######## btn_debounce ########
`config.mk`:
```
export PLATFORM = sky130hd
export DESIGN_NAME = btn_debounce
export DESIGN_NICKNAME = d
export VERILOG_FILES = /design/src/rtl/btn_debounce.sv
export SDC_FILE = /design/constraint.sdc
export NUM_CORES = 1
export LEC_CHECK = 0
export CAP_MARGIN = 20
export CORE_UTILIZATION = 54
export DETAILED_ROUTE_END_ITERATION = 16
export PLACE_DENSITY = 0.69
export SLEW_MARGIN = 20
export SYNTH_ARGS = -nofsm -noshare
export SYNTH_HDL_FRONTEND = slang
export SYNTH_SLANG_ARGS = --single-unit
```
`constraint.sdc`:
```
create_clock -name clk -period 5.03 [get_ports clk]
set_input_delay 1.006 -clock clk [delete_from_list [all_inputs] [get_ports clk]]
set_output_delay 1.006 -clock clk [all_outputs]
set_load 0.02 [all_outputs]
```
`src/rtl/btn_debounce.sv`:
```
// Two-channel push-button conditioner: sync, debounce, and press/release/hold events.
// Both channels are identical instances of btn_debounce_ch.
module btn_debounce_ch #(
   parameter int unsigned DEBOUNCE_CYCLES = 270000,
   parameter int unsigned HOLD_CYCLES     = 27000000
) (
   input  logic clk,
   input  logic rst_n,
   input  logic pin_n_i,
   output logic level_o,
   output logic press_o,
   output logic release_o,
   output logic hold_o
);

   localparam int unsigned DW = $clog2(DEBOUNCE_CYCLES + 1);
   localparam int unsigned HW = $clog2(HOLD_CYCLES + 1);
   localparam logic [DW-1:0] DB_LAST  = DW'(DEBOUNCE_CYCLES - 1);
   localparam logic [HW-1:0] HOLD_MAX = HW'(HOLD_CYCLES);
   localparam logic [HW-1:0] HOLD_PRE = HW'(HOLD_CYCLES - 1);

   typedef enum logic [1:0] {
      S_RELEASED,
      S_PRESS_PEND,
      S_PRESSED,
      S_REL_PEND
   } state_e;

   state_e        state_q, state_d;
   logic [1:0]    sync_q;
   logic [DW-1:0] cnt_q, cnt_d;
   logic [HW-1:0] hcnt_q, hcnt_d;
   logic          hit_q, hit_d;
   logic          level_q, press_q, rel_q, hold_q;
   logic          sync;
   logic          acc_lvl;

   assign sync    = sync_q[1];
   assign acc_lvl = (state_q == S_PRESSED) || (state_q == S_REL_PEND);

   always_comb begin
      state_d = state_q;
      cnt_d   = '0;
      hcnt_d  = hcnt_q;
      hit_d   = 1'b0;
      case (state_q)
         S_RELEASED: begin
            if (sync) begin
               state_d = S_PRESS_PEND;
               cnt_d   = DW'(1);
            end
         end
         S_PRESS_PEND: begin
            if (!sync) begin
               state_d = S_RELEASED;
            end else if (cnt_q == DB_LAST) begin
               state_d = S_PRESSED;
            end else begin
               cnt_d = cnt_q + DW'(1);
            end
         end
         S_PRESSED: begin
            if (hcnt_q != HOLD_MAX) begin
               hcnt_d = hcnt_q + HW'(1);
            end
            hit_d = (hcnt_q == HOLD_PRE);
            if (!sync) begin
               state_d = S_REL_PEND;
               cnt_d   = DW'(1);
            end
         end
         S_REL_PEND: begin
            if (sync) begin
               state_d = S_PRESSED;
            end else if (cnt_q == DB_LAST) begin
               state_d = S_RELEASED;
               hcnt_d  = '0;
            end else begin
               cnt_d = cnt_q + DW'(1);
            end
         end
         default: begin
            state_d = S_RELEASED;
            hcnt_d  = '0;
         end
      endcase
   end

   // Output stage edge-detects the accepted level so every output is a flop.
   always_ff @(posedge clk or negedge rst_n) begin
      if (!rst_n) begin
         sync_q  <= '0;
         state_q <= S_RELEASED;
         cnt_q   <= '0;
         hcnt_q  <= '0;
         hit_q   <= 1'b0;
         level_q <= 1'b0;
         press_q <= 1'b0;
         rel_q   <= 1'b0;
         hold_q  <= 1'b0;
      end else begin
         sync_q  <= {sync_q[0], ~pin_n_i};
         state_q <= state_d;
         cnt_q   <= cnt_d;
         hcnt_q  <= hcnt_d;
         hit_q   <= hit_d;
         level_q <= acc_lvl;
         press_q <= acc_lvl & ~level_q;
         rel_q   <= ~acc_lvl & level_q;
         hold_q  <= hit_q;
      end
   end

   assign level_o   = level_q;
   assign press_o   = press_q;
   assign release_o = rel_q;
   assign hold_o    = hold_q;

endmodule

module btn_debounce #(
   parameter int unsigned DEBOUNCE_CYCLES = 270000,
   parameter int unsigned HOLD_CYCLES     = 27000000
) (
   input  logic clk,
   input  logic rst_n,
   input  logic btn1,
   input  logic btn2,
   output logic btn1_level,
   output logic btn2_level,
   output logic btn1_press,
   output logic btn2_press,
   output logic btn1_release,
   output logic btn2_release,
   output logic btn1_hold,
   output logic btn2_hold
);

   btn_debounce_ch #(
      .DEBOUNCE_CYCLES (DEBOUNCE_CYCLES),
      .HOLD_CYCLES     (HOLD_CYCLES)
   ) u_ch1 (
      .clk       (clk),
      .rst_n     (rst_n),
      .pin_n_i   (btn1),
      .level_o   (btn1_level),
      .press_o   (btn1_press),
      .release_o (btn1_release),
      .hold_o    (btn1_hold)
   );

   btn_debounce_ch #(
      .DEBOUNCE_CYCLES (DEBOUNCE_CYCLES),
      .HOLD_CYCLES     (HOLD_CYCLES)
   ) u_ch2 (
      .clk       (clk),
      .rst_n     (rst_n),
      .pin_n_i   (btn2),
      .level_o   (btn2_level),
      .press_o   (btn2_press),
      .release_o (btn2_release),
      .hold_o    (btn2_hold)
   );

endmodule

```
==> btn_debounce/clock_nets.png <==
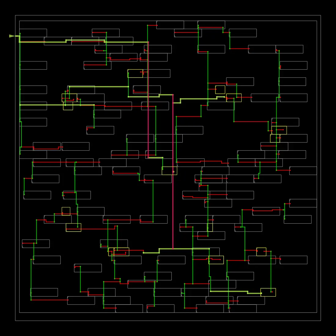
clock sink count: 106
power in the clock group: 489 uW
CLK BUF: 9

==> btn_debounce/gates.png <==
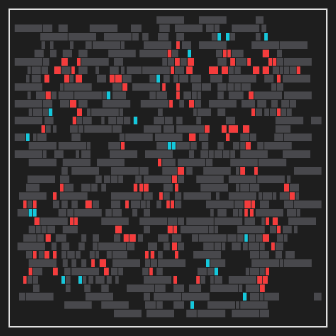
| color | family | cells | most used | where |
|---|---|---|---|---|
| red | nand cells | 108 | nand2_1 | all over the die |
| cyan | inv cells | 20 | inv_1 | all over the die |

==> impl_metrics.json <==
{
  "status": "completed",
  "layout-drive-gt1-share_pct": 6.50,
  "clkPwrFrac_pct": 35.4,
  "area_leaders": "dfrtp_1 (49%), a31oi_1 (5.3%), nand2_1 (3.9%)",
  "synth_top_area_share_pct": 48.6,
  "antenna_cells": 0,
  "cts.path.max_buffers": 2,
  "drt_iter0_markers": 223,
  "ys_cells": 572,
  "fin_nets": 574,
  "cts_hold_buf": 0,
  "adder_share_pct": 1.38,
  "simple_gate_share_pct": 23.3,
  "placed_area_um2": 5560,
  "power_per_cell_area_nw_per_um2": 240
}
==> btn_debounce/ff_map.png <==
Other sequential cells in the stronger gray, the rest of the logic in the fainter gray.
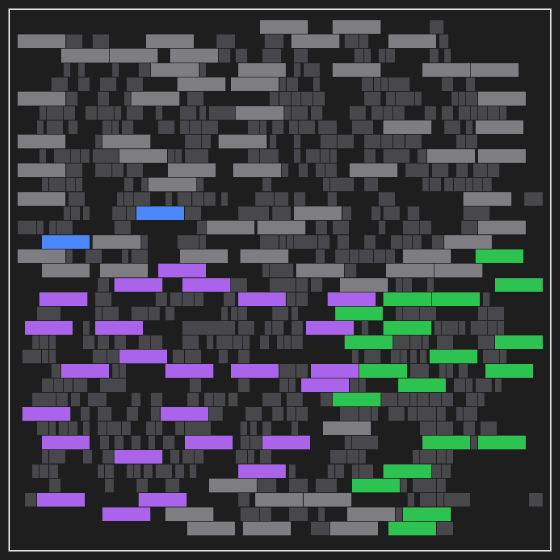
| color | name in the netlist | sequential cells |
|---|---|---|
| blue | `u_ch2.sync_q` | 2 |
| green | `u_ch1.cnt_q` | 19 |
| purple | `u_ch1.hcnt_q` | 25 |
not colored: 60

[worst max-delay path, cell delays in order (launching register included)]
cell	delay, ps
dfrtp_1	460
or4b_2	650
nor4_1	350
a41o_1	220
and3_1	780
a31oi_1	210
[metal layers]
metal / wire length (um) / up-vias / global-route usage [%]
li1: - / 2064 / -
met5: 0 / - / 0
met1: 5160 / 2099 / 30.0
met2: 5190 / 81 / 34.2
met4: 90 / 0 / 7.80
met3: 381 / 6 / 5.83
[logic make-up (layout without fill, tap and decap cells)]
family                     count (synthesis)  in the layout
xor gates and xnor gates                  35             35
DFF                                      106            106
adders and majority gates                  6              6
AOI/OAI and AO/OA                        126            126
buffers and inverters                     53             50
muxes                                      6              6
and+or+nand+nor                          240            240
[sequential cells by signal (all words and copies together) (netlist names), 2 cells and up, named ones only]
| register | count |
|---|---|
| u_ch2.sync_q | 2 |
| u_ch1.sync_q | 2 |
| u_ch2.cnt_q | 19 |
| u_ch1.cnt_q | 19 |
| u_ch1.hcnt_q | 25 |
| u_ch2.hcnt_q | 25 |
[cell type report]
class	instances	area, um2
clock inverter	7	52.6
multi-input combinational	413	2550
sequential	106	2650
fill	845	4020
tap	133	166
inverter	20	75.1
clock buffer	9	124
timing repair buffer	14	130

######## pipeline_skid_buffer ########
### config.mk
export PLATFORM = sky130hd
export DESIGN_NAME = pipeline_skid_buffer
export DESIGN_NICKNAME = d
export VERILOG_FILES = /design/src/rtl/pipeline_skid_buffer.sv
export SDC_FILE = /design/constraint.sdc
export NUM_CORES = 1
export LEC_CHECK = 0
export ABC_CLOCK_PERIOD_IN_PS = 1600
export CAP_MARGIN = 30
export CORE_ASPECT_RATIO = 1.5
export CORE_MARGIN = 2
export CORE_UTILIZATION = 43
export CTS_CLUSTER_SIZE = 12
export DETAILED_ROUTE_END_ITERATION = 12
export PLACE_DENSITY = 0.73
export SLEW_MARGIN = 20
export SYNTH_ARGS = -nofsm -noshare
export SYNTH_HDL_FRONTEND = slang
export SYNTH_SLANG_ARGS = --single-unit
### constraint.sdc
create_clock -name clk -period 1.6 [get_ports clk]
set_clock_uncertainty 0.2 [all_clocks]
set_input_delay 0.48 -clock clk [delete_from_list [all_inputs] [get_ports clk]]
set_output_delay 0.48 -clock clk [all_outputs]
set_load 0.03 [all_outputs]
### src/rtl/pipeline_skid_buffer.sv
// Receiving end of a pipeline stage: a two-entry skid buffer that keeps upstream ready registered.
// With PIPELINE_ENABLE=0 it degenerates to a combinational pass-through; a debug stall counter remains.
module pipeline_skid_buffer #(
  parameter int unsigned WIDTH           = 4,
  parameter int unsigned PIPELINE_ENABLE = 1,
  parameter int unsigned STALL_CNT_W     = 8
) (
  input  logic                   clk,
  input  logic                   rst,
  input  logic [WIDTH-1:0]       in_data,
  input  logic                   in_valid,
  output logic                   in_ready,
  output logic [WIDTH-1:0]       out_data,
  output logic                   out_valid,
  input  logic                   out_ready,
  output logic [STALL_CNT_W-1:0] stall_cnt
);

  typedef enum logic [1:0] {StEmpty, StBusy, StFull} state_e;

  if (PIPELINE_ENABLE != 0) begin : g_skid
    state_e           state_q, state_d;
    logic [WIDTH-1:0] main_q, main_d;
    logic [WIDTH-1:0] skid_q, skid_d;
    logic             in_ready_q;
    logic             in_xfer;

    assign in_xfer = in_valid && in_ready_q;

    always_comb begin
      state_d = state_q;
      main_d  = main_q;
      skid_d  = skid_q;
      unique case (state_q)
        StEmpty: begin
          if (in_xfer) begin
            main_d  = in_data;
            state_d = StBusy;
          end
        end
        StBusy: begin
          if (in_xfer && out_ready) begin
            main_d = in_data;
          end else if (in_xfer) begin
            skid_d  = in_data;
            state_d = StFull;
          end else if (out_ready) begin
            state_d = StEmpty;
          end
        end
        StFull: begin
          if (out_ready) begin
            main_d  = skid_q;
            state_d = StBusy;
          end
        end
        default: state_d = StEmpty;
      endcase
    end

    always_ff @(posedge clk) begin
      if (rst) begin
        state_q    <= StEmpty;
        main_q     <= '0;
        skid_q     <= '0;
        in_ready_q <= 1'b1;
      end else begin
        state_q    <= state_d;
        main_q     <= main_d;
        skid_q     <= skid_d;
        // Ready drops on the same edge the skid is loaded.
        in_ready_q <= (state_d != StFull);
      end
    end

    assign out_valid = (state_q != StEmpty);
    assign out_data  = main_q;
    assign in_ready  = in_ready_q;
  end else begin : g_pass
    assign out_valid = in_valid;
    assign out_data  = in_data;
    assign in_ready  = out_ready;
  end

  logic [STALL_CNT_W-1:0] stall_cnt_q;

  always_ff @(posedge clk) begin
    if (rst) begin
      stall_cnt_q <= '0;
    end else if (out_valid && !out_ready && (stall_cnt_q != '1)) begin
      stall_cnt_q <= stall_cnt_q + STALL_CNT_W'(1);
    end
  end

  assign stall_cnt = stall_cnt_q;

endmodule

==> pipeline_skid_buffer/ff_map.png <==
Other sequential cells in the stronger gray, the rest of the logic in the fainter gray.
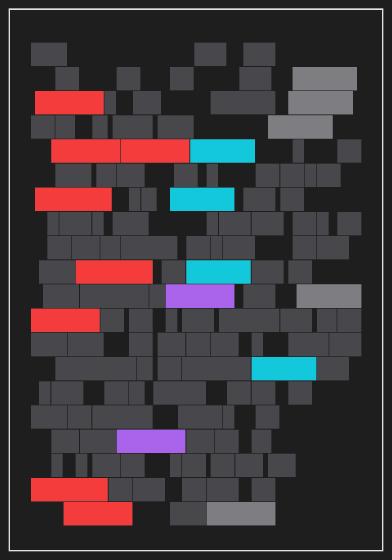
| color | name in the netlist | sequential cells |
|---|---|---|
| cyan | `g_skid.skid_q` | 4 |
| purple | `g_skid.state_q` | 2 |
| red | `stall_cnt` | 8 |
not colored: 5
Seq group: 503 uW
sequential cell area share: 28.5%
FF/Latch Area: 402 um2
final core occ: 69.5%

==> pipeline_skid_buffer/clock_nets.png <==
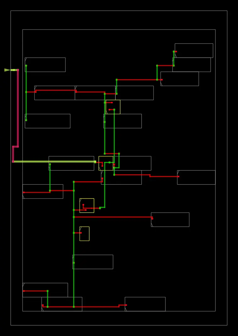
CLK BUF: 3
clk latency of the worst-skew pair: 290 ps
power in the clock group: 243 uW
registers: 19

==> impl_metrics.json <==
{
  "grt_first_pass_wirelength_mm": 3.46,
  "comb-power_uw": 242,
  "status": "complete, but fails checks",
  "cp-startpoint": "g_skid.state_q[0]$_SDFF_PP0_",
  "inverters": 1,
  "p_int_uw": 713,
  "worst_slack_ps": -99.3,
  "placed_cells": 140,
  "synthCells": 90,
  "io_buffers": 21,
  "ys_area_um2": 923,
  "synth_seq_share_pct": 41.2,
  "async_flop_share_pct": 0,
  "placed_area_um2": 1210,
  "finalSetupViolations": 1,
  "grt.overflow.total": 0,
  "clockRootBuffer": "clkbuf_4",
  "violations": "setup timing",
  "sh_comb_area_pct": 40.8,
  "ys_cells": 90,
  "cts_tree": "yes"
}
timing repair:
action                                 4_1_cts  5_1_grt
setup endpoints to repair                   22       17
endpoints found under the hold margin        0        0
gates resized                               16       16
pin swaps                                    4        8
buffers inserted                             6        7
per-stage QoR:
stage / utilization, % / hold WS, ps
after floorplan: - / 260
after global placement: 59.7 / 274
after detailed placement: 59.7 / 289
after CTS: 64.7 / 309
after global routing: 69.5 / 334
final: 69.5 / 308
metal layers:
| layer | up-vias | global-route usage [%] | part of all wire [%] |
|---|---|---|---|
| li1 | 410 | - | - |
| met3 | 4 | 2.98 | 3.2 |
| met1 | 378 | 17.6 | 39 |
| met4 | 0 | 8.29 | 1.1 |
| met5 | - | 0 | 0 |
| met2 | 18 | 35.9 | 56 |
kinds of logic after synthesis:
family | after synthesis | synth area share (%)
and+or+nand+nor | 33 | 22.6
xor gates and xnor gates | 3 | 2.85
muxes | 11 | 11.9
DFF | 19 | 41.2
buffers and inverters | 5 | 2.57
AOI/OAI and AO/OA | 18 | 17.5
adders and majority gates | 1 | 1.35
worst max-delay path: stages, from the launching register on:
cell,delay (ps)
dfxtp_2,340
or2_4,250
buf_6,140

######## vcm_i2c_responder ########
`config.mk`:
```
export PLATFORM = sky130hd
export DESIGN_NAME = vcm_i2c_responder
export DESIGN_NICKNAME = d
export VERILOG_FILES = /design/src/rtl/vcm_i2c_responder.sv
export SDC_FILE = /design/constraint.sdc
export NUM_CORES = 1
export LEC_CHECK = 0
export ABC_AREA = 0
export CAP_MARGIN = 20
export CORE_MARGIN = 1.5
export CORE_UTILIZATION = 45
export DETAILED_ROUTE_END_ITERATION = 16
export GPL_ROUTABILITY_DRIVEN = 1
export PLACE_DENSITY = 0.67
export RECOVER_POWER = 50
export SYNTH_ARGS = -nofsm -noshare
export SYNTH_HDL_FRONTEND = slang
export SYNTH_SLANG_ARGS = --single-unit
```
`constraint.sdc`:
```
create_clock -name CLK_50 -period 2 [get_ports CLK_50]
set_input_delay 0.4 -clock CLK_50 [delete_from_list [all_inputs] [get_ports CLK_50]]
set_output_delay 0.4 -clock CLK_50 [all_outputs]
set_load 0.03 [all_outputs]
```
`src/rtl/vcm_i2c_responder.sv`:
```
// I2C target emulating the VCM focus-driver chip: accepts 2-byte writes into a
// 16-bit register and returns that register on reads. Open-drain SDA via SDA_OE.
module vcm_i2c_responder #(
    parameter logic [6:0]  DEV_ADDR = 7'h0C,
    parameter logic [15:0] RST_DATA = 16'h0000,
    parameter int          SYNC_STG = 2
) (
    input  logic        CLK_50,
    input  logic        RESET_N,
    input  logic        SCL_IN,
    input  logic        SDA_IN,
    output logic        SDA_OE,
    output logic [15:0] VCM_DATA,
    output logic        VCM_UPDATE,
    output logic        BUSY,
    output logic [7:0]  NACK_CNT
);

    localparam logic [2:0] ST_IDLE     = 3'd0;
    localparam logic [2:0] ST_ADDR     = 3'd1;
    localparam logic [2:0] ST_ADDR_ACK = 3'd2;
    localparam logic [2:0] ST_WR_BYTE  = 3'd3;
    localparam logic [2:0] ST_WR_ACK   = 3'd4;
    localparam logic [2:0] ST_RD_BYTE  = 3'd5;
    localparam logic [2:0] ST_RD_ACK   = 3'd6;
    localparam logic [2:0] ST_IGNORE   = 3'd7;

    logic [SYNC_STG-1:0] scl_sync_q, scl_sync_d;
    logic [SYNC_STG-1:0] sda_sync_q, sda_sync_d;
    logic                scl_hist_q, sda_hist_q;
    logic                scl_s, sda_s;
    logic                scl_rise, scl_fall, start_det, stop_det;
    logic [7:0]          byte_nxt;

    logic [2:0]  state_q, state_d;
    logic [7:0]  shift_q, shift_d;
    logic [3:0]  bit_cnt_q, bit_cnt_d;
    logic [1:0]  byte_cnt_q, byte_cnt_d;
    logic        ack_rise_q, ack_rise_d;
    logic        rd_lo_q, rd_lo_d;
    logic [7:0]  hold_q, hold_d;
    logic [15:0] vcm_q, vcm_d;
    logic        upd_q, upd_d;
    logic        busy_q, busy_d;
    logic [7:0]  nack_q, nack_d;
    logic        oe_q, oe_d;

    // Next value of the synchronizer chains
    always_comb begin
        scl_sync_d = {scl_sync_q[SYNC_STG-2:0], SCL_IN};
        sda_sync_d = {sda_sync_q[SYNC_STG-2:0], SDA_IN};
    end

    // Synchronizer and history flops; idle bus level is high
    always_ff @(posedge CLK_50 or negedge RESET_N) begin
        if (!RESET_N) begin
            scl_sync_q <= {SYNC_STG{1'b1}};
            sda_sync_q <= {SYNC_STG{1'b1}};
            scl_hist_q <= 1'b1;
            sda_hist_q <= 1'b1;
        end else begin
            scl_sync_q <= scl_sync_d;
            sda_sync_q <= sda_sync_d;
            scl_hist_q <= scl_s;
            sda_hist_q <= sda_s;
        end
    end

    assign scl_s     = scl_sync_q[SYNC_STG-1];
    assign sda_s     = sda_sync_q[SYNC_STG-1];
    assign scl_rise  = scl_s & ~scl_hist_q;
    assign scl_fall  = ~scl_s & scl_hist_q;
    assign start_det = scl_s & scl_hist_q & sda_hist_q & ~sda_s;
    assign stop_det  = scl_s & scl_hist_q & ~sda_hist_q & sda_s;
    assign byte_nxt  = {shift_q[6:0], sda_s};

    // Protocol state machine; START/STOP take priority over any bit in progress
    always_comb begin
        state_d    = state_q;
        shift_d    = shift_q;
        bit_cnt_d  = bit_cnt_q;
        byte_cnt_d = byte_cnt_q;
        ack_rise_d = ack_rise_q;
        rd_lo_d    = rd_lo_q;
        hold_d     = hold_q;
        vcm_d      = vcm_q;
        upd_d      = 1'b0;
        busy_d     = busy_q;
        nack_d     = nack_q;
        oe_d       = oe_q;
        if (stop_det) begin
            state_d    = ST_IDLE;
            oe_d       = 1'b0;
            busy_d     = 1'b0;
            bit_cnt_d  = 4'd0;
            byte_cnt_d = 2'd0;
            ack_rise_d = 1'b0;
        end else if (start_det) begin
            state_d    = ST_ADDR;
            oe_d       = 1'b0;
            bit_cnt_d  = 4'd0;
            byte_cnt_d = 2'd0;
            ack_rise_d = 1'b0;
        end else begin
            case (state_q)
                ST_IDLE: begin
                    state_d = ST_IDLE;
                end
                ST_ADDR: begin
                    if (scl_rise) begin
                        shift_d = byte_nxt;
                        if (bit_cnt_q == 4'd7) begin
                            bit_cnt_d = 4'd0;
                            if (byte_nxt[7:1] == DEV_ADDR) begin
                                state_d = ST_ADDR_ACK;
                                busy_d  = 1'b1;
                            end else begin
                                state_d = ST_IGNORE;
                                busy_d  = 1'b0;
                            end
                        end else begin
                            bit_cnt_d = bit_cnt_q + 4'd1;
                        end
                    end else begin
                        state_d = ST_ADDR;
                    end
                end
                // First SCL fall drives the ACK, the fall after the 9th rise ends it
                ST_ADDR_ACK, ST_WR_ACK: begin
                    if (scl_rise) begin
                        ack_rise_d = 1'b1;
                    end else if (scl_fall) begin
                        if (!ack_rise_q) begin
                            oe_d = 1'b1;
                        end else begin
                            ack_rise_d = 1'b0;
                            bit_cnt_d  = 4'd0;
                            if ((state_q == ST_ADDR_ACK) && shift_q[0]) begin
                                state_d = ST_RD_BYTE;
                                shift_d = vcm_q[15:8];
                                oe_d    = ~vcm_q[15];
                                rd_lo_d = 1'b1;
                            end else begin
                                state_d = ST_WR_BYTE;
                                oe_d    = 1'b0;
                            end
                        end
                    end else begin
                        ack_rise_d = ack_rise_q;
                    end
                end
                ST_WR_BYTE: begin
                    if (scl_rise) begin
                        shift_d = byte_nxt;
                        if (bit_cnt_q == 4'd7) begin
                            bit_cnt_d  = 4'd0;
                            ack_rise_d = 1'b0;
                            case (byte_cnt_q)
                                2'd0: begin
                                    hold_d     = byte_nxt;
                                    byte_cnt_d = 2'd1;
                                    state_d    = ST_WR_ACK;
                                end
                                2'd1: begin
                                    vcm_d      = {hold_q, byte_nxt};
                                    upd_d      = 1'b1;
                                    byte_cnt_d = 2'd2;
                                    state_d    = ST_WR_ACK;
                                end
                                default: begin
                                    nack_d  = (nack_q != 8'hFF) ? nack_q + 8'd1 : nack_q;
                                    state_d = ST_IGNORE;
                                end
                            endcase
                        end else begin
                            bit_cnt_d = bit_cnt_q + 4'd1;
                        end
                    end else begin
                        state_d = ST_WR_BYTE;
                    end
                end
                ST_RD_BYTE: begin
                    if (scl_rise) begin
                        bit_cnt_d = bit_cnt_q + 4'd1;
                    end else if (scl_fall) begin
                        if (bit_cnt_q == 4'd8) begin
                            oe_d       = 1'b0;
                            bit_cnt_d  = 4'd0;
                            ack_rise_d = 1'b0;
                            state_d    = ST_RD_ACK;
                        end else begin
                            shift_d = {shift_q[6:0], 1'b0};
                            oe_d    = ~shift_q[6];
                        end
                    end else begin
                        state_d = ST_RD_BYTE;
                    end
                end
                // Master ACK reloads the shifter, alternating low then high byte
                ST_RD_ACK: begin
                    if (scl_rise) begin
                        if (!sda_s) begin
                            ack_rise_d = 1'b1;
                            shift_d    = rd_lo_q ? vcm_q[7:0] : vcm_q[15:8];
                            rd_lo_d    = ~rd_lo_q;
                        end else begin
                            state_d = ST_IGNORE;
                        end
                    end else if (scl_fall && ack_rise_q) begin
                        oe_d       = ~shift_q[7];
                        ack_rise_d = 1'b0;
                        bit_cnt_d  = 4'd0;
                        state_d    = ST_RD_BYTE;
                    end else begin
                        state_d = ST_RD_ACK;
                    end
                end
                ST_IGNORE: begin
                    oe_d = 1'b0;
                end
                default: begin
                    state_d = ST_IDLE;
                    oe_d    = 1'b0;
                end
            endcase
        end
    end

    // Protocol and output registers
    always_ff @(posedge CLK_50 or negedge RESET_N) begin
        if (!RESET_N) begin
            state_q    <= ST_IDLE;
            shift_q    <= 8'h00;
            bit_cnt_q  <= 4'd0;
            byte_cnt_q <= 2'd0;
            ack_rise_q <= 1'b0;
            rd_lo_q    <= 1'b0;
            hold_q     <= 8'h00;
            vcm_q      <= RST_DATA;
            upd_q      <= 1'b0;
            busy_q     <= 1'b0;
            nack_q     <= 8'h00;
            oe_q       <= 1'b0;
        end else begin
            state_q    <= state_d;
            shift_q    <= shift_d;
            bit_cnt_q  <= bit_cnt_d;
            byte_cnt_q <= byte_cnt_d;
            ack_rise_q <= ack_rise_d;
            rd_lo_q    <= rd_lo_d;
            hold_q     <= hold_d;
            vcm_q      <= vcm_d;
            upd_q      <= upd_d;
            busy_q     <= busy_d;
            nack_q     <= nack_d;
            oe_q       <= oe_d;
        end
    end

    assign SDA_OE     = oe_q;
    assign VCM_DATA   = vcm_q;
    assign VCM_UPDATE = upd_q;
    assign BUSY       = busy_q;
    assign NACK_CNT   = nack_q;

endmodule

```
==> vcm_i2c_responder/clock_nets.png <==
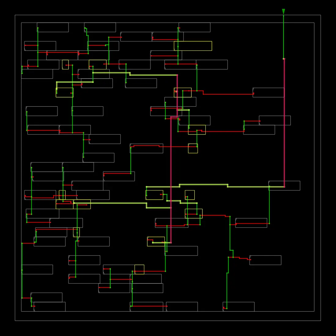
registers: 60
CLK BUF: 9
Setup Skew: 11.5 ps

==> impl_metrics.json <==
{
  "synthMuxAreaShare_pct": 16.8,
  "violations": "capacitance limit, setup timing",
  "switching_share_pct": 37.8,
  "period_needed_ps": 2100,
  "path_cells": "inv_2 > ha_4 > nand2b_4 > a21oi_4 > nor3_2 > nor4_4 > buf_6 > mux2_4",
  "grt_use_total_pct": 23.1,
  "holdPathEnd": "scl_sync_q[1]$_DFF_PN1_",
  "p_total_uw": 5000,
  "rsz0062_at_grt": "true",
  "ir_drop_uv": 689,
  "comb-power_uw": 2400,
  "p_int_uw": 3110,
  "grt_use_met1_pct": 31.6,
  "grt_pass1_vias": 2699,
  "power_per_cell_area_nw_per_um2": 1050,
  "status": "complete, but fails checks",
  "cts.sinks": 60,
  "die_x_um": 89.3,
  "hold_depth": 0,
  "fp.dieH_um": 89.3,
  "clockRootBuffer": "clkbuf_8",
  "utilization_pct": 66.3,
  "cts_tree": "yes",
  "required_ps": 2230,
  "io_buffers": 30,
  "synth-edff-count": 0,
  "fillers": 560,
  "adder_share_pct": 2.61,
  "worst_slack_ps": -102,
  "synthCells": 314,
  "startpoint_type": "flip-flop",
  "hold_path_class": "flip-flop to flip-flop",
  "row_count": 31,
  "grt.overflow.total": 0,
  "cts.path.max_buffers": 2,
  "wirelength_mm": 9.02,
  "drt_pass1_iterations": 6,
  "critical_path.endpoint_type": "flip-flop",
  "finalWeightedCongestion": 0.985,
  "worst-path-stages": 8,
  "ys_cells": 314,
  "cp_max_fo": 8,
  "cap_violations": 1,
  "final_common_cell": "buf_4",
  "finalSetupViolations": 19
}
sequential cells by signal, indices dropped and copies added, names as in the netlist:
register and cells:
BUSY 1, SDA_OE 1, bit_cnt_q 4, shift_q 8, ack_rise_q 1, rd_lo_q 1, NACK_CNT 8, sda_sync_q 2
hold_q 8, byte_cnt_q 2, VCM_DATA 16, scl_hist_q 1, scl_sync_q 2, state_q 3, VCM_UPDATE 1, sda_hist_q 1
per-stage QoR:
step                      TNS (ps)  cell area (um2)  instances  setup slack, ps  hold WS, ps
final                        -1220             4780        511             -102          355
after global routing         -3270             4780        511             -176          360
after CTS                    -1790             4480        501            -85.1         66.4
after detailed placement     -2200             4170        481             -152          347
after global placement       -1460             4170        481             -123          346
after floorplan              -1140             3380        314             -149          104
cell type report:
type,count,area (um2),share of cell area (%)
multi-input cells,228,2000,41.8
flip-flops and latches,60,1510,31.6
repair buffers,99,922,19.3
clock buffers,9,124,2.59
well taps,99,124,2.59
clock inverters,7,67.6,1.41
inverters,9,33.8,0.707
routing by layer:
metal / up-vias / share of wire (%)
met5: - / 0
met4: 0 / 2.4
met3: 22 / 5.4
met2: 102 / 48
met1: 1474 / 44
li1: 1336 / -

######## ps2_rx_fifo ########
==> ps2_rx_fifo/gates.png <==
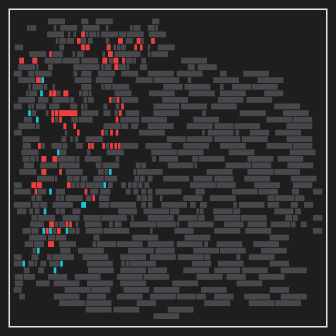
`config.mk`:
```
export PLATFORM = sky130hd
export DESIGN_NAME = ps2_rx_fifo
export DESIGN_NICKNAME = d
export VERILOG_FILES = /design/src/rtl/ps2_rx_fifo_pkg.sv /design/src/rtl/ps2_rx_fifo_sync_fifo.sv /design/src/rtl/ps2_rx_fifo.sv
export SDC_FILE = /design/constraint.sdc
export NUM_CORES = 1
export LEC_CHECK = 0
export ABC_CLOCK_PERIOD_IN_PS = 4100
export CORE_UTILIZATION = 45
export CTS_BUF_LIST = sky130_fd_sc_hd__clkbuf_2
export CTS_CLUSTER_SIZE = 24
export DETAILED_ROUTE_END_ITERATION = 16
export GPL_TIMING_DRIVEN = 0
export SETUP_SLACK_MARGIN = 0.3
export SYNTH_ARGS = -nofsm -noshare
export SYNTH_HDL_FRONTEND = slang
export SYNTH_SLANG_ARGS = --single-unit
```
`constraint.sdc`:
```
create_clock -name clk -period 4.1 [get_ports clk]
set_input_delay 0.41 -clock clk [delete_from_list [all_inputs] [get_ports clk]]
set_output_delay 0.41 -clock clk [all_outputs]
set_load 0.02 [all_outputs]
```
`src/rtl/ps2_rx_fifo_pkg.sv`:
```
// ps2_rx_fifo_pkg
// Shared definitions for the PS/2 receiver. This package holds the following:
//   - the receive FSM state type
//   - the number of data bits in a frame
//   - the break prefix byte
//   - the width of one FIFO entry
//   - the odd-parity check helper
// When KBD_BREAK_TAG_EN is defined, each FIFO entry gets an extra break tag bit
// above the scancode byte.
`timescale 1ns/1ps

package ps2_rx_fifo_pkg;

  // Frame position. The start bit is consumed in IDLE; DATA takes eight bits.
  typedef enum logic [1:0] {
    ST_IDLE,
    ST_DATA,
    ST_PARITY,
    ST_STOP
  } ps2_state_t;

  localparam int DATA_BITS = 8;

  // Scancode that announces that the following code is a key release.
  localparam logic [7:0] BREAK_PREFIX = 8'hF0;

`ifdef KBD_BREAK_TAG_EN
  localparam int ENTRY_WIDTH = 9;
`else
  localparam int ENTRY_WIDTH = 8;
`endif

  // PS/2 uses odd parity: the data byte and the parity bit together carry an odd number of ones.
  function automatic logic odd_parity_ok(input logic [7:0] data_byte, input logic parity_bit);
    return ^{data_byte, parity_bit};
  endfunction

endpackage

```
`src/rtl/ps2_rx_fifo_sync_fifo.sv`:
```
// sync_fifo
// This is a single-clock first-word-fall-through FIFO with registered storage.
// The head entry appears on head_data whenever empty is low. When the FIFO is empty,
// head_data is forced to zero.
// Ports:
//   clk, rst_n   system clock and synchronous active-low reset
//   push         write request
//   push_data    data to write
//   pop          read request; it is ignored while the FIFO is empty
//   head_data    entry at the head of the FIFO
//   empty        FIFO holds no entries
//   count        current occupancy, 0..DEPTH
//   push_accept  the push in this cycle is taken. This allows a push on a full FIFO
//                when a pop happens in the same cycle.
`timescale 1ns/1ps

module sync_fifo #(
  parameter int WIDTH = 8,
  parameter int DEPTH = 16
) (
  input  logic                   clk,
  input  logic                   rst_n,
  input  logic                   push,
  input  logic [WIDTH-1:0]       push_data,
  input  logic                   pop,
  output logic [WIDTH-1:0]       head_data,
  output logic                   empty,
  output logic [$clog2(DEPTH):0] count,
  output logic                   push_accept
);

  localparam int AW = $clog2(DEPTH);

  logic [WIDTH-1:0] mem [DEPTH];
  logic [AW:0]      wr_ptr;
  logic [AW:0]      rd_ptr;
  logic             full;
  logic             do_pop;

  // The pointers carry one extra MSB, so the difference between them is the occupancy.
  // This also lets a full FIFO be told apart from an empty one.
  assign count       = wr_ptr - rd_ptr;
  assign empty       = (count == '0);
  assign full        = (count == (AW+1)'(DEPTH));
  assign do_pop      = pop && !empty;
  assign push_accept = push && (!full || do_pop);
  assign head_data   = empty ? '0 : mem[rd_ptr[AW-1:0]];

  always_ff @(posedge clk) begin
    if (!rst_n) begin
      wr_ptr <= '0;
      rd_ptr <= '0;
    end else begin
      if (push_accept) wr_ptr <= wr_ptr + 1'b1;
      if (do_pop)      rd_ptr <= rd_ptr + 1'b1;
    end
  end

  // The storage has no reset. An entry is only ever visible after it has been written.
  always_ff @(posedge clk) begin
    if (push_accept) mem[wr_ptr[AW-1:0]] <= push_data;
  end

endmodule

```
`src/rtl/ps2_rx_fifo.sv`:
```
// ps2_rx_fifo
// PS/2 keyboard receiver. Both PS/2 pins are oversampled in the system clock.
// Frames are checked, and each good byte is queued in a valid/ready FIFO for the CPU
// keyboard port.
// Optional feature (macro KBD_BREAK_TAG_EN): a good 0xF0 byte is absorbed rather than
// queued. The next good byte is then tagged with rd_break.
// Ports:
//   clk, rst_n        system clock and synchronous active-low reset
//   ps2_clk, ps2_data raw asynchronous PS/2 pins
//   rd_data           scancode at the FIFO head
//   rd_break          head entry is a key release; this output is 0 without KBD_BREAK_TAG_EN
//   rd_valid          FIFO not empty
//   rd_ready          consumer pops the head when this is high together with rd_valid
//   count             FIFO occupancy
//   overflow          sticky flag: a good byte was dropped because the FIFO was full
//   parity_err        sticky flag: a frame arrived with even parity
//   frame_err         sticky flag: a stop bit was 0, or a frame timed out mid-frame
//   err_clr           clears the three sticky flags; a simultaneous set wins
`timescale 1ns/1ps

import ps2_rx_fifo_pkg::*;

module ps2_rx_fifo #(
  parameter int DEPTH          = 16,
  parameter int FILTER_LEN     = 4,
  parameter int TIMEOUT_CYCLES = 50000
) (
  input  logic                   clk,
  input  logic                   rst_n,
  input  logic                   ps2_clk,
  input  logic                   ps2_data,
  output logic [7:0]             rd_data,
  output logic                   rd_break,
  output logic                   rd_valid,
  input  logic                   rd_ready,
  output logic [$clog2(DEPTH):0] count,
  output logic                   overflow,
  output logic                   parity_err,
  output logic                   frame_err,
  input  logic                   err_clr
);

  localparam int FW   = (FILTER_LEN > 2) ? $clog2(FILTER_LEN) : 1;
  localparam int TO_W = $clog2(TIMEOUT_CYCLES + 1);

  logic             clk_meta, clk_sync, data_meta, data_sync;
  logic             clk_filt;
  logic [FW-1:0]    filt_cnt;
  logic             fall_edge;

  ps2_state_t       state, next_state;
  logic [7:0]       shift_reg;
  logic [2:0]       bit_cnt;
  logic             parity_bit;
  logic [TO_W-1:0]  to_cnt;
  logic             timeout_hit;

  logic             frame_good;
  logic             push_req;
  logic             set_parity_err;
  logic             set_frame_err;
  logic             push_accept;
  logic             fifo_empty;

  logic [ENTRY_WIDTH-1:0] push_entry;
  logic [ENTRY_WIDTH-1:0] head_entry;

  // Two-flop synchronisers. They reset to the idle-high level so that a reset does not
  // look like a falling clock edge.
  always_ff @(posedge clk) begin
    if (!rst_n) begin
      clk_meta  <= 1'b1;
      clk_sync  <= 1'b1;
      data_meta <= 1'b1;
      data_sync <= 1'b1;
    end else begin
      clk_meta  <= ps2_clk;
      clk_sync  <= clk_meta;
      data_meta <= ps2_data;
      data_sync <= data_meta;
    end
  end

  // Glitch filter. The filtered level follows the synced clock only after FILTER_LEN
  // consecutive samples that differ from it. filt_cnt counts the differing samples seen
  // before the current one.
  always_ff @(posedge clk) begin
    if (!rst_n) begin
      clk_filt <= 1'b1;
      filt_cnt <= '0;
    end else if (clk_sync == clk_filt) begin
      filt_cnt <= '0;
    end else if (filt_cnt == FW'(FILTER_LEN - 1)) begin
      clk_filt <= clk_sync;
      filt_cnt <= '0;
    end else begin
      filt_cnt <= filt_cnt + 1'b1;
    end
  end

  // The edge is flagged in the cycle whose clock edge drops the filtered level. The data
  // pin sampled in that same cycle is the bit being received.
  assign fall_edge = clk_filt && !clk_sync && (filt_cnt == FW'(FILTER_LEN - 1));

  // A stalled frame is abandoned once TIMEOUT_CYCLES cycles pass without an edge.
  // An edge in that same cycle keeps the frame alive.
  assign timeout_hit = (state != ST_IDLE) && !fall_edge && (to_cnt == TO_W'(TIMEOUT_CYCLES - 1));

  // FSM state register
  always_ff @(posedge clk) begin
    if (!rst_n) state <= ST_IDLE;
    else        state <= next_state;
  end

  // FSM next state. Progress happens only on filtered falling edges, with the timeout as
  // the one exception.
  always_comb begin
    next_state = state;
    if (timeout_hit) begin
      next_state = ST_IDLE;
    end else if (fall_edge) begin
      case (state)
        ST_IDLE:   if (!data_sync) next_state = ST_DATA;
        ST_DATA:   if (bit_cnt == 3'(DATA_BITS - 1)) next_state = ST_PARITY;
        ST_PARITY: next_state = ST_STOP;
        ST_STOP:   next_state = ST_IDLE;
        default:   next_state = ST_IDLE;
      endcase
    end
  end

  // FSM outputs: the frame verdict in the stop-bit edge cycle.
  always_comb begin
    frame_good     = 1'b0;
    push_req       = 1'b0;
    set_parity_err = 1'b0;
    set_frame_err  = timeout_hit;
    if (state == ST_STOP && fall_edge) begin
      frame_good     = odd_parity_ok(shift_reg, parity_bit) && data_sync;
      set_parity_err = !odd_parity_ok(shift_reg, parity_bit);
      if (!data_sync) set_frame_err = 1'b1;
`ifdef KBD_BREAK_TAG_EN
      push_req = frame_good && (shift_reg != BREAK_PREFIX);
`else
      push_req = frame_good;
`endif
    end
  end

  // Receive datapath. The timeout counter restarts on every edge and is held at zero
  // while idle.
  always_ff @(posedge clk) begin
    if (!rst_n) begin
      shift_reg  <= '0;
      bit_cnt    <= '0;
      parity_bit <= 1'b0;
      to_cnt     <= '0;
    end else begin
      if (fall_edge || state == ST_IDLE) to_cnt <= '0;
      else                               to_cnt <= to_cnt + 1'b1;

      if (fall_edge) begin
        case (state)
          ST_IDLE:   bit_cnt <= '0;
          ST_DATA: begin
            shift_reg <= {data_sync, shift_reg[7:1]};
            bit_cnt   <= bit_cnt + 1'b1;
          end
          ST_PARITY: parity_bit <= data_sync;
          default: ;
        endcase
      end
    end
  end

  // Sticky error flags. A set in the same cycle as err_clr takes priority over the clear.
  always_ff @(posedge clk) begin
    if (!rst_n) begin
      overflow   <= 1'b0;
      parity_err <= 1'b0;
      frame_err  <= 1'b0;
    end else begin
      if (push_req && !push_accept) overflow <= 1'b1;
      else if (err_clr)             overflow <= 1'b0;
      if (set_parity_err)           parity_err <= 1'b1;
      else if (err_clr)             parity_err <= 1'b0;
      if (set_frame_err)            frame_err <= 1'b1;
      else if (err_clr)             frame_err <= 1'b0;
    end
  end

`ifdef KBD_BREAK_TAG_EN
  logic break_pending;

  // Break-pending register. A good 0xF0 byte sets it. The next good byte consumes it.
  // Any bad or abandoned frame also clears it.
  always_ff @(posedge clk) begin
    if (!rst_n) begin
      break_pending <= 1'b0;
    end else if (set_parity_err || set_frame_err) begin
      break_pending <= 1'b0;
    end else if (frame_good) begin
      break_pending <= (shift_reg == BREAK_PREFIX);
    end
  end

  assign push_entry = {break_pending, shift_reg};
  assign rd_data    = head_entry[7:0];
  assign rd_break   = head_entry[8];
`else
  assign push_entry = shift_reg;
  assign rd_data    = head_entry;
  assign rd_break   = 1'b0;
`endif

  sync_fifo #(
    .WIDTH (ENTRY_WIDTH),
    .DEPTH (DEPTH)
  ) u_fifo (
    .clk         (clk),
    .rst_n       (rst_n),
    .push        (push_req),
    .push_data   (push_entry),
    .pop         (rd_ready),
    .head_data   (head_entry),
    .empty       (fifo_empty),
    .count       (count),
    .push_accept (push_accept)
  );

  assign rd_valid = !fifo_empty;

endmodule

```
==> impl_metrics.json <==
{
  "crit_slowest_cell": "or4b_4",
  "wirelength_mm": 14.8,
  "clock_area_share_pct": 3.14,
  "cts_tree": "yes",
  "n_all_buffers": 48,
  "r2r-end": "u_fifo.mem[4][1]$_DFFE_PP_",
  "rsz0062_at_grt": "true",
  "dp_hpwl_mm": 9.69,
  "logic_area_um2": 2490,
  "reg2reg_slack_ps": 710,
  "worst_pin_slew_ps": 1170,
  "grt.overflow.total": 0,
  "die_x_um": 131,
  "dr_wl_met3_um": 630,
  "ys_area_um2": 7510,
  "p_leak_uw": 0.00282,
  "synth_area_per_cell_um2": 15.4,
  "holdWs_ps": 177,
  "maxPowerGroup": "sequential cells",
  "hold_path_class": "input pin to flip-flop",
  "cts_hold_buf": 0,
  "switching_share_pct": 29.9,
  "hold_viol": 0,
  "ir_drop_uv": 380,
  "yosysUniqueCellTypes": 51,
  "crit_arrival_ps": 3210,
  "cap_violations": 0,
  "drt_iter0_markers": 324,
  "clkPwrFrac_pct": 23.4,
  "holdPathEnd": "clk_meta$_SDFF_PN1_",
  "logic_gates": 270,
  "worstReg2RegStart": "u_fifo.rd_ptr[0]$_SDFFE_PN0N_",
  "io_buffers": 22,
  "critical_path.endpoint_type": "output pin",
  "placed_cells": 725,
  "fp_util_pct": 46.7,
  "sequentialPower_uw": 1980,
  "finalSetupViolations": 0,
  "pwr-share-seq_pct": 47.3,
  "status": "completed",
  "layout-drive-gt1-share_pct": 21.1,
  "p_int_uw": 2930,
  "cts_setup_buffers": 3
}
Notes on ps2_rx_fifo/gates.png above:
| color | family | cells | most used |
|---|---|---|---|
| cyan | inv cells | 17 | inv_1 |
| red | nand cells | 61 | nand2_1 |

==> cells in the final DEF (no fill, tap or decap), types with 4 or more instances in the layout <==
cell type / count
dfxtp_1: 52
and3_1: 21
o21ai_0: 4
inv_6: 4
nand3_1: 12
nor2b_1: 6
xor2_1: 12
mux4_2: 40
inv_1: 14
xnor2_1: 9
clkbuf_2: 18
buf_6: 10
a21oi_1: 20
nand2_1: 33
clkdlybuf4s50_1: 13
edfxtp_1: 128
nor2_1: 30
mux2i_1: 4
buf_4: 12
nand2b_1: 9
nand4_1: 5
clkbuf_1: 11
nor2b_2: 5
ha_1: 17
==> cells in the mapped netlist, types with 9 or more instances <==
master	instances	area share, %
a21oi_1	20	1.3
and3_1	21	1.8
clkbuf_1	11	0.55
dfxtp_1	54	14
edfxtp_1	128	51
ha_1	18	3.0
inv_1	16	0.80
mux4_2	40	12
nand2_1	33	1.7
nand2b_1	9	0.75
nand3_1	12	0.80
nor2_1	30	1.5
nor2b_1	12	1.0
xnor2_1	9	1.1
xor2_1	13	1.5

######## clk_period_meter ########
==> clk_period_meter/floorplan.png <==
Pins as bars on the die edge.
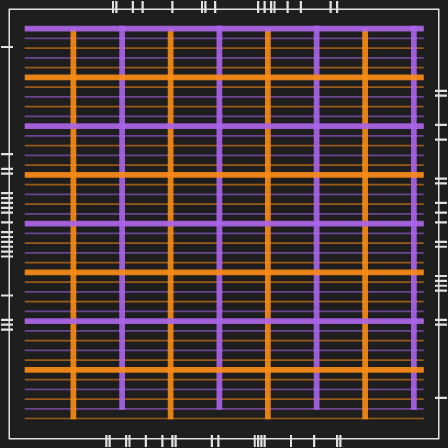
==> clk_period_meter/pinout.png <==
Pins as bars across the die edge, other pins in gray.
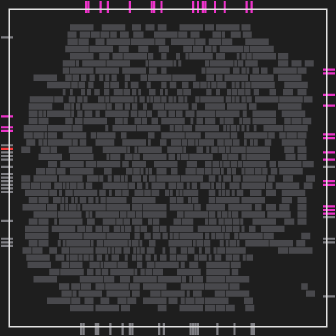
`src/rtl/clk_period_meter.sv`:
```
// Measures period and high time of a slow asynchronous input in clk cycles and
// hands each completed measurement to a valid/ready consumer.
module clk_period_meter #(
  parameter int unsigned WIDTH   = 32,
  parameter int unsigned TIMEOUT = 1000000
) (
  input  logic             i_clk,
  input  logic             i_rst_n,
  input  logic             i_meas_in,
  input  logic             i_meas_ready,
  output logic             o_meas_valid,
  output logic [WIDTH-1:0] o_period,
  output logic [WIDTH-1:0] o_high_time,
  output logic             o_overrun,
  output logic             o_timeout,
  output logic             o_busy
);

  typedef enum logic {
    ST_IDLE    = 1'b0,
    ST_MEASURE = 1'b1
  } state_t;

  localparam logic [WIDTH-1:0] TIMEOUT_W = WIDTH'(TIMEOUT);
  localparam logic [WIDTH-1:0] ONE_W     = WIDTH'(1);

  state_t           r_state;
  state_t           w_state_next;
  logic             r_s1;
  logic             r_s2;
  logic             r_s3;
  logic [WIDTH-1:0] r_cnt;
  logic [WIDTH-1:0] r_hcnt;
  logic [WIDTH-1:0] w_cnt_next;
  logic [WIDTH-1:0] w_hcnt_next;
  logic [WIDTH-1:0] r_period;
  logic [WIDTH-1:0] r_high_time;
  logic             r_meas_valid;
  logic             r_overrun;
  logic             r_timeout;
  logic             r_busy;

  logic w_rise;
  logic w_complete;
  logic w_expire;
  logic w_transfer;

  // s1/s2 form the synchroniser; s3 only exists to find the rising edge of s2.
  always_ff @(posedge i_clk or negedge i_rst_n) begin
    if (!i_rst_n) begin
      r_s1 <= 1'b0;
      r_s2 <= 1'b0;
      r_s3 <= 1'b0;
    end else begin
      r_s1 <= i_meas_in;
      r_s2 <= r_s1;
      r_s3 <= r_s2;
    end
  end

  assign w_rise     = r_s2 & ~r_s3;
  assign w_complete = (r_state == ST_MEASURE) & w_rise;
  assign w_expire   = (r_state == ST_MEASURE) & ~w_rise & (r_cnt == TIMEOUT_W);
  assign w_transfer = r_meas_valid & i_meas_ready;

  always_ff @(posedge i_clk or negedge i_rst_n) begin
    if (!i_rst_n) begin
      r_state <= ST_IDLE;
      r_cnt   <= '0;
      r_hcnt  <= '0;
    end else begin
      r_state <= w_state_next;
      r_cnt   <= w_cnt_next;
      r_hcnt  <= w_hcnt_next;
    end
  end

  // Counters restart at 1 on a rise because the rise cycle itself is high.
  always_comb begin
    w_state_next = r_state;
    w_cnt_next   = r_cnt;
    w_hcnt_next  = r_hcnt;
    case (r_state)
      ST_IDLE: begin
        if (w_rise) begin
          w_state_next = ST_MEASURE;
          w_cnt_next   = ONE_W;
          w_hcnt_next  = ONE_W;
        end
      end
      ST_MEASURE: begin
        if (w_rise) begin
          w_cnt_next  = ONE_W;
          w_hcnt_next = ONE_W;
        end else if (r_cnt == TIMEOUT_W) begin
          w_state_next = ST_IDLE;
        end else begin
          w_cnt_next = r_cnt + ONE_W;
          if (r_s2) begin
            w_hcnt_next = r_hcnt + ONE_W;
          end
        end
      end
      default: begin
        w_state_next = ST_IDLE;
      end
    endcase
  end

  always_ff @(posedge i_clk or negedge i_rst_n) begin
    if (!i_rst_n) begin
      r_period     <= '0;
      r_high_time  <= '0;
      r_meas_valid <= 1'b0;
      r_overrun    <= 1'b0;
      r_timeout    <= 1'b0;
      r_busy       <= 1'b0;
    end else begin
      r_busy <= (w_state_next == ST_MEASURE);
      if (w_complete) begin
        r_period     <= r_cnt;
        r_high_time  <= r_hcnt;
        r_meas_valid <= 1'b1;
      end else if (w_transfer) begin
        r_meas_valid <= 1'b0;
      end
      // A completion landing on an unconsumed result loses the old one.
      if (w_complete && r_meas_valid && !i_meas_ready) begin
        r_overrun <= 1'b1;
      end else if (w_transfer) begin
        r_overrun <= 1'b0;
      end
      if (w_complete) begin
        r_timeout <= 1'b0;
      end else if (w_expire) begin
        r_timeout <= 1'b1;
      end
    end
  end

  assign o_meas_valid = r_meas_valid;
  assign o_period     = r_period;
  assign o_high_time  = r_high_time;
  assign o_overrun    = r_overrun;
  assign o_timeout    = r_timeout;
  assign o_busy       = r_busy;

endmodule

```
`config.mk`:
```
export PLATFORM = sky130hd
export DESIGN_NAME = clk_period_meter
export DESIGN_NICKNAME = d
export VERILOG_FILES = /design/src/rtl/clk_period_meter.sv
export SDC_FILE = /design/constraint.sdc
export NUM_CORES = 1
export LEC_CHECK = 0
export CORE_MARGIN = 4
export CORE_UTILIZATION = 50
export DETAILED_ROUTE_END_ITERATION = 12
export PLACE_DENSITY = 0.73
export SKIP_LAST_GASP = 1
export SYNTH_ARGS = -nofsm -noshare
export SYNTH_HDL_FRONTEND = slang
export SYNTH_SLANG_ARGS = --single-unit
```
`constraint.sdc`:
```
create_clock -name i_clk -period 1.9 [get_ports i_clk]
set_input_delay 0.38 -clock i_clk [delete_from_list [all_inputs] [get_ports i_clk]]
set_output_delay 0.38 -clock i_clk [all_outputs]
set_load 0.01 [all_outputs]
```
==> impl_metrics.json <==
{
  "p_leak_uw": 0.00403,
  "cts_buffers": 17,
  "final_area_um2": 8580,
  "fin_cells": 905,
  "nClkBuffers": 24,
  "utilization_pct": 70.9,
  "setup_tns_ps": -133,
  "finalSetupViolations": 8,
  "syn_to_final_growth_pct": 38.2,
  "worst_slack_ps": -23.4,
  "chipArea_um2": 14300,
  "drcViolationCount": 0,
  "yosysUniqueCellTypes": 47,
  "holdWs_ps": 381,
  "cts_hold_buf": 1,
  "grt_use_met2_pct": 35.1,
  "finalClockPeriodUsage_pct": 101,
  "hold_viol": 0,
  "syn-num-nets": 571,
  "vias": 5186,
  "async_flop_share_pct": 100,
  "cts.repair.resized": 17,
  "violations": "setup timing",
  "simple_gate_share_pct": 19.2,
  "met1Wirelength_mm": 7.01,
  "sh_comb_area_pct": 33.8,
  "clkTransAtPathRegs_ps": 60,
  "critPathBufInv": 3,
  "status": "complete, but fails checks",
  "area_leaders": "dfrtp_1 (54%), mux2_2 (11%), nand2_1 (3.9%)"
}
About clk_period_meter/floorplan.png:
| color | net |
|---|---|
| orange | VSS |
| purple | VDD |
signal pins: 72
met1 rails: 41
met5 straps: 8
rows: 40
met4 straps: 8
Die Span Y: 119 um
CORE AREA: 12100 um2
Worst IR Drop VDD: 597 uV
die width: 119 um

About clk_period_meter/pinout.png:
| color | port | pins | direction | edge |
|---|---|---|---|---|
| red | `o_timeout` | 1 | output | left |
| magenta | `o_high_time` | 32 | output | 16 top, 13 right, 3 left |

-- flip-flops by register name (all words and copies together) (netlist names) --
| register | count |
|---|---|
| o_busy | 1 |
| o_period | 32 |
| r_s3 | 1 |
| r_s1 | 1 |
| r_cnt | 32 |
| o_overrun | 1 |
| o_high_time | 32 |
| o_timeout | 1 |
| o_meas_valid | 1 |
| r_hcnt | 32 |
| r_s2 | 1 |
-- worst paths after layout --
path / from / to / slack (ps) / cells after the start
setup / recovery: r_cnt[0]$_DFFE_PN0P_ / r_cnt[21]$_DFFE_PN0P_ / -20 / 9
hold / removal: r_s1$_DFF_PN0_ / r_s2$_DFF_PN0_ / 380 / 0
setup reg to reg: r_cnt[0]$_DFFE_PN0P_ / r_cnt[21]$_DFFE_PN0P_ / -20 / 9
hold reg to reg: r_s1$_DFF_PN0_ / r_s2$_DFF_PN0_ / 380 / 0
max in group asynchronous: i_rst_n / o_high_time[27]$_DFFE_PN0N_ / 730 / 3
min in group asynchronous: i_rst_n / o_period[26]$_DFFE_PN0N_ / 460 / 2
-- power by group --
group,switching [uW],internal (uW),total [uW]
combinational,435,428,862
sequential,105,3030,3130
clock,1120,1830,2950

######## psum_accum_buffer ########
<file path="config.mk">
export PLATFORM = sky130hd
export DESIGN_NAME = psum_accum_buffer
export DESIGN_NICKNAME = d
export VERILOG_FILES = /design/src/rtl/psum_accum_buffer_pkg.sv /design/src/rtl/psum_accum_buffer_sat_add16.sv /design/src/rtl/psum_accum_buffer.sv
export SDC_FILE = /design/constraint.sdc
export NUM_CORES = 1
export LEC_CHECK = 0
export ABC_AREA = 1
export CORE_MARGIN = 1
export CORE_UTILIZATION = 40
export DETAILED_ROUTE_END_ITERATION = 8
export SETUP_SLACK_MARGIN = 0.3
export SYNTH_ARGS = -nofsm -noshare
export SYNTH_HDL_FRONTEND = slang
export SYNTH_HIERARCHICAL = 1
export SYNTH_SLANG_ARGS = --single-unit
</file>
<file path="constraint.sdc">
create_clock -name clk -period 3.7 [get_ports clk]
set_input_delay 0.555 -clock clk [delete_from_list [all_inputs] [get_ports clk]]
set_output_delay 0.555 -clock clk [all_outputs]
set_load 0.005 [all_outputs]
</file>
<file path="src/rtl/psum_accum_buffer_pkg.sv">
// Shared types for the partial-sum accumulation buffer: psum width, psum
// value type, saturation limits and the controller state encoding.
package psum_accum_buffer_pkg;

    localparam int PSUM_DATA_SIZE = 16;

    typedef logic signed [PSUM_DATA_SIZE-1:0] psum_t;

    localparam psum_t PSUM_MAX = 16'sh7fff;
    localparam psum_t PSUM_MIN = 16'sh8000;

    typedef enum logic [1:0] {
        ST_IDLE,
        ST_ACCUM,
        ST_DRAIN,
        ST_DONE
    } ACC_STATE;

endpackage

</file>
<file path="src/rtl/psum_accum_buffer_sat_add16.sv">
// Signed 16-bit saturating adder. On overflow the sum clamps to the nearest
// representable extreme and overflow is flagged.
module sat_add16
    import psum_accum_buffer_pkg::*;
(
    input  psum_t a,
    input  psum_t b,
    output psum_t sum,
    output logic  overflow
);

    logic [PSUM_DATA_SIZE:0] w_wide;

    // One guard bit: overflow shows up as the guard bit disagreeing with the sign bit.
    assign w_wide   = {a[PSUM_DATA_SIZE-1], a} + {b[PSUM_DATA_SIZE-1], b};
    assign overflow = w_wide[PSUM_DATA_SIZE] != w_wide[PSUM_DATA_SIZE-1];

    always_comb begin
        sum = psum_t'(w_wide[PSUM_DATA_SIZE-1:0]);
        if (overflow)
            sum = w_wide[PSUM_DATA_SIZE] ? PSUM_MIN : PSUM_MAX;
    end

endmodule

</file>
<file path="src/rtl/psum_accum_buffer.sv">
// Accumulates OFMAP_W psums over num_rounds rounds from a PE column, then
// drains the results (optionally ReLU'd) to the global buffer.
module psum_accum_buffer
    import psum_accum_buffer_pkg::*;
#(
    parameter int OFMAP_W = 8
) (
    input  logic                      clk,
    input  logic                      rst,
    input  logic                      start,
    input  logic [3:0]                num_rounds,
    input  logic                      relu_en,
    input  logic [PSUM_DATA_SIZE-1:0] psum_in,
    input  logic                      psum_valid,
    output logic                      psum_ack,
    output logic [PSUM_DATA_SIZE-1:0] ofmap_data,
    output logic                      ofmap_valid,
    input  logic                      ofmap_ready,
    output logic                      busy,
    output logic                      done,
    output logic                      sat
);

    localparam int             CW       = (OFMAP_W > 1) ? $clog2(OFMAP_W) : 1;
    localparam logic [CW-1:0]  LAST_COL = CW'(OFMAP_W - 1);

    ACC_STATE      r_state;
    logic [CW-1:0] r_col;
    logic [3:0]    r_round;
    logic [3:0]    r_last_round;
    logic          r_relu;
    logic          r_sat;
    psum_t         r_buf [OFMAP_W];

    psum_t w_cur;
    psum_t w_sum;
    logic  w_ovf;

    assign w_cur = r_buf[r_col];

    sat_add16 u_add (
        .a        (w_cur),
        .b        (psum_t'(psum_in)),
        .sum      (w_sum),
        .overflow (w_ovf)
    );

    assign psum_ack    = psum_valid && (r_state == ST_ACCUM);
    assign ofmap_valid = (r_state == ST_DRAIN);
    assign ofmap_data  = (r_relu && w_cur[PSUM_DATA_SIZE-1]) ? '0 : w_cur;
    assign busy        = (r_state != ST_IDLE);
    assign done        = (r_state == ST_DONE);
    assign sat         = r_sat;

    always_ff @(posedge clk or posedge rst) begin
        if (rst) begin
            r_state      <= ST_IDLE;
            r_col        <= '0;
            r_round      <= '0;
            r_last_round <= '0;
            r_relu       <= 1'b0;
            r_sat        <= 1'b0;
        end else begin
            case (r_state)
                ST_IDLE: begin
                    if (start) begin
                        r_state      <= ST_ACCUM;
                        // Zero rounds behaves as a single round.
                        r_last_round <= (num_rounds == 4'd0) ? 4'd0 : num_rounds - 4'd1;
                        r_relu       <= relu_en;
                        r_col        <= '0;
                        r_round      <= '0;
                        r_sat        <= 1'b0;
                    end
                end
                ST_ACCUM: begin
                    if (psum_valid) begin
                        if (w_ovf && r_round != 4'd0)
                            r_sat <= 1'b1;
                        if (r_col == LAST_COL) begin
                            r_col <= '0;
                            if (r_round == r_last_round)
                                r_state <= ST_DRAIN;
                            else
                                r_round <= r_round + 4'd1;
                        end else begin
                            r_col <= r_col + 1'b1;
                        end
                    end
                end
                ST_DRAIN: begin
                    if (ofmap_ready) begin
                        if (r_col == LAST_COL) begin
                            r_col   <= '0;
                            r_state <= ST_DONE;
                        end else begin
                            r_col <= r_col + 1'b1;
                        end
                    end
                end
                default: r_state <= ST_IDLE;
            endcase
        end
    end

    // Round 0 overwrites, so the buffer needs no clearing between jobs.
    always_ff @(posedge clk) begin
        if (psum_ack)
            r_buf[r_col] <= (r_round == 4'd0) ? psum_t'(psum_in) : w_sum;
    end

endmodule
</file>
==> psum_accum_buffer/ff_map.png <==
Other sequential cells in the stronger gray, the rest of the logic in the fainter gray.
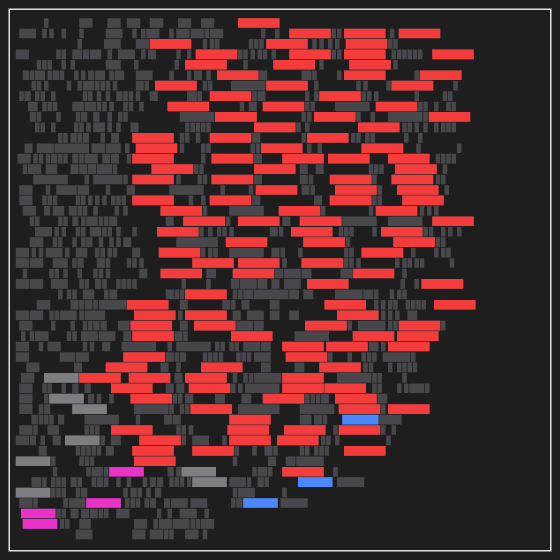
| color | name in the netlist | sequential cells |
|---|---|---|
| red | `r_buf` | 128 |
| magenta | `r_round` | 4 |
| blue | `r_col` | 3 |
final core occ: 49.2%
FF/Latch Area: 4220 um2
sequential cell area share: 45.7%
Seq group: 2370 uW

==> impl_metrics.json <==
{
  "status": "completed",
  "simple_gate_share_pct": 30.8,
  "largestClassByArea": "flip-flops and latches",
  "top_cell": "nand2_1",
  "crit_arrival_ps": 3380,
  "worst-path-stages": 21,
  "power_per_cell_area_nw_per_um2": 957,
  "pwr-share-seq_pct": 26.8,
  "finalMaxSlewViolations": 0,
  "vias": 5887,
  "drtAntennaViolNets": 0,
  "yosysUniqueCellTypes": 38,
  "grt_first_pass_wirelength_mm": 29.1,
  "hold_path_class": "input pin to asynchronous set/reset pin",
  "wirelength_mm": 18.8
}
power groups by stage:
stage	combinational [uW]	clock (uW)	sequential, uW
floorplan	3280	0	2370
global placement	4630	0	2400
detailed placement	4620	0	2400
CTS	4640	1620	2370
global route	5440	1680	2390
finish	4870	1600	2370
flip-flops by register name (all words and copies together) (netlist names):
signal,count
r_buf,128
r_col,3
r_last_round,4
r_relu,1
r_round,4
r_state,2
sat,1
layer usage:
metal  vias to the layer above  track usage [%]  share of wire, %  wire length [um]
li1                       3000                -                 -                 -
met1                      2721             26.5                47              8900
met2                       145             31.0                46              8740
met3                        21             4.69               4.7               884
met4                         0             5.43               1.5               282
met5                         -                0                 0                 0
per-stage QoR:
step / total power (uW) / util [%] / setup slack (ps)
finish: 8840 / 49.2 / 446
CTS: 8630 / 48.3 / 323
floorplan: 5660 / - / 716
global placement: 7030 / 45.3 / 352
detailed placement: 7020 / 45.3 / 325
global route: 9510 / 49.2 / 217
logic make-up after synthesis:
| kind of cell | count (synthesis) |
|---|---|
| DFF | 143 |
| xor gates and xnor gates | 12 |
| buffers and inverters | 98 |
| adders and majority gates | 25 |
| AOI/OAI and AO/OA | 32 |
| and+or+nand+nor | 572 |

######## ladner_fischer_exact ########
==> ladner_fischer_exact/clock_nets.png <==
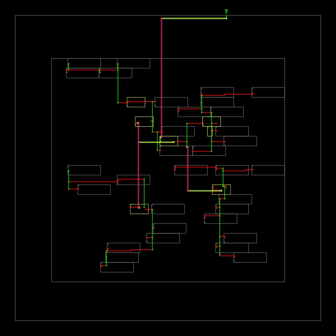
==> ladner_fischer_exact/floorplan.png <==
Pins as bars on the die edge.
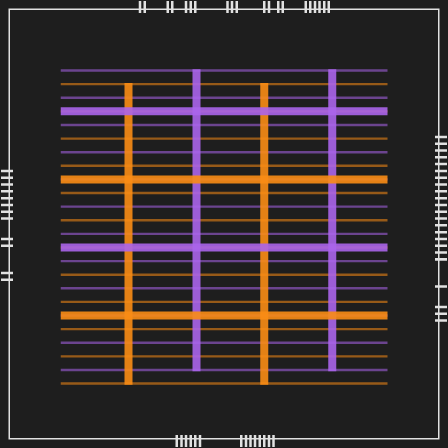
--- config.mk ---
export PLATFORM = sky130hd
export DESIGN_NAME = ladner_fischer_exact
export DESIGN_NICKNAME = d
export VERILOG_FILES = /design/src/rtl/ladner_fischer_exact.sv
export SDC_FILE = /design/constraint.sdc
export NUM_CORES = 1
export LEC_CHECK = 0
export CORE_MARGIN = 10
export CORE_UTILIZATION = 36
export DETAILED_ROUTE_END_ITERATION = 6
export PLACE_DENSITY = 0.71
export SLEW_MARGIN = 20
export SYNTH_ARGS = -nofsm -noshare
export SYNTH_HDL_FRONTEND = slang
export SYNTH_SLANG_ARGS = --single-unit
export TNS_END_PERCENT = 5
--- constraint.sdc ---
create_clock -name clk -period 1.2 [get_ports clk]
set_clock_uncertainty 0.15 [all_clocks]
set_input_delay 0.24 -clock clk [delete_from_list [all_inputs] [get_ports clk]]
set_output_delay 0.24 -clock clk [all_outputs]
set_load 0.02 [all_outputs]
--- src/rtl/ladner_fischer_exact.sv ---
// rtl/ladner_fischer_exact.sv - 16-bit exact Ladner-Fischer prefix adder with registered sum and carry vector
//
// Purpose: exact 16-bit adder with carry-in built on a Ladner-Fischer prefix
// carry network. This is the reference point for approximate prefix-adder variants.
// The prefix network is combinational. Sum and the full carry vector are
// captured in one register stage.
//
// Ports:
//   clk   rising-edge clock
//   rst   asynchronous active-high reset; clears Sum and Cout
//   A, B  [16:1] operands, bit 1 is the LSB
//   Cin   carry-in
//   Cout  [16:0] registered carries: Cout[0] = Cin, Cout[i] = carry out of bit i
//   Sum   [17:1] registered sum: Sum[16:1] sum bits, Sum[17] final carry-out

module ladner_fischer_exact (
    input  logic        clk,
    input  logic        rst,
    input  logic [16:1] A,
    input  logic [16:1] B,
    input  logic        Cin,
    output logic [16:0] Cout,
    output logic [17:1] Sum
);

    logic [16:1] g;
    logic [16:1] p;

    // Per-level group generate/propagate. Index j is bit position i-1.
    logic [4:0][15:0] gv;
    logic [4:0][15:0] pv;

    logic [16:0] c;
    logic [17:1] s;

    assign g = A & B;
    assign p = A ^ B;

    always_comb begin
        gv = '0;
        pv = '0;
        gv[0] = g;
        pv[0] = p;
        // Folding Cin into the lowest generate makes every group that reaches
        // bit 1 carry the Cin contribution. No separate carry-in row is needed.
        gv[0][0] = g[1] | (p[1] & Cin);

        for (int k = 1; k <= 4; k++) begin
            gv[k] = gv[k-1];
            pv[k] = pv[k-1];
            for (int j = 0; j < 16; j++) begin
                if (((j >> (k - 1)) & 1) != 0) begin
                    // Combine with the top node of the lower half of this 2^k block.
                    gv[k][j] = gv[k-1][j] | (pv[k-1][j] & gv[k-1][((j >> (k - 1)) << (k - 1)) - 1]);
                    // Groups that reach bit 1 are complete carries (gray cell).
                    // Only the black cells above them need a group propagate.
                    if (j >= (1 << k)) begin
                        pv[k][j] = pv[k-1][j] & pv[k-1][((j >> (k - 1)) << (k - 1)) - 1];
                    end
                end
            end
        end

        c       = {gv[4], Cin};
        s[16:1] = p ^ c[15:0];
        s[17]   = c[16];
    end

    always_ff @(posedge clk or posedge rst) begin
        if (rst) begin
            Sum  <= '0;
            Cout <= '0;
        end else begin
            Sum  <= s;
            Cout <= c;
        end
    end

endmodule

==> impl_metrics.json <==
{
  "finalSetupViolations": 33,
  "cts_setup_buffers": 2,
  "rsz0062_at_grt": "true",
  "wl_per_cell_um": 15.3,
  "cts.repair.resized": 160,
  "drcViolationCount": 0,
  "synthMuxAreaShare_pct": 0,
  "syn_to_final_growth_pct": 70.0,
  "violations": "setup timing",
  "fmax_mhz": 488,
  "crit_slowest_cell": "clkdlybuf4s50_1",
  "simple_gate_share_pct": 7.36,
  "worst_slack_ps": -850,
  "highest_layer": "met4",
  "grt.busiest_layer": "met2",
  "status": "complete, but fails checks",
  "clkPwrFrac_pct": 24.1,
  "synthTopLogicFamily": "adder cells",
  "core_area_um2": 4090,
  "clockRootBuffer": "clkbuf_8",
  "comb-power_uw": 1210,
  "cts_hold_buf": 1,
  "cp_max_fo": 4,
  "holdWs_ps": 156
}
About ladner_fischer_exact/clock_nets.png:
clock sink count: 33
power in the clock group: 813 uW
registers: 33
Num CTS Buffers: 5
CLK BUF: 7

About ladner_fischer_exact/floorplan.png:
| color | net |
|---|---|
| orange | VSS |
| purple | VDD |
met5 straps: 4
met4 straps: 4
signal pins: 69
met1 rails: 24

==> sequential cells by signal, indices dropped and copies added, names as in the netlist <==
name  flops
Sum      16
Cout     17
==> Yosys cell counts (2+ instances only) <==
master,instances
a21o_2,2
nand2_1,2
o21ai_0,2
dfrtp_1,33
inv_1,14
a21o_1,4
xor2_1,6
or2_2,3
ha_1,14
xnor2_1,3
nand3_1,3
a21oi_1,5
nor2_1,2
fa_1,4
==> per-stage QoR <==
| step | TNS, ps | area [um2] | power [uW] |
|---|---|---|---|
| after floorplan | -20640 | 1550 | 1930 |
| after CTS | -19040 | 2450 | 3280 |
| final | -16950 | 2630 | 3370 |
| after detailed placement | -42700 | 2480 | 2620 |
| after global routing | -18980 | 2630 | 3550 |
| after global placement | -40990 | 2480 | 2590 |
==> tightest hold or removal path, cell delays in order <==
cell	delay (ps)
clkdlybuf4s50_1	400
inv_1	90
buf_12	210
==> area by class of cell <==
cell class              instances  area (um2)
fillers                       326        1460
flip-flops and latches         33         826
multi-input cells              70         791
clock buffers                   7        86.3
well taps                      50        62.6
inverters                      14        55.1
repair buffers                 96         808

######## stall_ctrl ########
==> stall_ctrl/m1.png <==
Supply wires on this layer in gray.
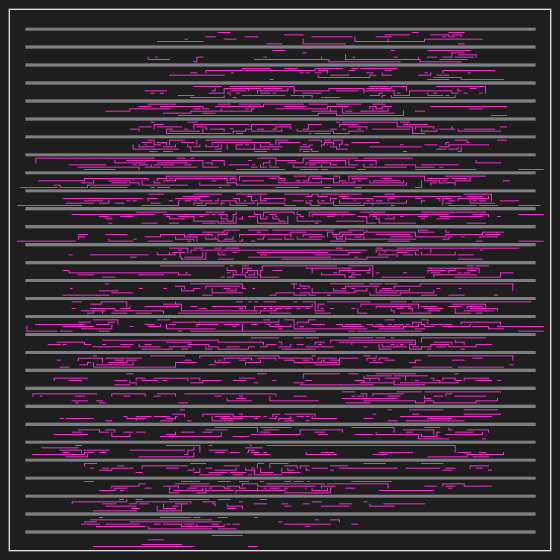
==> stall_ctrl/gates.png <==
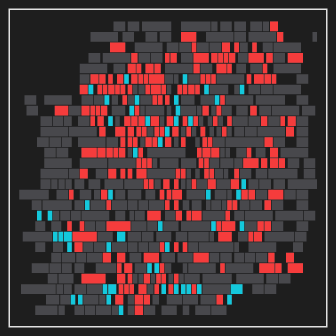
### config.mk
export PLATFORM = sky130hd
export DESIGN_NAME = stall_ctrl
export DESIGN_NICKNAME = d
export VERILOG_FILES = /design/src/rtl/stall_ctrl.sv
export SDC_FILE = /design/constraint.sdc
export NUM_CORES = 1
export LEC_CHECK = 0
export ABC_AREA = 1
export CORE_MARGIN = 2
export CORE_UTILIZATION = 46
export DETAILED_ROUTE_END_ITERATION = 7
export HOLD_SLACK_MARGIN = 0.15
export PLACE_DENSITY = 0.85
export SYNTH_ARGS = -nofsm -noshare
export SYNTH_HDL_FRONTEND = slang
export SYNTH_SLANG_ARGS = --single-unit
### constraint.sdc
create_clock -name clk_i -period 1.7 [get_ports clk_i]
set_clock_uncertainty 0.2 [all_clocks]
set_input_delay 0.34 -clock clk_i [delete_from_list [all_inputs] [get_ports clk_i]]
set_output_delay 0.34 -clock clk_i [all_outputs]
set_load 0.02 [all_outputs]
### src/rtl/stall_ctrl.sv
// Purpose : stall/flush scheduler for the 5-stage core; drives hold/bubble controls for PC,
//           IF/ID, ID/EX, EX/MEM, MEM/WB and owns the divide busy counter and a stall-cycle counter.
// Latency : control outputs are combinational from registered state/counter and current inputs.
// Backpr. : stalls the front of the pipe on load-use, divide and data-memory wait states;
//           memory wait states override every other pattern.
//
// Ports
//   clk_i, rst_i          clock, synchronous active-high reset
//   rs1_ifr_i, rs2_ifr_i  source registers of the instruction in IF/ID
//   rd_idr_i              destination register of the instruction in ID/EX
//   MemRead_idr_i         ID/EX holds a load
//   div_idr_i             ID/EX holds a divide/remainder
//   branch_taken_i        ID/EX resolved a taken branch/jump
//   mem_req_exr_i         EX/MEM accesses data memory
//   mem_ack_i             data memory completes the access this cycle
//   stall_pc_o            hold PC
//   stall_r_o[3:0]        hold pipeline register (bit0 IF/ID .. bit3 MEM/WB)
//   flush_r_o[3:0]        load a bubble into pipeline register, same bit map
//   div_done_o            divider result valid in EX this cycle
//   busy_o                divide in progress (DIV_WAIT)
//   stall_cycles_o        free-running count of cycles with stall_pc_o=1
module stall_ctrl #(
    parameter int DIV_LAT = 32
) (
    input  logic        clk_i,
    input  logic        rst_i,
    input  logic [4:0]  rs1_ifr_i,
    input  logic [4:0]  rs2_ifr_i,
    input  logic [4:0]  rd_idr_i,
    input  logic        MemRead_idr_i,
    input  logic        div_idr_i,
    input  logic        branch_taken_i,
    input  logic        mem_req_exr_i,
    input  logic        mem_ack_i,
    output logic        stall_pc_o,
    output logic [3:0]  stall_r_o,
    output logic [3:0]  flush_r_o,
    output logic        div_done_o,
    output logic        busy_o,
    output logic [31:0] stall_cycles_o
);

    localparam int CW = $clog2(DIV_LAT);
    // The detect cycle is spent in RUN and the release cycle at cnt==0,
    // so the counter only has to cover the DIV_LAT-2 cycles in between.
    localparam logic [CW-1:0] CNT_INIT = CW'(DIV_LAT - 2);

    // Control patterns {stall_pc, stall_r, flush_r}
    localparam logic [8:0] PAT_NONE   = {1'b0, 4'b0000, 4'b0000};
    localparam logic [8:0] PAT_MEM    = {1'b1, 4'b0111, 4'b1000};
    localparam logic [8:0] PAT_BRANCH = {1'b0, 4'b0000, 4'b0011};
    localparam logic [8:0] PAT_DIV    = {1'b1, 4'b0011, 4'b0100};
    localparam logic [8:0] PAT_LDUSE  = {1'b1, 4'b0001, 4'b0010};

    typedef enum logic {
        RUN      = 1'b0,
        DIV_WAIT = 1'b1
    } state_t;

    state_t         state_q, state_d;
    logic [CW-1:0]  cnt_q, cnt_d;
    logic [31:0]    stall_cycles_q;

    logic           memstall;
    logic           loaduse;
    logic [8:0]     pat;
    logic           div_done;

    assign memstall = mem_req_exr_i & ~mem_ack_i;
    assign loaduse  = MemRead_idr_i & (rd_idr_i != 5'd0) &
                      ((rd_idr_i == rs1_ifr_i) | (rd_idr_i == rs2_ifr_i));

    always_comb begin
        state_d  = state_q;
        cnt_d    = cnt_q;
        pat      = PAT_NONE;
        div_done = 1'b0;

        case (state_q)
            RUN: begin
                if (memstall) begin
                    pat = PAT_MEM;
                end else if (branch_taken_i) begin
                    // Wrong-path instructions in IF/ID and ID/EX are squashed;
                    // a divide or load-use in the shadow of the branch is dead.
                    pat = PAT_BRANCH;
                end else if (div_idr_i) begin
                    pat     = PAT_DIV;
                    cnt_d   = CNT_INIT;
                    state_d = DIV_WAIT;
                end else if (loaduse) begin
                    pat = PAT_LDUSE;
                end
            end

            DIV_WAIT: begin
                // The divider keeps working through memory wait states,
                // so the countdown is not gated by memstall.
                if (cnt_q != '0) begin
                    cnt_d = cnt_q - CW'(1);
                end

                if (memstall) begin
                    // Release is deferred while cnt sits at 0.
                    pat = PAT_MEM;
                end else if (cnt_q != '0) begin
                    pat = PAT_DIV;
                end else begin
                    // ID/EX advances here, so the divide is not seen again in RUN.
                    div_done = 1'b1;
                    state_d  = RUN;
                end
            end

            default: begin
                state_d = RUN;
            end
        endcase
    end

    // Outputs are suppressed during reset so nothing in the pipe moves on stale state.
    assign stall_pc_o     = ~rst_i & pat[8];
    assign stall_r_o      = rst_i ? 4'b0000 : pat[7:4];
    assign flush_r_o      = rst_i ? 4'b0000 : pat[3:0];
    assign div_done_o     = ~rst_i & div_done;
    assign busy_o         = (state_q == DIV_WAIT);
    assign stall_cycles_o = stall_cycles_q;

    always_ff @(posedge clk_i) begin
        if (rst_i) begin
            state_q        <= RUN;
            cnt_q          <= '0;
            stall_cycles_q <= 32'd0;
        end else begin
            state_q <= state_d;
            cnt_q   <= cnt_d;
            if (stall_pc_o) begin
                stall_cycles_q <= stall_cycles_q + 32'd1;
            end
        end
    end

endmodule

==> impl_metrics.json <==
{
  "worst_slack_ps": -383,
  "clkTransAtPathRegs_ps": 80,
  "nWellTaps": 75,
  "grt_use_met2_pct": 49.1,
  "status": "complete, but fails checks",
  "cts_tree": "yes",
  "clk_latency_ps": 290,
  "finalSetupViolations": 44,
  "cts.repair.resized": 214,
  "nClkBuffers": 7,
  "synthTopLogicFamily": "simple AND/OR/NAND/NOR gates",
  "seq_area_um2": 773,
  "fillers": 400,
  "grt_use_met1_pct": 33.5,
  "synth_top_area_share_pct": 27.3,
  "p_total_uw": 2320,
  "cts_setup_buffers": 14,
  "area_leaders": "dfxtp_1 (27%), nand2_1 (19%), nand3_1 (8.8%)",
  "reg2reg_slack_ps": -290,
  "grt_use_total_pct": 28.5,
  "critical_path.top_delay_family": "buffers and inverters",
  "drcViolationCount": 0,
  "required_ps": 1160,
  "cp_max_fo": 3,
  "worstReg2RegStart": "cnt_q[1]$_SDFFE_PP0P_",
  "violations": "setup timing",
  "period_needed_ps": 2080,
  "criticalPathCategory": "flip-flop to output pin",
  "crit_slowest_cell": "dfxtp_2",
  "utilization_pct": 74.9,
  "wirelength_mm": 10.0,
  "holdPathEnd": "stall_cycles_o[17]$_SDFFE_PP0P_",
  "flop-count": 38,
  "antenna_found_initial": 0,
  "grt_pass1_vias": 3286,
  "ir_drop_uv": 420,
  "grtUsageMet3_pct": 4.95,
  "cts.path.max_buffers": 2,
  "cts_buffers": 5,
  "io_buffers": 63,
  "met1Wirelength_mm": 3.89,
  "startpoint_type": "flip-flop",
  "grt_first_pass_wirelength_mm": 14.9,
  "vias": 3469,
  "largestClassByArea": "multi-input combinational cells",
  "path_cells": "inv_2 > ha_4 > inv_2 > nor2_4 > nand3_4 > nor2_4 > buf_4 > nor3_2 > buf_4",
  "clock_area_share_pct": 2.07,
  "dp_slack_ps": -1060,
  "sh_seq_area_pct": 17.5,
  "syn-num-nets": 473,
  "holdWs_ps": 290,
  "critical_path.endpoint_type": "output pin",
  "fin_nets": 590
}
About stall_ctrl/m1.png:
share of all routed wire: 39%
main direction: horizontal

About stall_ctrl/gates.png:
| color | family | cells | most used |
|---|---|---|---|
| red | nand cells | 209 | nand2_1 |
| cyan | inv cells | 50 | inv_1 |
Finished Layout Cells: 641
most frequent logic cell in the layout: nand2_1
logic share of the area: 48.0%

how the worst max path moves through the flow:
stage                               start            to  slack [ps]  cells after the start
finish              cnt_q[1]$_SDFFE_PP0P_  stall_r_o[1]        -380                      9
global placement              rd_idr_i[0]    stall_pc_o        -980                     12
detailed placement            rd_idr_i[0]    stall_pc_o       -1060                     12
CTS                 cnt_q[1]$_SDFFE_PP0P_  stall_r_o[1]        -350                      9
global route        cnt_q[1]$_SDFFE_PP0P_  stall_r_o[1]        -430                      9
floorplan           cnt_q[1]$_SDFFE_PP0P_  stall_r_o[0]         -70                     10
synth_stat cells (all sizes together):
master,instances
or2,1
o21ai,3
nand4,2
xor2,16
buf,14
inv,50
nor4,1
nor2,55
nor3,13
nand3,52
nand2,148
nand3b,7
a221oi,1
xnor2,5
a21oi,36
dfxtp,38
ha,3
conb,1
clkbuf,2
power breakdown:
part	internal, uW	switching [uW]	total [uW]	leakage [uW]
combinational	335	381	716	0.00160
sequential	915	31.4	946	0.000312
clock	328	329	656	0.0000482
flip-flops by register name, summed over array words and instances (netlist names):
name and flops:
stall_cycles_o 32, cnt_q 5, busy_o 1

######## i2c_reg_target ########
==> i2c_reg_target/clock_nets.png <==
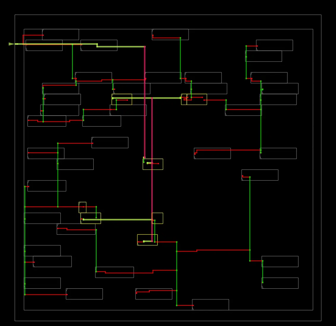
==> i2c_reg_target/m1.png <==
Supply wires on this layer in gray.
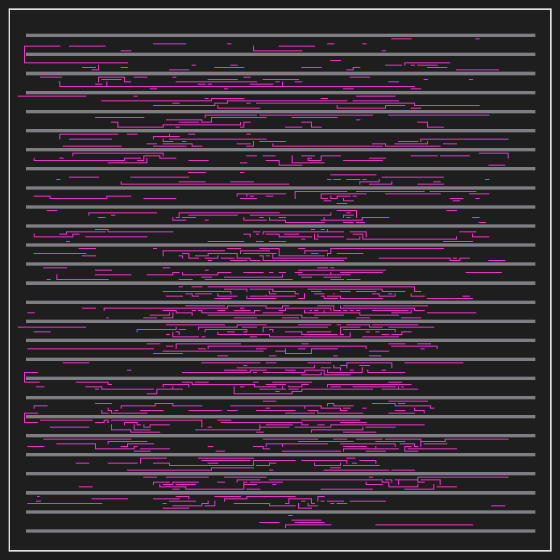
File: config.mk
export PLATFORM = sky130hd
export DESIGN_NAME = i2c_reg_target
export DESIGN_NICKNAME = d
export VERILOG_FILES = /design/src/rtl/i2c_pkg.sv /design/src/rtl/i2c_line_sync.sv /design/src/rtl/i2c_reg_target.sv
export SDC_FILE = /design/constraint.sdc
export NUM_CORES = 1
export LEC_CHECK = 0
export CORE_MARGIN = 2
export CORE_UTILIZATION = 47
export CTS_CLUSTER_SIZE = 12
export DETAILED_ROUTE_END_ITERATION = 16
export PLACE_DENSITY_LB_ADDON = 0.05
export SLEW_MARGIN = 20
export SYNTH_ARGS = -nofsm -noshare
export SYNTH_HDL_FRONTEND = slang
export SYNTH_SLANG_ARGS = --single-unit
File: constraint.sdc
create_clock -name clk -period 3.1 [get_ports clk]
set_clock_uncertainty 0.2 [all_clocks]
set_input_delay 0.62 -clock clk [delete_from_list [all_inputs] [get_ports clk]]
set_output_delay 0.62 -clock clk [all_outputs]
set_load 0.005 [all_outputs]
File: src/rtl/i2c_pkg.sv
// Shared types and constants for the I2C register target.
// State encoding, ACK levels and the general-call address.
package i2c_pkg;

  typedef enum logic [3:0] {
    S_IDLE      = 4'd0,
    S_ADDR      = 4'd1,
    S_ADDR_ACK  = 4'd2,
    S_PTR       = 4'd3,
    S_PTR_ACK   = 4'd4,
    S_WRITE     = 4'd5,
    S_WRITE_ACK = 4'd6,
    S_READ      = 4'd7,
    S_READ_ACK  = 4'd8,
    S_IGNORE    = 4'd9
  } state_t;

  localparam logic ACK  = 1'b0;
  localparam logic NACK = 1'b1;

  localparam logic [6:0] GEN_CALL_ADDR = 7'h00;

endpackage

File: src/rtl/i2c_line_sync.sv
// Multi-flop synchroniser for one bus line plus edge detect.
// Resets to 1 so an idle (released) bus produces no edges.
module i2c_line_sync #(
  parameter int STAGES = 2
) (
  input  logic clk,
  input  logic reset,
  input  logic i_line,
  output logic o_level,
  output logic o_rise,
  output logic o_fall
);

  logic [STAGES-1:0] r_sync;
  logic              r_prev;

  // shift the pin through the chain, keep last level for edges
  always_ff @(posedge clk or negedge reset) begin
    if (!reset) begin
      r_sync <= '1;
      r_prev <= 1'b1;
    end else begin
      r_sync <= {r_sync[STAGES-2:0], i_line};
      r_prev <= r_sync[STAGES-1];
    end
  end

  assign o_level = r_sync[STAGES-1];
  assign o_rise  = o_level & ~r_prev;
  assign o_fall  = ~o_level & r_prev;

endmodule

File: src/rtl/i2c_reg_target.sv
// 7-bit I2C target with pointer-based register read/write.
// Define I2C_GEN_CALL_EN to accept general-call writes.
module i2c_reg_target
  import i2c_pkg::*;
#(
  parameter logic [6:0] ADDRESS     = 7'h4A,
  parameter int          NUM_REGS    = 4,
  parameter int          SYNC_STAGES = 2,
  localparam int         PTR_W       = $clog2(NUM_REGS)
) (
  input  logic             clk,
  input  logic             reset,
  input  logic             scl_i,
  output logic             scl_o,
  input  logic             sda_i,
  output logic             sda_o,
  output logic [PTR_W-1:0] reg_addr_o,
  output logic [7:0]       wr_data_o,
  output logic             wr_valid_o,
  output logic             rd_req_o,
  input  logic [7:0]       rd_data_i,
  output logic             start_o,
  output logic             stop_o,
  output logic             busy_o,
  output logic             gen_call_o
);

`ifdef I2C_GEN_CALL_EN
  localparam bit GC_EN = 1'b1;
`else
  localparam bit GC_EN = 1'b0;
`endif

  localparam logic [PTR_W-1:0] PTR_MAX = PTR_W'(NUM_REGS - 1);

  logic w_scl, w_scl_rise, w_scl_fall;
  logic w_sda, w_sda_rise, w_sda_fall;

  i2c_line_sync #(.STAGES(SYNC_STAGES)) u_scl (
    .clk(clk), .reset(reset), .i_line(scl_i),
    .o_level(w_scl), .o_rise(w_scl_rise), .o_fall(w_scl_fall)
  );

  i2c_line_sync #(.STAGES(SYNC_STAGES)) u_sda (
    .clk(clk), .reset(reset), .i_line(sda_i),
    .o_level(w_sda), .o_rise(w_sda_rise), .o_fall(w_sda_fall)
  );

  logic w_start, w_stop;
  assign w_start = w_sda_fall & w_scl;
  assign w_stop  = w_sda_rise & w_scl;

  state_t           r_state, w_state;
  logic [3:0]       r_cnt, w_cnt;
  logic [7:0]       r_shift, w_shift;
  logic [PTR_W-1:0] r_ptr, w_ptr;
  logic             r_sda, w_sda_o;
  logic             r_rw, w_rw;
  logic             r_gc, w_gc;
  logic             r_busy, w_busy;
  logic             r_start, w_start_p;
  logic             r_stop, w_stop_p;
  logic             r_wr_valid, w_wr_valid;
  logic [7:0]       r_wr_data, w_wr_data;
  logic             r_rd_req, w_rd_req;
  logic             r_gc_out, w_gc_out;

  logic [7:0]       w_byte;
  logic [PTR_W-1:0] w_ptr_mod;
  logic [PTR_W-1:0] w_ptr_inc;

  assign w_byte    = {r_shift[6:0], w_sda};
  assign w_ptr_mod = PTR_W'(r_shift % 8'(NUM_REGS));
  assign w_ptr_inc = (r_ptr == PTR_MAX) ? '0 : r_ptr + 1'b1;

  // state and datapath registers
  always_ff @(posedge clk or negedge reset) begin
    if (!reset) begin
      r_state    <= S_IDLE;
      r_cnt      <= '0;
      r_shift    <= '0;
      r_ptr      <= '0;
      r_sda      <= 1'b1;
      r_rw       <= 1'b0;
      r_gc       <= 1'b0;
      r_busy     <= 1'b0;
      r_start    <= 1'b0;
      r_stop     <= 1'b0;
      r_wr_valid <= 1'b0;
      r_wr_data  <= '0;
      r_rd_req   <= 1'b0;
      r_gc_out   <= 1'b0;
    end else begin
      r_state    <= w_state;
      r_cnt      <= w_cnt;
      r_shift    <= w_shift;
      r_ptr      <= w_ptr;
      r_sda      <= w_sda_o;
      r_rw       <= w_rw;
      r_gc       <= w_gc;
      r_busy     <= w_busy;
      r_start    <= w_start_p;
      r_stop     <= w_stop_p;
      r_wr_valid <= w_wr_valid;
      r_wr_data  <= w_wr_data;
      r_rd_req   <= w_rd_req;
      r_gc_out   <= w_gc_out;
    end
  end

  // next-state: START/STOP override everything, else bit-level FSM
  always_comb begin
    w_state    = r_state;
    w_cnt      = r_cnt;
    w_shift    = r_shift;
    w_ptr      = r_ptr;
    w_sda_o    = r_sda;
    w_rw       = r_rw;
    w_gc       = r_gc;
    w_busy     = r_busy;
    w_start_p  = 1'b0;
    w_stop_p   = 1'b0;
    w_wr_valid = 1'b0;
    w_wr_data  = r_wr_data;
    w_rd_req   = 1'b0;
    w_gc_out   = 1'b0;
    if (r_rd_req) w_shift = rd_data_i;
    if (w_start) begin
      w_state   = S_ADDR;
      w_cnt     = '0;
      w_sda_o   = 1'b1;
      w_start_p = 1'b1;
      w_busy    = 1'b1;
      w_gc      = 1'b0;
    end else if (w_stop) begin
      w_state  = S_IDLE;
      w_sda_o  = 1'b1;
      w_stop_p = 1'b1;
      w_busy   = 1'b0;
    end else begin
      unique case (r_state)
        S_ADDR: begin
          if (w_scl_rise) begin
            w_shift = w_byte;
            w_cnt   = r_cnt + 4'd1;
          end else if (w_scl_fall && r_cnt == 4'd8) begin
            w_cnt = '0;
            if (r_shift[7:1] == ADDRESS) begin
              w_state = S_ADDR_ACK;
              w_sda_o = ACK;
              w_rw    = r_shift[0];
            end else if (GC_EN && r_shift == {GEN_CALL_ADDR, 1'b0}) begin
              w_state = S_ADDR_ACK;
              w_sda_o = ACK;
              w_rw    = 1'b0;
              w_gc    = 1'b1;
            end else begin
              w_state = S_IGNORE;
            end
          end
        end
        S_PTR, S_WRITE: begin
          if (w_scl_rise) begin
            w_shift = w_byte;
            w_cnt   = r_cnt + 4'd1;
            if (r_state == S_WRITE && r_cnt == 4'd7) begin
              w_wr_valid = 1'b1;
              w_wr_data  = w_byte;
              w_gc_out   = r_gc;
            end
          end else if (w_scl_fall && r_cnt == 4'd8) begin
            w_cnt   = '0;
            w_sda_o = ACK;
            if (r_state == S_PTR) begin
              w_ptr   = w_ptr_mod;
              w_state = S_PTR_ACK;
            end else begin
              w_state = S_WRITE_ACK;
            end
          end
        end
        S_ADDR_ACK: begin
          if (w_scl_rise) begin
            w_cnt    = 4'd1;
            w_rd_req = r_rw;
          end else if (w_scl_fall && r_cnt == 4'd1) begin
            w_cnt = '0;
            if (r_rw) begin
              w_state = S_READ;
              w_sda_o = r_shift[7];
              w_shift = {r_shift[6:0], 1'b0};
            end else begin
              w_state = r_gc ? S_WRITE : S_PTR;
              w_sda_o = 1'b1;
            end
          end
        end
        S_PTR_ACK, S_WRITE_ACK: begin
          if (w_scl_rise) begin
            w_cnt = 4'd1;
          end else if (w_scl_fall && r_cnt == 4'd1) begin
            w_cnt   = '0;
            w_state = S_WRITE;
            w_sda_o = 1'b1;
            if (r_state == S_WRITE_ACK && !r_gc) w_ptr = w_ptr_inc;
          end
        end
        S_READ: begin
          if (w_scl_rise) begin
            w_cnt = r_cnt + 4'd1;
          end else if (w_scl_fall) begin
            if (r_cnt == 4'd8) begin
              w_state = S_READ_ACK;
              w_cnt   = '0;
              w_sda_o = 1'b1;
            end else begin
              w_sda_o = r_shift[7];
              w_shift = {r_shift[6:0], 1'b0};
            end
          end
        end
        S_READ_ACK: begin
          if (w_scl_rise) begin
            if (w_sda == NACK) begin
              w_state = S_IGNORE;
            end else begin
              w_cnt    = 4'd1;
              w_ptr    = w_ptr_inc;
              w_rd_req = 1'b1;
            end
          end else if (w_scl_fall && r_cnt == 4'd1) begin
            w_cnt   = '0;
            w_state = S_READ;
            w_sda_o = r_shift[7];
            w_shift = {r_shift[6:0], 1'b0};
          end
        end
        S_IDLE, S_IGNORE: begin
          w_sda_o = 1'b1;
        end
        default: begin
          w_state = S_IDLE;
          w_sda_o = 1'b1;
        end
      endcase
    end
  end

  assign scl_o      = 1'b1;
  assign sda_o      = r_sda;
  assign reg_addr_o = r_ptr;
  assign wr_data_o  = r_wr_data;
  assign wr_valid_o = r_wr_valid;
  assign rd_req_o   = r_rd_req;
  assign start_o    = r_start;
  assign stop_o     = r_stop;
  assign busy_o     = r_busy;
  assign gen_call_o = r_gc_out;

endmodule

==> impl_metrics.json <==
{
  "status": "completed",
  "finalWeightedCongestion": 0.874,
  "fmax_mhz": 379,
  "r2r-end": "r_shift[3]$_DFF_PN0_",
  "drcViolationCount": 0,
  "sh_comb_area_pct": 47.8,
  "final_common_cell": "dfrtp_1",
  "comb-power_uw": 1060,
  "warnings": 29,
  "power_per_cell_area_nw_per_um2": 775,
  "drt_pass1_iterations": 4,
  "cts_hold_buf": 0,
  "aoi_share_pct": 16.7,
  "grt_use_met2_pct": 30.3,
  "synthTopLogicFamily": "simple AND/OR/NAND/NOR gates",
  "pwr-share-seq_pct": 36.7,
  "logic_gates": 180,
  "crit_arrival_ps": 2620,
  "p_sw_uw": 894,
  "maxPowerGroup": "combinational cells",
  "logic_area_um2": 1370,
  "synth_seq_share_pct": 39.3,
  "yosysUniqueCellTypes": 68,
  "synth-edff-count": 0,
  "yosys_warnings": 0,
  "crit_slowest_cell": "dfstp_2",
  "critical_path.endpoint_type": "flip-flop",
  "hold_depth": 0,
  "cap_violations": 0,
  "worstReg2RegStart": "u_scl.r_sync[1]$_DFF_PN1_",
  "required_ps": 3080,
  "layout-drive-gt1-share_pct": 22.7,
  "flop-count": 39,
  "worst_pin_slew_ps": 867,
  "row_count": 26,
  "criticalPathCategory": "flip-flop to flip-flop",
  "die_x_um": 77.1,
  "simple_gate_share_pct": 20.5,
  "grt_pass1_vias": 1806,
  "critPathMaxStageDelay_ps": 610,
  "chipArea_um2": 5940,
  "grt_use_total_pct": 20.4,
  "antenna_found_initial": 0,
  "fillers": 497,
  "finalClockPeriodUsage_pct": 85.2,
  "grt.busiest_layer": "met2",
  "fin_cells": 339,
  "hold_start": "u_scl.r_sync[0]$_DFF_PN1_",
  "vias_per_cell": 5.65,
  "async_flop_share_pct": 100,
  "nonClkBufAreaFrac_pct": 10.6,
  "rsz0062_at_grt": "false",
  "hold_viol": 0,
  "largestClassByArea": "multi-input combinational cells",
  "switching_share_pct": 40.2,
  "placed_area_um2": 2780,
  "lay_top_cells": "dfrtp_1 (32), clkdlybuf4s50_1 (26), nand2_1 (21)",
  "setup_tns_ps": 0,
  "drt_iter0_markers": 163,
  "synthCells": 247,
  "sh_seq_area_pct": 34.3,
  "fp_util_pct": 48.8,
  "yosys.area_share.xor_xnor_pct": 0.998,
  "cts_tree": "yes",
  "cp_max_fo": 8,
  "n_all_buffers": 32,
  "r2r_cells": 8,
  "nWellTaps": 70,
  "sequentialPower_uw": 816,
  "cts.path.max_buffers": 2
}
About i2c_reg_target/clock_nets.png:
Num CTS Buffers: 5
clock sink count: 39
CLK BUF: 6
clk latency of the worst-skew pair: 300 ps
power in the clock group: 347 uW

About i2c_reg_target/m1.png:
main direction: horizontal
wire length on this layer: 2680 um
nets with wire on the layer: 254
share of all routed wire: 48%

==> Yosys cell counts (all sizes together), types with 4 or more instances <==
| library cell | count | area share [%] |
|---|---|---|
| a21oi | 11 | 2.2 |
| a22oi | 4 | 1.2 |
| buf | 15 | 4.2 |
| dfrtp | 32 | 32 |
| dfstp | 7 | 7.3 |
| ha | 6 | 3.0 |
| inv | 10 | 1.5 |
| mux2 | 26 | 13 |
| nand2 | 23 | 3.8 |
| nand2b | 5 | 1.2 |
| nand3 | 5 | 1.0 |
| nor2 | 17 | 2.5 |
| o21ai | 11 | 2.2 |
| or2 | 4 | 1.0 |
==> per-stage QoR <==
step | hold slack (ps) | total power, uW | worst slack, ps
2_1_floorplan | 124 | 1630 | 675
3_3_place_gp | 146 | 1890 | 523
3_5_place_dp | 148 | 1890 | 480
4_1_cts | 157 | 2240 | 452
5_1_grt | 153 | 2420 | 239
6_report | 143 | 2220 | 459
==> metal layers <==
| metal | vias to the layer above | part of all wire [%] |
|---|---|---|
| met1 | 921 | 48 |
| met5 | - | 0 |
| li1 | 935 | - |
| met3 | 6 | 4.5 |
| met4 | 0 | 1.1 |
| met2 | 55 | 46 |

######## multi_channel_tick_timer ########
==> src/rtl/multi_channel_tick_timer.sv <==
// Multi-channel programmable tick generator: per-channel period/mode, start/stop, one-cycle tick pulses.
// Start with period N gives a registered tick N+1 enabled edges later; no backpressure, every strobe is taken the cycle it arrives.
module multi_channel_tick_timer #(
    parameter int WIDTH    = 26,
    parameter int CHANNELS = 4,
    parameter int CH_BITS  = 2
) (
    input  logic                clk,
    input  logic                resetn,
    input  logic                enable,
    input  logic                load_valid,
    input  logic [CH_BITS-1:0]  load_ch,
    input  logic [WIDTH-1:0]    load_value,
    input  logic                load_oneshot,
    input  logic [CHANNELS-1:0] start,
    input  logic [CHANNELS-1:0] stop,
    output logic [CHANNELS-1:0] tick,
    output logic [CHANNELS-1:0] busy,
    output logic [CHANNELS-1:0] done
);

    localparam logic [1:0] S_IDLE = 2'd0;
    localparam logic [1:0] S_RUN  = 2'd1;
    localparam logic [1:0] S_DONE = 2'd2;

    for (genvar i = 0; i < CHANNELS; i++) begin : g_ch
        logic [WIDTH-1:0] r_period;
        logic [WIDTH-1:0] r_count;
        logic             r_oneshot;
        logic [1:0]       r_state;
        logic             r_tick;
        logic             w_load;

        // Out-of-range channel indices match no channel and are dropped here.
        assign w_load = load_valid && (load_ch == CH_BITS'(i));

        always_ff @(posedge clk) begin
            if (!resetn) begin
                r_period  <= '0;
                r_count   <= '0;
                r_oneshot <= 1'b0;
                r_state   <= S_IDLE;
                r_tick    <= 1'b0;
            end else begin
                r_tick <= 1'b0;
                if (w_load) begin
                    r_period  <= load_value;
                    r_oneshot <= load_oneshot;
                end
                if (stop[i]) begin
                    r_state <= S_IDLE;
                    r_count <= '0;
                end else if (start[i]) begin
                    // Same-cycle load bypasses the period register.
                    r_count <= w_load ? load_value : r_period;
                    r_state <= S_RUN;
                end else if (r_state == S_RUN && enable) begin
                    if (r_count != '0) begin
                        r_count <= r_count - WIDTH'(1);
                    end else begin
                        r_tick <= 1'b1;
                        if (r_oneshot) begin
                            r_state <= S_DONE;
                        end else begin
                            r_count <= r_period;
                        end
                    end
                end
            end
        end

        assign tick[i] = r_tick;
        assign busy[i] = (r_state == S_RUN);
        assign done[i] = (r_state == S_DONE);
    end

endmodule

==> config.mk <==
export PLATFORM = sky130hd
export DESIGN_NAME = multi_channel_tick_timer
export DESIGN_NICKNAME = d
export VERILOG_FILES = /design/src/rtl/multi_channel_tick_timer.sv
export SDC_FILE = /design/constraint.sdc
export NUM_CORES = 1
export LEC_CHECK = 0
export ABC_AREA = 1
export CORE_MARGIN = 4
export CORE_UTILIZATION = 60
export DETAILED_ROUTE_END_ITERATION = 8
export GPL_TIMING_DRIVEN = 0
export PLACE_DENSITY = 0.79
export SLEW_MARGIN = 10
export SYNTH_ARGS = -nofsm -noshare
export SYNTH_HDL_FRONTEND = slang
export SYNTH_SLANG_ARGS = --single-unit
export TNS_END_PERCENT = 30
==> constraint.sdc <==
create_clock -name clk -period 2.57 [get_ports clk]
set_input_delay 0.771 -clock clk [delete_from_list [all_inputs] [get_ports clk]]
set_output_delay 0.771 -clock clk [all_outputs]
set_load 0.005 [all_outputs]
==> multi_channel_tick_timer/gates.png <==
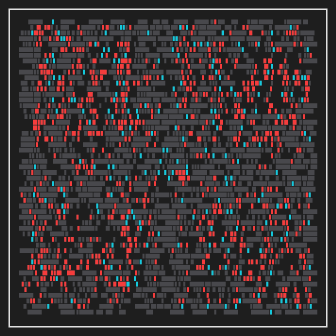
| color | family | cells | most used | where |
|---|---|---|---|---|
| red | nand cells | 687 | nand2_1 | all over the die |
| cyan | inv cells | 202 | inv_1 | all over the die |

==> multi_channel_tick_timer/ff_map.png <==
Other sequential cells in the stronger gray, the rest of the logic in the fainter gray.
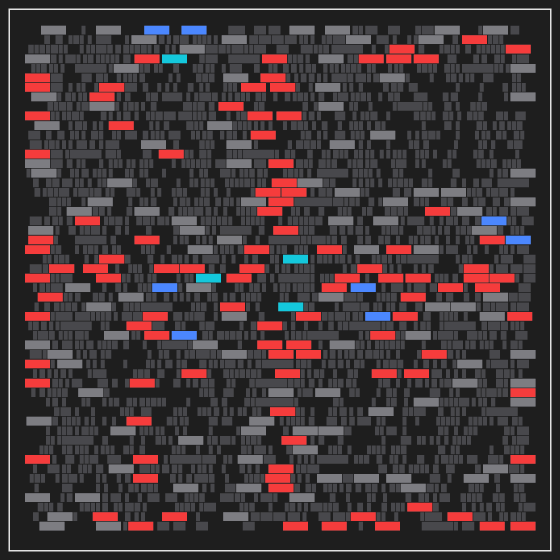
| color | name in the netlist | sequential cells |
|---|---|---|
| red | `g_ch.r_period` | 104 |
| cyan | `g_ch.r_oneshot` | 4 |
| blue | `g_ch.r_state` | 8 |

==> multi_channel_tick_timer/floorplan.png <==
Pins as bars on the die edge.
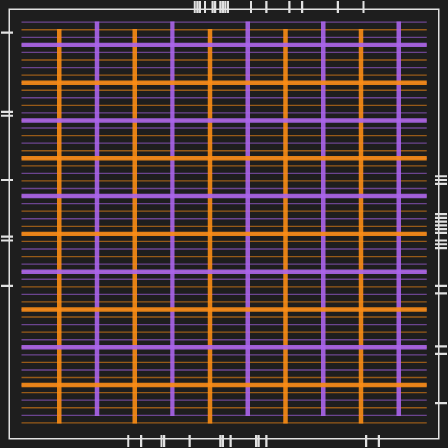
| color | net |
|---|---|
| purple | VDD |
| orange | VSS |
met5 straps: 10
met1 rails: 54
signal pins: 53

==> impl_metrics.json <==
{
  "status": "completed",
  "cts_tree": "yes",
  "die_x_um": 154,
  "antenna_cells": 1,
  "hold_depth": 2,
  "drt_pass1_iterations": 6,
  "nWellTaps": 275,
  "yosys_warnings": 0,
  "cts_buffers": 25,
  "fmax_mhz": 397,
  "cts_setup_buffers": 0,
  "drtAntennaViolNets": 0,
  "comb-power_uw": 2920,
  "cts_hold_buf": 0,
  "async_flop_share_pct": 0,
  "reg2reg_slack_ps": 250,
  "required_ps": 2950,
  "pwr-share-seq_pct": 36.2,
  "pg_clk_uw": 3640,
  "ys_area_um2": 12800,
  "area_leaders": "dfxtp_1 (35%), nand2_1 (16%), nor2_1 (12%)",
  "inverters": 202,
  "combPwrFrac_pct": 28.4,
  "period_needed_ps": 2520,
  "n_all_buffers": 137,
  "r2r-end": "g_ch[1].r_count[8]$_SDFFE_PP0P_",
  "grtUsageMet3_pct": 5.26,
  "ff_type": "dfxtp_1",
  "final_common_cell": "nand2_1",
  "cts.sinks": 224,
  "core_area_um2": 21000,
  "row_count": 53,
  "yosys.area_share.xor_xnor_pct": 3.63,
  "clockRootBuffer": "clkbuf_16",
  "clkPwrFrac_pct": 35.4,
  "finalSetupViolations": 0,
  "grt_first_pass_wirelength_mm": 65.7,
  "grt.overflow.total": 0,
  "chipArea_um2": 23700,
  "syn-num-nets": 2092,
  "seq_area_um2": 4480,
  "criticalPathCategory": "input pin to flip-flop",
  "routed-wl-met2_mm": 18.8,
  "aoi_share_pct": 13.2
}
## cells in the mapped netlist (22+ instances only)
cell type and number:
a21oi_1 129, clkbuf_1 50, dfxtp_1 224, inv_1 188, mux2i_1 26, nand2_1 535, nand3_1 95, nand4_1 43
nor2_1 396, o21ai_0 166, or2_2 22, xor2_1 37
## worst reg2reg max path, delay by kind of cell (launching register included)
kind | cells | cell delay [ps]
AND/OR/NAND/NOR | 7 | 980
buffers and inverters | 3 | 440
flip-flops | 1 | 330
AND-OR/OR-AND | 1 | 260
adder cells (fa/ha/maj) | 1 | 190
## metrics by stage
stage | util, % | cells | hold slack, ps
floorplan | - | 2047 | 444
global route | 68.9 | 2419 | 503
global placement | 64.9 | 2374 | 454
CTS | 68.9 | 2418 | 477
finish | 68.9 | 2419 | 482
detailed placement | 64.9 | 2374 | 458
## flip-flops by register name, indices dropped and copies added, names as in the netlist
register,count
g_ch.r_count,104
g_ch.r_oneshot,4
g_ch.r_period,104
g_ch.r_state,8
g_ch.r_tick,4
## what timing repair did
item,4_1_cts,5_1_grt
resized,1,6
setup endpoints to repair,1,16
pin swaps,0,0

######## spwm_carrier_gen_flat ########
==> config.mk <==
export PLATFORM = sky130hd
export DESIGN_NAME = spwm_carrier_gen_flat
export DESIGN_NICKNAME = d
export VERILOG_FILES = /design/src/rtl/spwm_carrier_gen_if.sv /design/src/rtl/spwm_carrier_gen.sv /design/src/flat_wrapper.sv
export SDC_FILE = /design/constraint.sdc
export NUM_CORES = 1
export LEC_CHECK = 0
export CORE_ASPECT_RATIO = 1.75
export CORE_MARGIN = 10
export CORE_UTILIZATION = 58
export DETAILED_ROUTE_END_ITERATION = 6
export GPL_ROUTABILITY_DRIVEN = 0
export PLACE_DENSITY_LB_ADDON = 0.08
export SLEW_MARGIN = 15
export SYNTH_ARGS = -nofsm -noshare
export SYNTH_HDL_FRONTEND = slang
export SYNTH_SLANG_ARGS = --single-unit
==> constraint.sdc <==
create_clock -name clk -period 5.1 [get_ports clk]
set_clock_uncertainty 0.05 [all_clocks]
set_input_delay 1.275 -clock clk [delete_from_list [all_inputs] [get_ports clk]]
set_output_delay 1.275 -clock clk [all_outputs]
set_load 0.01 [all_outputs]
==> src/rtl/spwm_carrier_gen_if.sv <==
// Carrier generator bus: control inputs and carrier/strobe outputs.
// SPWM_CARRIER_SYNC_EN adds the sync_in control line.
interface spwm_carrier_gen_if #(
    parameter int WIDTH   = 10,
    parameter int PRESC_W = 8,
    parameter int CNT_W   = 14
);
    logic               enable;
    logic [PRESC_W-1:0] presc_div;
`ifdef SPWM_CARRIER_SYNC_EN
    logic               sync_in;
`endif
    logic [WIDTH-1:0]   peak;
    logic [WIDTH-1:0]   carrier;
    logic               en_inc;
    logic               en_dec;
    logic [CNT_W-1:0]   cont_inc;
    logic [CNT_W-1:0]   cont_dec;
    logic               peak_pulse;
    logic               valley_pulse;

    modport master (
        output enable, presc_div,
`ifdef SPWM_CARRIER_SYNC_EN
               sync_in,
`endif
               peak,
        input  carrier, en_inc, en_dec, cont_inc, cont_dec,
               peak_pulse, valley_pulse
    );

    modport slave (
        input  enable, presc_div,
`ifdef SPWM_CARRIER_SYNC_EN
               sync_in,
`endif
               peak,
        output carrier, en_inc, en_dec, cont_inc, cont_dec,
               peak_pulse, valley_pulse
    );
endinterface

==> src/rtl/spwm_carrier_gen.sv <==
// Triangular up/down SPWM carrier with prescaler, ramp counters and turn strobes.
// Optional SPWM_CARRIER_SYNC_EN: sync_in restarts the carrier at a valley.
module spwm_carrier_gen #(
    parameter int WIDTH   = 10,
    parameter int PRESC_W = 8,
    parameter int CNT_W   = 14
) (
    input  logic               clk,
    input  logic               rst_n,
    spwm_carrier_gen_if.slave  bus
);
    typedef enum logic [1:0] {IDLE, UP, DOWN} state_t;

    state_t             state_q, state_d;
    logic [WIDTH-1:0]   carrier_q, carrier_d;
    logic [WIDTH-1:0]   peak_sh_q, peak_sh_d;
    logic [PRESC_W-1:0] presc_q, presc_d;
    logic [PRESC_W-1:0] div_q, div_d;
    logic [CNT_W-1:0]   cinc_q, cinc_d;
    logic [CNT_W-1:0]   cdec_q, cdec_d;
    logic               ppulse_q, ppulse_d;
    logic               vpulse_q, vpulse_d;
    logic               en_inc_q, en_dec_q;

    logic [WIDTH-1:0]   peak_clamp;
    logic [WIDTH:0]     carrier_inc;
    logic               tick;
    logic               sync_hit;

    assign peak_clamp  = (bus.peak < WIDTH'(2)) ? WIDTH'(2) : bus.peak;
    assign carrier_inc = {1'b0, carrier_q} + (WIDTH+1)'(1);
    assign tick        = (presc_q == div_q);
`ifdef SPWM_CARRIER_SYNC_EN
    assign sync_hit    = bus.sync_in;
`else
    assign sync_hit    = 1'b0;
`endif

    always_comb begin
        state_d   = state_q;
        carrier_d = carrier_q;
        peak_sh_d = peak_sh_q;
        presc_d   = presc_q;
        div_d     = div_q;
        cinc_d    = cinc_q;
        cdec_d    = cdec_q;
        ppulse_d  = 1'b0;
        vpulse_d  = 1'b0;
        unique case (state_q)
            IDLE: begin
                if (bus.enable) begin
                    state_d   = UP;
                    carrier_d = '0;
                    presc_d   = '0;
                    div_d     = bus.presc_div;
                    peak_sh_d = peak_clamp;
                end
            end
            UP, DOWN: begin
                if (!bus.enable) begin
                    state_d   = IDLE;
                    carrier_d = '0;
                    presc_d   = '0;
                end else if (sync_hit) begin
                    state_d   = UP;
                    carrier_d = '0;
                    presc_d   = '0;
                    div_d     = bus.presc_div;
                    peak_sh_d = peak_clamp;
                    vpulse_d  = 1'b1;
                end else if (!tick) begin
                    presc_d = presc_q + PRESC_W'(1);
                end else begin
                    // prescaler division only changes at a wrap
                    presc_d = '0;
                    div_d   = bus.presc_div;
                    if (state_q == UP) begin
                        if (carrier_inc >= {1'b0, peak_sh_q}) begin
                            carrier_d = peak_sh_q;
                            state_d   = DOWN;
                            ppulse_d  = 1'b1;
                            cinc_d    = cinc_q + CNT_W'(1);
                        end else begin
                            carrier_d = carrier_inc[WIDTH-1:0];
                        end
                    end else if (carrier_q <= WIDTH'(1)) begin
                        carrier_d = '0;
                        state_d   = UP;
                        vpulse_d  = 1'b1;
                        cdec_d    = cdec_q + CNT_W'(1);
                        peak_sh_d = peak_clamp;
                    end else begin
                        carrier_d = carrier_q - WIDTH'(1);
                    end
                end
            end
            default: begin
                state_d   = IDLE;
                carrier_d = '0;
            end
        endcase
    end

    always_ff @(posedge clk or negedge rst_n) begin
        if (!rst_n) begin
            state_q   <= IDLE;
            carrier_q <= '0;
            peak_sh_q <= WIDTH'(2);
            presc_q   <= '0;
            div_q     <= '0;
            cinc_q    <= '0;
            cdec_q    <= '0;
            ppulse_q  <= 1'b0;
            vpulse_q  <= 1'b0;
            en_inc_q  <= 1'b0;
            en_dec_q  <= 1'b0;
        end else begin
            state_q   <= state_d;
            carrier_q <= carrier_d;
            peak_sh_q <= peak_sh_d;
            presc_q   <= presc_d;
            div_q     <= div_d;
            cinc_q    <= cinc_d;
            cdec_q    <= cdec_d;
            ppulse_q  <= ppulse_d;
            vpulse_q  <= vpulse_d;
            en_inc_q  <= (state_d == UP);
            en_dec_q  <= (state_d == DOWN);
        end
    end

    assign bus.carrier      = carrier_q;
    assign bus.en_inc       = en_inc_q;
    assign bus.en_dec       = en_dec_q;
    assign bus.cont_inc     = cinc_q;
    assign bus.cont_dec     = cdec_q;
    assign bus.peak_pulse   = ppulse_q;
    assign bus.valley_pulse = vpulse_q;
endmodule

==> src/flat_wrapper.sv <==
// flat-port wrapper written by rule: the top's interface ports become plain ports
module spwm_carrier_gen_flat 
#(
    parameter int WIDTH   = 10,
    parameter int PRESC_W = 8,
    parameter int CNT_W   = 14
)
  (clk, rst_n, bus_enable, bus_presc_div, bus_peak, bus_carrier, bus_en_inc, bus_en_dec, bus_cont_inc, bus_cont_dec, bus_peak_pulse, bus_valley_pulse);
  spwm_carrier_gen_if #(.WIDTH(WIDTH), .PRESC_W(PRESC_W), .CNT_W(CNT_W)) bus_i ();
  input  logic clk;
  input  logic rst_n;
  input wire logic [$bits(bus_i.enable)-1:0] bus_enable;
  input wire logic [$bits(bus_i.presc_div)-1:0] bus_presc_div;
  input wire logic [$bits(bus_i.peak)-1:0] bus_peak;
  output wire logic [$bits(bus_i.carrier)-1:0] bus_carrier;
  output wire logic [$bits(bus_i.en_inc)-1:0] bus_en_inc;
  output wire logic [$bits(bus_i.en_dec)-1:0] bus_en_dec;
  output wire logic [$bits(bus_i.cont_inc)-1:0] bus_cont_inc;
  output wire logic [$bits(bus_i.cont_dec)-1:0] bus_cont_dec;
  output wire logic [$bits(bus_i.peak_pulse)-1:0] bus_peak_pulse;
  output wire logic [$bits(bus_i.valley_pulse)-1:0] bus_valley_pulse;
  assign bus_i.enable = bus_enable;
  assign bus_i.presc_div = bus_presc_div;
  assign bus_i.peak = bus_peak;
  assign bus_carrier = bus_i.carrier;
  assign bus_en_inc = bus_i.en_inc;
  assign bus_en_dec = bus_i.en_dec;
  assign bus_cont_inc = bus_i.cont_inc;
  assign bus_cont_dec = bus_i.cont_dec;
  assign bus_peak_pulse = bus_i.peak_pulse;
  assign bus_valley_pulse = bus_i.valley_pulse;
  spwm_carrier_gen #(.WIDTH(WIDTH), .PRESC_W(PRESC_W), .CNT_W(CNT_W)) u_core (.clk(clk), .rst_n(rst_n), .bus(bus_i));
endmodule
==> spwm_carrier_gen_flat/clock_nets.png <==
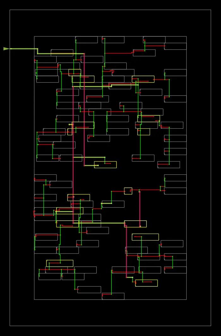
CLK BUF: 11
clk latency of the worst-skew pair: 340 ps
power in the clock group: 747 uW
Num CTS Buffers: 9

==> impl_metrics.json <==
{
  "status": "completed",
  "inverters": 23,
  "logic_area_um2": 2140,
  "simple_gate_share_pct": 20.6,
  "grt_pass1_vias": 3519,
  "cts.repair.resized": 0,
  "grt_max_degree": 41,
  "hold_start": "u_core.bus.cont_inc[13]$_DFFE_PN0P_",
  "top_cell": "dfrtp_1",
  "grt_first_pass_wirelength_mm": 16.5,
  "holdPathEnd": "u_core.bus.cont_inc[13]$_DFFE_PN0P_",
  "synth_area_per_cell_um2": 9.69,
  "synthCells": 419,
  "yosys.area_share.xor_xnor_pct": 10.7,
  "grt_use_total_pct": 18.4,
  "worst-path-stages": 10,
  "synth-edff-count": 0,
  "sh_seq_area_pct": 34.6,
  "worst_pin_slew_ps": 947,
  "fin_cells": 565,
  "yosysUniqueCellTypes": 55,
  "vias_per_cell": 5.98,
  "dp_hpwl_mm": 7.16,
  "top_cells_by_count": "dfrtp_1 (69), nand2_1 (52), xnor2_1 (30), inv_1 (23)",
  "critPathMaxStageDelay_ps": 760
}
==> spwm_carrier_gen_flat/m1.png <==
Supply wires on this layer in gray.
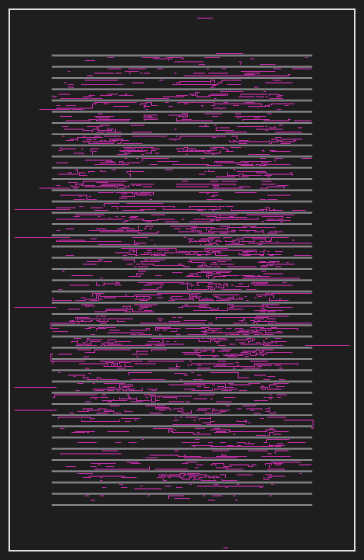
wire length on this layer: 3650 um
nets with wire on the layer: 464

==> per-layer routing <==
layer,vias up,global-route usage (%),wire length [um]
met5,-,0,0
met4,0,9.96,248
met3,22,4.15,434
met2,83,35.2,5530
met1,1693,17.9,3650
li1,1583,-,-
==> stage by stage <==
step	total power [uW]	cell area, um2	util, %	hold WS [ps]
2_1_floorplan	1120	4060	-	430
3_3_place_gp	1250	4700	68.5	409
3_5_place_dp	1270	4700	68.5	417
4_1_cts	2010	5060	73.7	430
5_1_grt	2120	5060	73.9	456
6_report	2010	5060	73.9	429
==> flip-flops by register name, indices dropped and copies added, names as in the netlist <==
signal                   flops
u_core.peak_sh_q            10
u_core.bus.en_dec            1
u_core.bus.en_inc            1
u_core.bus.carrier          10
u_core.bus.cont_inc         14
u_core.bus.valley_pulse      1
u_core.presc_q               8
u_core.bus.cont_dec         14
u_core.state_q               2
u_core.bus.peak_pulse        1
u_core.div_q                 8
==> worst reg2reg max path: stages (launching register included) <==
cell and delay (ps):
dfrtp_1 560, ha_1 280, nand3_1 170, xnor2_1 180, ha_1 310, a21oi_1 70
o21ai_0 180, a21oi_1 80, o21ai_2 760, and4_1 440, mux2_1 340

######## dmem_arbiter ########
==> dmem_arbiter/ff_map.png <==
Other sequential cells in the stronger gray, the rest of the logic in the fainter gray.
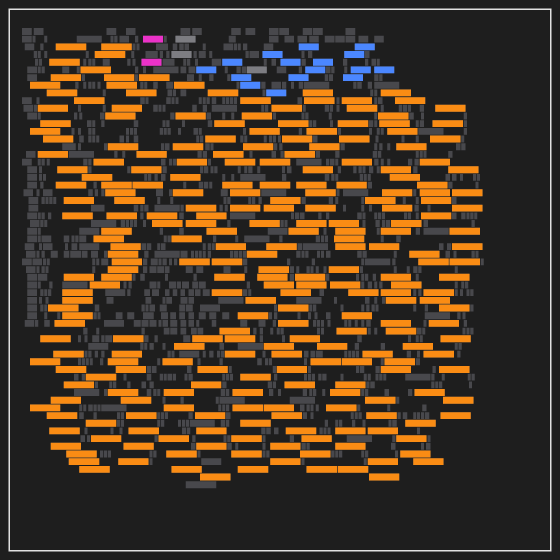
==> dmem_arbiter/clock_nets.png <==
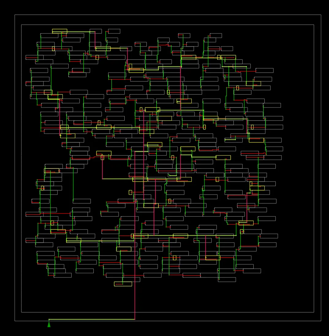
`src/rtl/dmem_arbiter.sv`:
```
// dmem_arbiter: round-robin req/gnt arbiter owning a 2^AW x DW data memory shared by core and host
// Ports: clk, sys_rst (sync, active high); core_req/we/addr/wdata and host_req/we/addr/wdata requests;
//        core_gnt/host_gnt registered grants; core_rvalid/host_rvalid one-cycle read strobes; rdata shared.
//        host_lock keeps host ownership for up to LOCK_MAX grants when DMEM_ARBITER_LOCK_EN is defined.
module dmem_arbiter #(
   parameter int AW       = 4,
   parameter int DW       = 16,
   parameter int LOCK_MAX = 8
) (
   input  logic          clk,
   input  logic          sys_rst,
   input  logic          core_req,
   input  logic          core_we,
   input  logic [AW-1:0] core_addr,
   input  logic [DW-1:0] core_wdata,
   output logic          core_gnt,
   output logic          core_rvalid,
   input  logic          host_req,
   input  logic          host_we,
   input  logic [AW-1:0] host_addr,
   input  logic [DW-1:0] host_wdata,
   input  logic          host_lock,
   output logic          host_gnt,
   output logic          host_rvalid,
   output logic [DW-1:0] rdata
);
`ifdef DMEM_ARBITER_LOCK_EN
   typedef enum logic [1:0] {IDLE, GNT_C, GNT_H, LOCK_H} state_t;
`else
   typedef enum logic [1:0] {IDLE, GNT_C, GNT_H} state_t;
`endif
   state_t state, state_nx;
   logic last_host;
   logic host_own, hold, core_el, host_el, access, sel_we;
   logic [AW-1:0] sel_addr;
   logic [DW-1:0] sel_wdata;
   logic [DW-1:0] mem [2**AW];
`ifdef DMEM_ARBITER_LOCK_EN
   localparam int CW = $clog2(LOCK_MAX + 1);
   logic [CW-1:0] cnt;
   assign host_own = state == GNT_H || state == LOCK_H;
   // cnt counts consecutive host grants including the current one
   assign hold = host_own && host_req && host_lock && cnt < CW'(LOCK_MAX);
   always_ff @(posedge clk)
      if (sys_rst) cnt <= '0;
      else cnt <= state_nx == GNT_H ? CW'(1) : state_nx == LOCK_H ? cnt + 1'b1 : '0;
`else
   localparam int unused_lock_max = LOCK_MAX;
   logic unused_lock;
   assign unused_lock = host_lock;
   assign host_own = state == GNT_H;
   assign hold = 1'b0;
`endif
   // the port granted this cycle still shows req, so it sits out the next decision
   assign core_el = core_req && state != GNT_C;
   assign host_el = host_req && !host_own;
   always_comb begin
      state_nx = core_el && (!host_el || last_host) ? GNT_C : host_el ? GNT_H : IDLE;
`ifdef DMEM_ARBITER_LOCK_EN
      if (hold) state_nx = LOCK_H;
`endif
   end
   assign core_gnt  = state == GNT_C;
   assign host_gnt  = host_own;
   assign access    = state != IDLE;
   assign sel_we    = core_gnt ? core_we : host_we;
   assign sel_addr  = core_gnt ? core_addr : host_addr;
   assign sel_wdata = core_gnt ? core_wdata : host_wdata;
   always_ff @(posedge clk)
      if (!sys_rst && access && sel_we) mem[sel_addr] <= sel_wdata;
   always_ff @(posedge clk)
      if (sys_rst) begin
         state       <= IDLE;
         last_host   <= 1'b1;
         core_rvalid <= 1'b0;
         host_rvalid <= 1'b0;
         rdata       <= '0;
      end else begin
         state       <= state_nx;
         last_host   <= core_gnt ? 1'b0 : host_gnt ? 1'b1 : last_host;
         core_rvalid <= core_gnt && !core_we;
         host_rvalid <= host_gnt && !host_we;
         if (access && !sel_we) rdata <= mem[sel_addr];
      end
endmodule

```
`config.mk`:
```
export PLATFORM = sky130hd
export DESIGN_NAME = dmem_arbiter
export DESIGN_NICKNAME = d
export VERILOG_FILES = /design/src/rtl/dmem_arbiter.sv
export SDC_FILE = /design/constraint.sdc
export NUM_CORES = 1
export LEC_CHECK = 0
export ABC_AREA = 1
export CAP_MARGIN = 20
export CORE_MARGIN = 4
export CORE_UTILIZATION = 35
export DETAILED_ROUTE_END_ITERATION = 10
export HOLD_SLACK_MARGIN = 0.12
export PLACE_DENSITY = 0.55
export SLEW_MARGIN = 20
export SYNTH_ARGS = -nofsm -noshare
export SYNTH_HDL_FRONTEND = slang
export SYNTH_SLANG_ARGS = --single-unit
```
`constraint.sdc`:
```
create_clock -name clk -period 2.85 [get_ports clk]
set_input_delay 0.4275 -clock clk [delete_from_list [all_inputs] [get_ports clk]]
set_output_delay 0.4275 -clock clk [all_outputs]
set_load 0.05 [all_outputs]
```
==> impl_metrics.json <==
{
  "status": "completed",
  "synth_area_per_cell_um2": 10.2,
  "simple_gate_share_pct": 26.6,
  "cts.path.max_buffers": 3,
  "layout-drive-gt1-share_pct": 10.2,
  "vias": 8476,
  "pwr-share-seq_pct": 48.8,
  "switching_share_pct": 25.0,
  "setup_tns_ps": 0,
  "dp_slack_ps": 236,
  "r2r_cells": 11,
  "nWellTaps": 442,
  "ff_type": "edfxtp_1",
  "core_area_um2": 32800,
  "p_int_uw": 6990,
  "cts.repair.resized": 0,
  "cts_setup_buffers": 0,
  "crit_end": "mem[11][4]$_DFFE_PP_",
  "netlist_area_um2": 11700,
  "largestClassByArea": "flip-flops and latches",
  "logic_area_um2": 3310,
  "period_needed_ps": 2620,
  "r2r-end": "mem[11][4]$_DFFE_PP_",
  "grt_first_pass_wirelength_mm": 49.7,
  "synth-seq-cells": 277,
  "vias_per_cell": 4.99,
  "ir_drop_uv": 322,
  "grt_use_total_pct": 17.8,
  "fmax_mhz": 381,
  "drt_pass1_iterations": 7,
  "fin_nets": 1285,
  "maxPowerGroup": "sequential cells",
  "cap_violations": 0,
  "largest_area_cell": "edfxtp_1",
  "synth-edff-count": 256,
  "holdPathEnd": "core_rvalid$_SDFF_PP0_",
  "startpoint_type": "flip-flop",
  "drcViolationCount": 0,
  "adder_share_pct": 0.320,
  "syn-num-nets": 1198,
  "cp-startpoint": "state[1]$_SDFF_PP0_",
  "p_total_uw": 9320,
  "drt_iter0_markers": 750,
  "grt.overflow.total": 0,
  "clkTransAtPathRegs_ps": 60,
  "synthMuxAreaShare_pct": 0,
  "async_flop_share_pct": 0,
  "chipArea_um2": 36600,
  "antenna_cells": 0,
  "worstReg2RegStart": "state[1]$_SDFF_PP0_",
  "max_slew_margin_pct": 44.5,
  "synth_top_area_share_pct": 65.4,
  "p_sw_uw": 2330,
  "cts.sinks": 277,
  "grt_max_degree": 65,
  "pg_clk_uw": 3650,
  "top_cell": "nand2_1",
  "fillers": 3141,
  "sh_seq_area_pct": 57.4,
  "yosys_warnings": 0,
  "grt_pass1_vias": 8380,
  "yosys.area_share.xor_xnor_pct": 0,
  "p_leak_uw": 0.00557,
  "finalClockPeriodUsage_pct": 92.1,
  "area_leaders": "edfxtp_1 (65%), nand2_1 (17%), nand3_1 (7.0%)",
  "ys_area_um2": 11700,
  "ioPinCount": 67,
  "synthTopLogicFamily": "simple AND/OR/NAND/NOR gates",
  "nClkBuffers": 43
}
About dmem_arbiter/ff_map.png:
| color | name in the netlist | sequential cells |
|---|---|---|
| orange | `mem` | 256 |
| magenta | `state` | 2 |
| blue | `rdata` | 16 |
not colored: 3

About dmem_arbiter/clock_nets.png:
clk latency of the worst-skew pair: 550 ps
Setup Skew: 5.84 ps
registers: 277
Num CTS Buffers: 30

[critical path: stages (launching register included)]
cell	delay, ps
dfxtp_1	320
inv_1	60
ha_1	210
inv_2	190
buf_4	190
nand2_1	50
nand2_1	160
inv_2	80
nor2_2	370
inv_1	210
nor2_2	220
buf_4	250
[state kept, by name, indices dropped and copies added, names as in the netlist]
register,count
core_rvalid,1
host_rvalid,1
last_host,1
mem,256
rdata,16
state,2
[layout by cell type, fill, tap and decap left out, types with 10 or more instances in the layout]
cell type and count:
dfxtp_1 21, nand2_1 539, clkdlybuf4s50_1 64, inv_1 12, edfxtp_1 256, nor2_1 37, clkbuf_1 10, clkbuf_16 31
nand3_1 164, buf_4 46, nor2_2 20
[layer usage]
| layer | share of wire (%) | global-route usage [%] | vias to the layer above | routed length [um] |
|---|---|---|---|---|
| met5 | 0 | 0 | - | 0 |
| met3 | 5.6 | 1.95 | 64 | 1800 |
| met2 | 47 | 28.6 | 266 | 15200 |
| met4 | 3.0 | 6.35 | 0 | 969 |
| met1 | 45 | 25.2 | 4116 | 14400 |
| li1 | - | - | 4030 | - |


## Gallery

Gate-type map.
Plate I
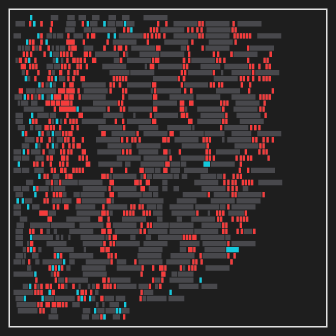
Plate II
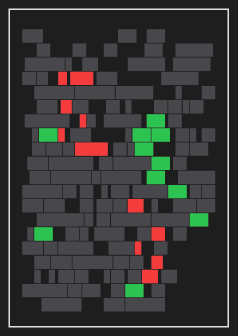
Plate III
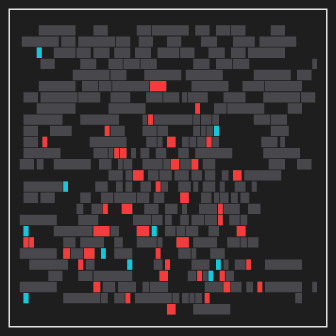
Plate IV
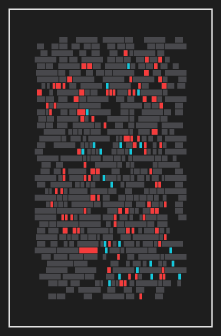
Plate V
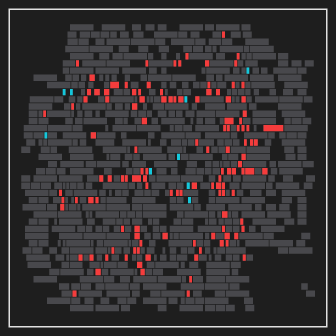
Plate VI
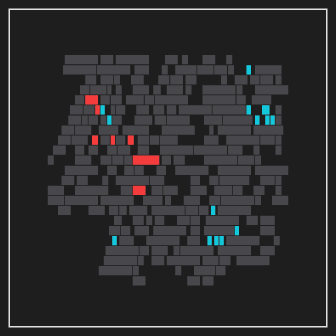
Plate III is i2c_reg_target.
Plate IV is spwm_carrier_gen_flat.
Plate I is psum_accum_buffer.
Plate V is clk_period_meter.
Plate II is pipeline_skid_buffer.
Plate VI is ladner_fischer_exact.
- most cells: Plate I
- fewest cells: Plate II

Key to Plate II:
| color | family | cells | most used |
|---|---|---|---|
| green | mux cells | 11 | mux2i_1 |
| red | nand cells | 11 | nand2_1 |


## Gallery

Power grid.
Pins as bars on the die edge.
panel A
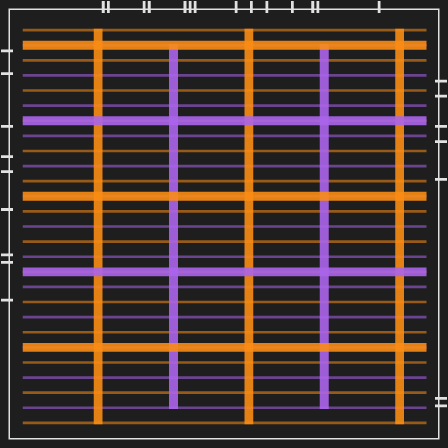
panel B
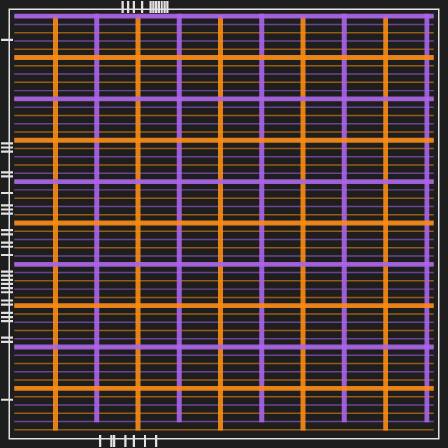
panel C
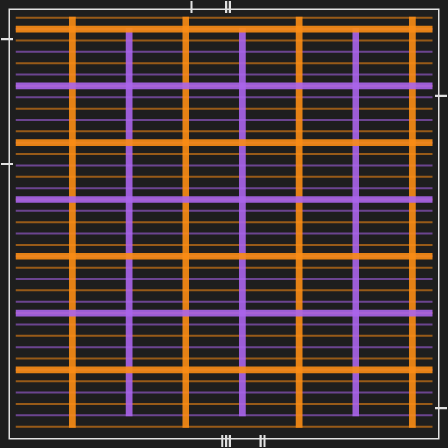
panel D
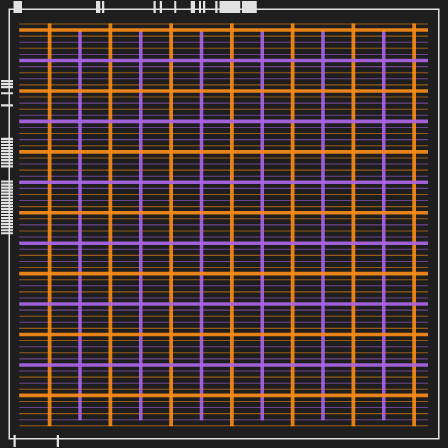
panel E
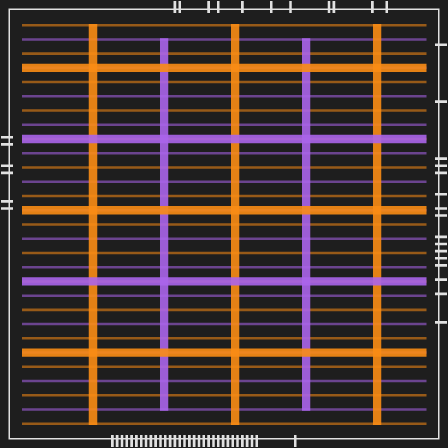
panel F
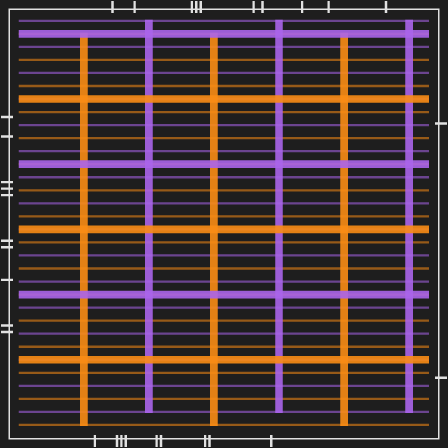
panel D -> dmem_arbiter
panel E -> stall_ctrl
panel F -> vcm_i2c_responder
panel B -> psum_accum_buffer
panel C -> btn_debounce
panel A -> i2c_reg_target
The one with the fewest pins is panel C.
The one with the largest die is panel D.

Power figures rest on the tool's default switching activity, not on a simulated workload.
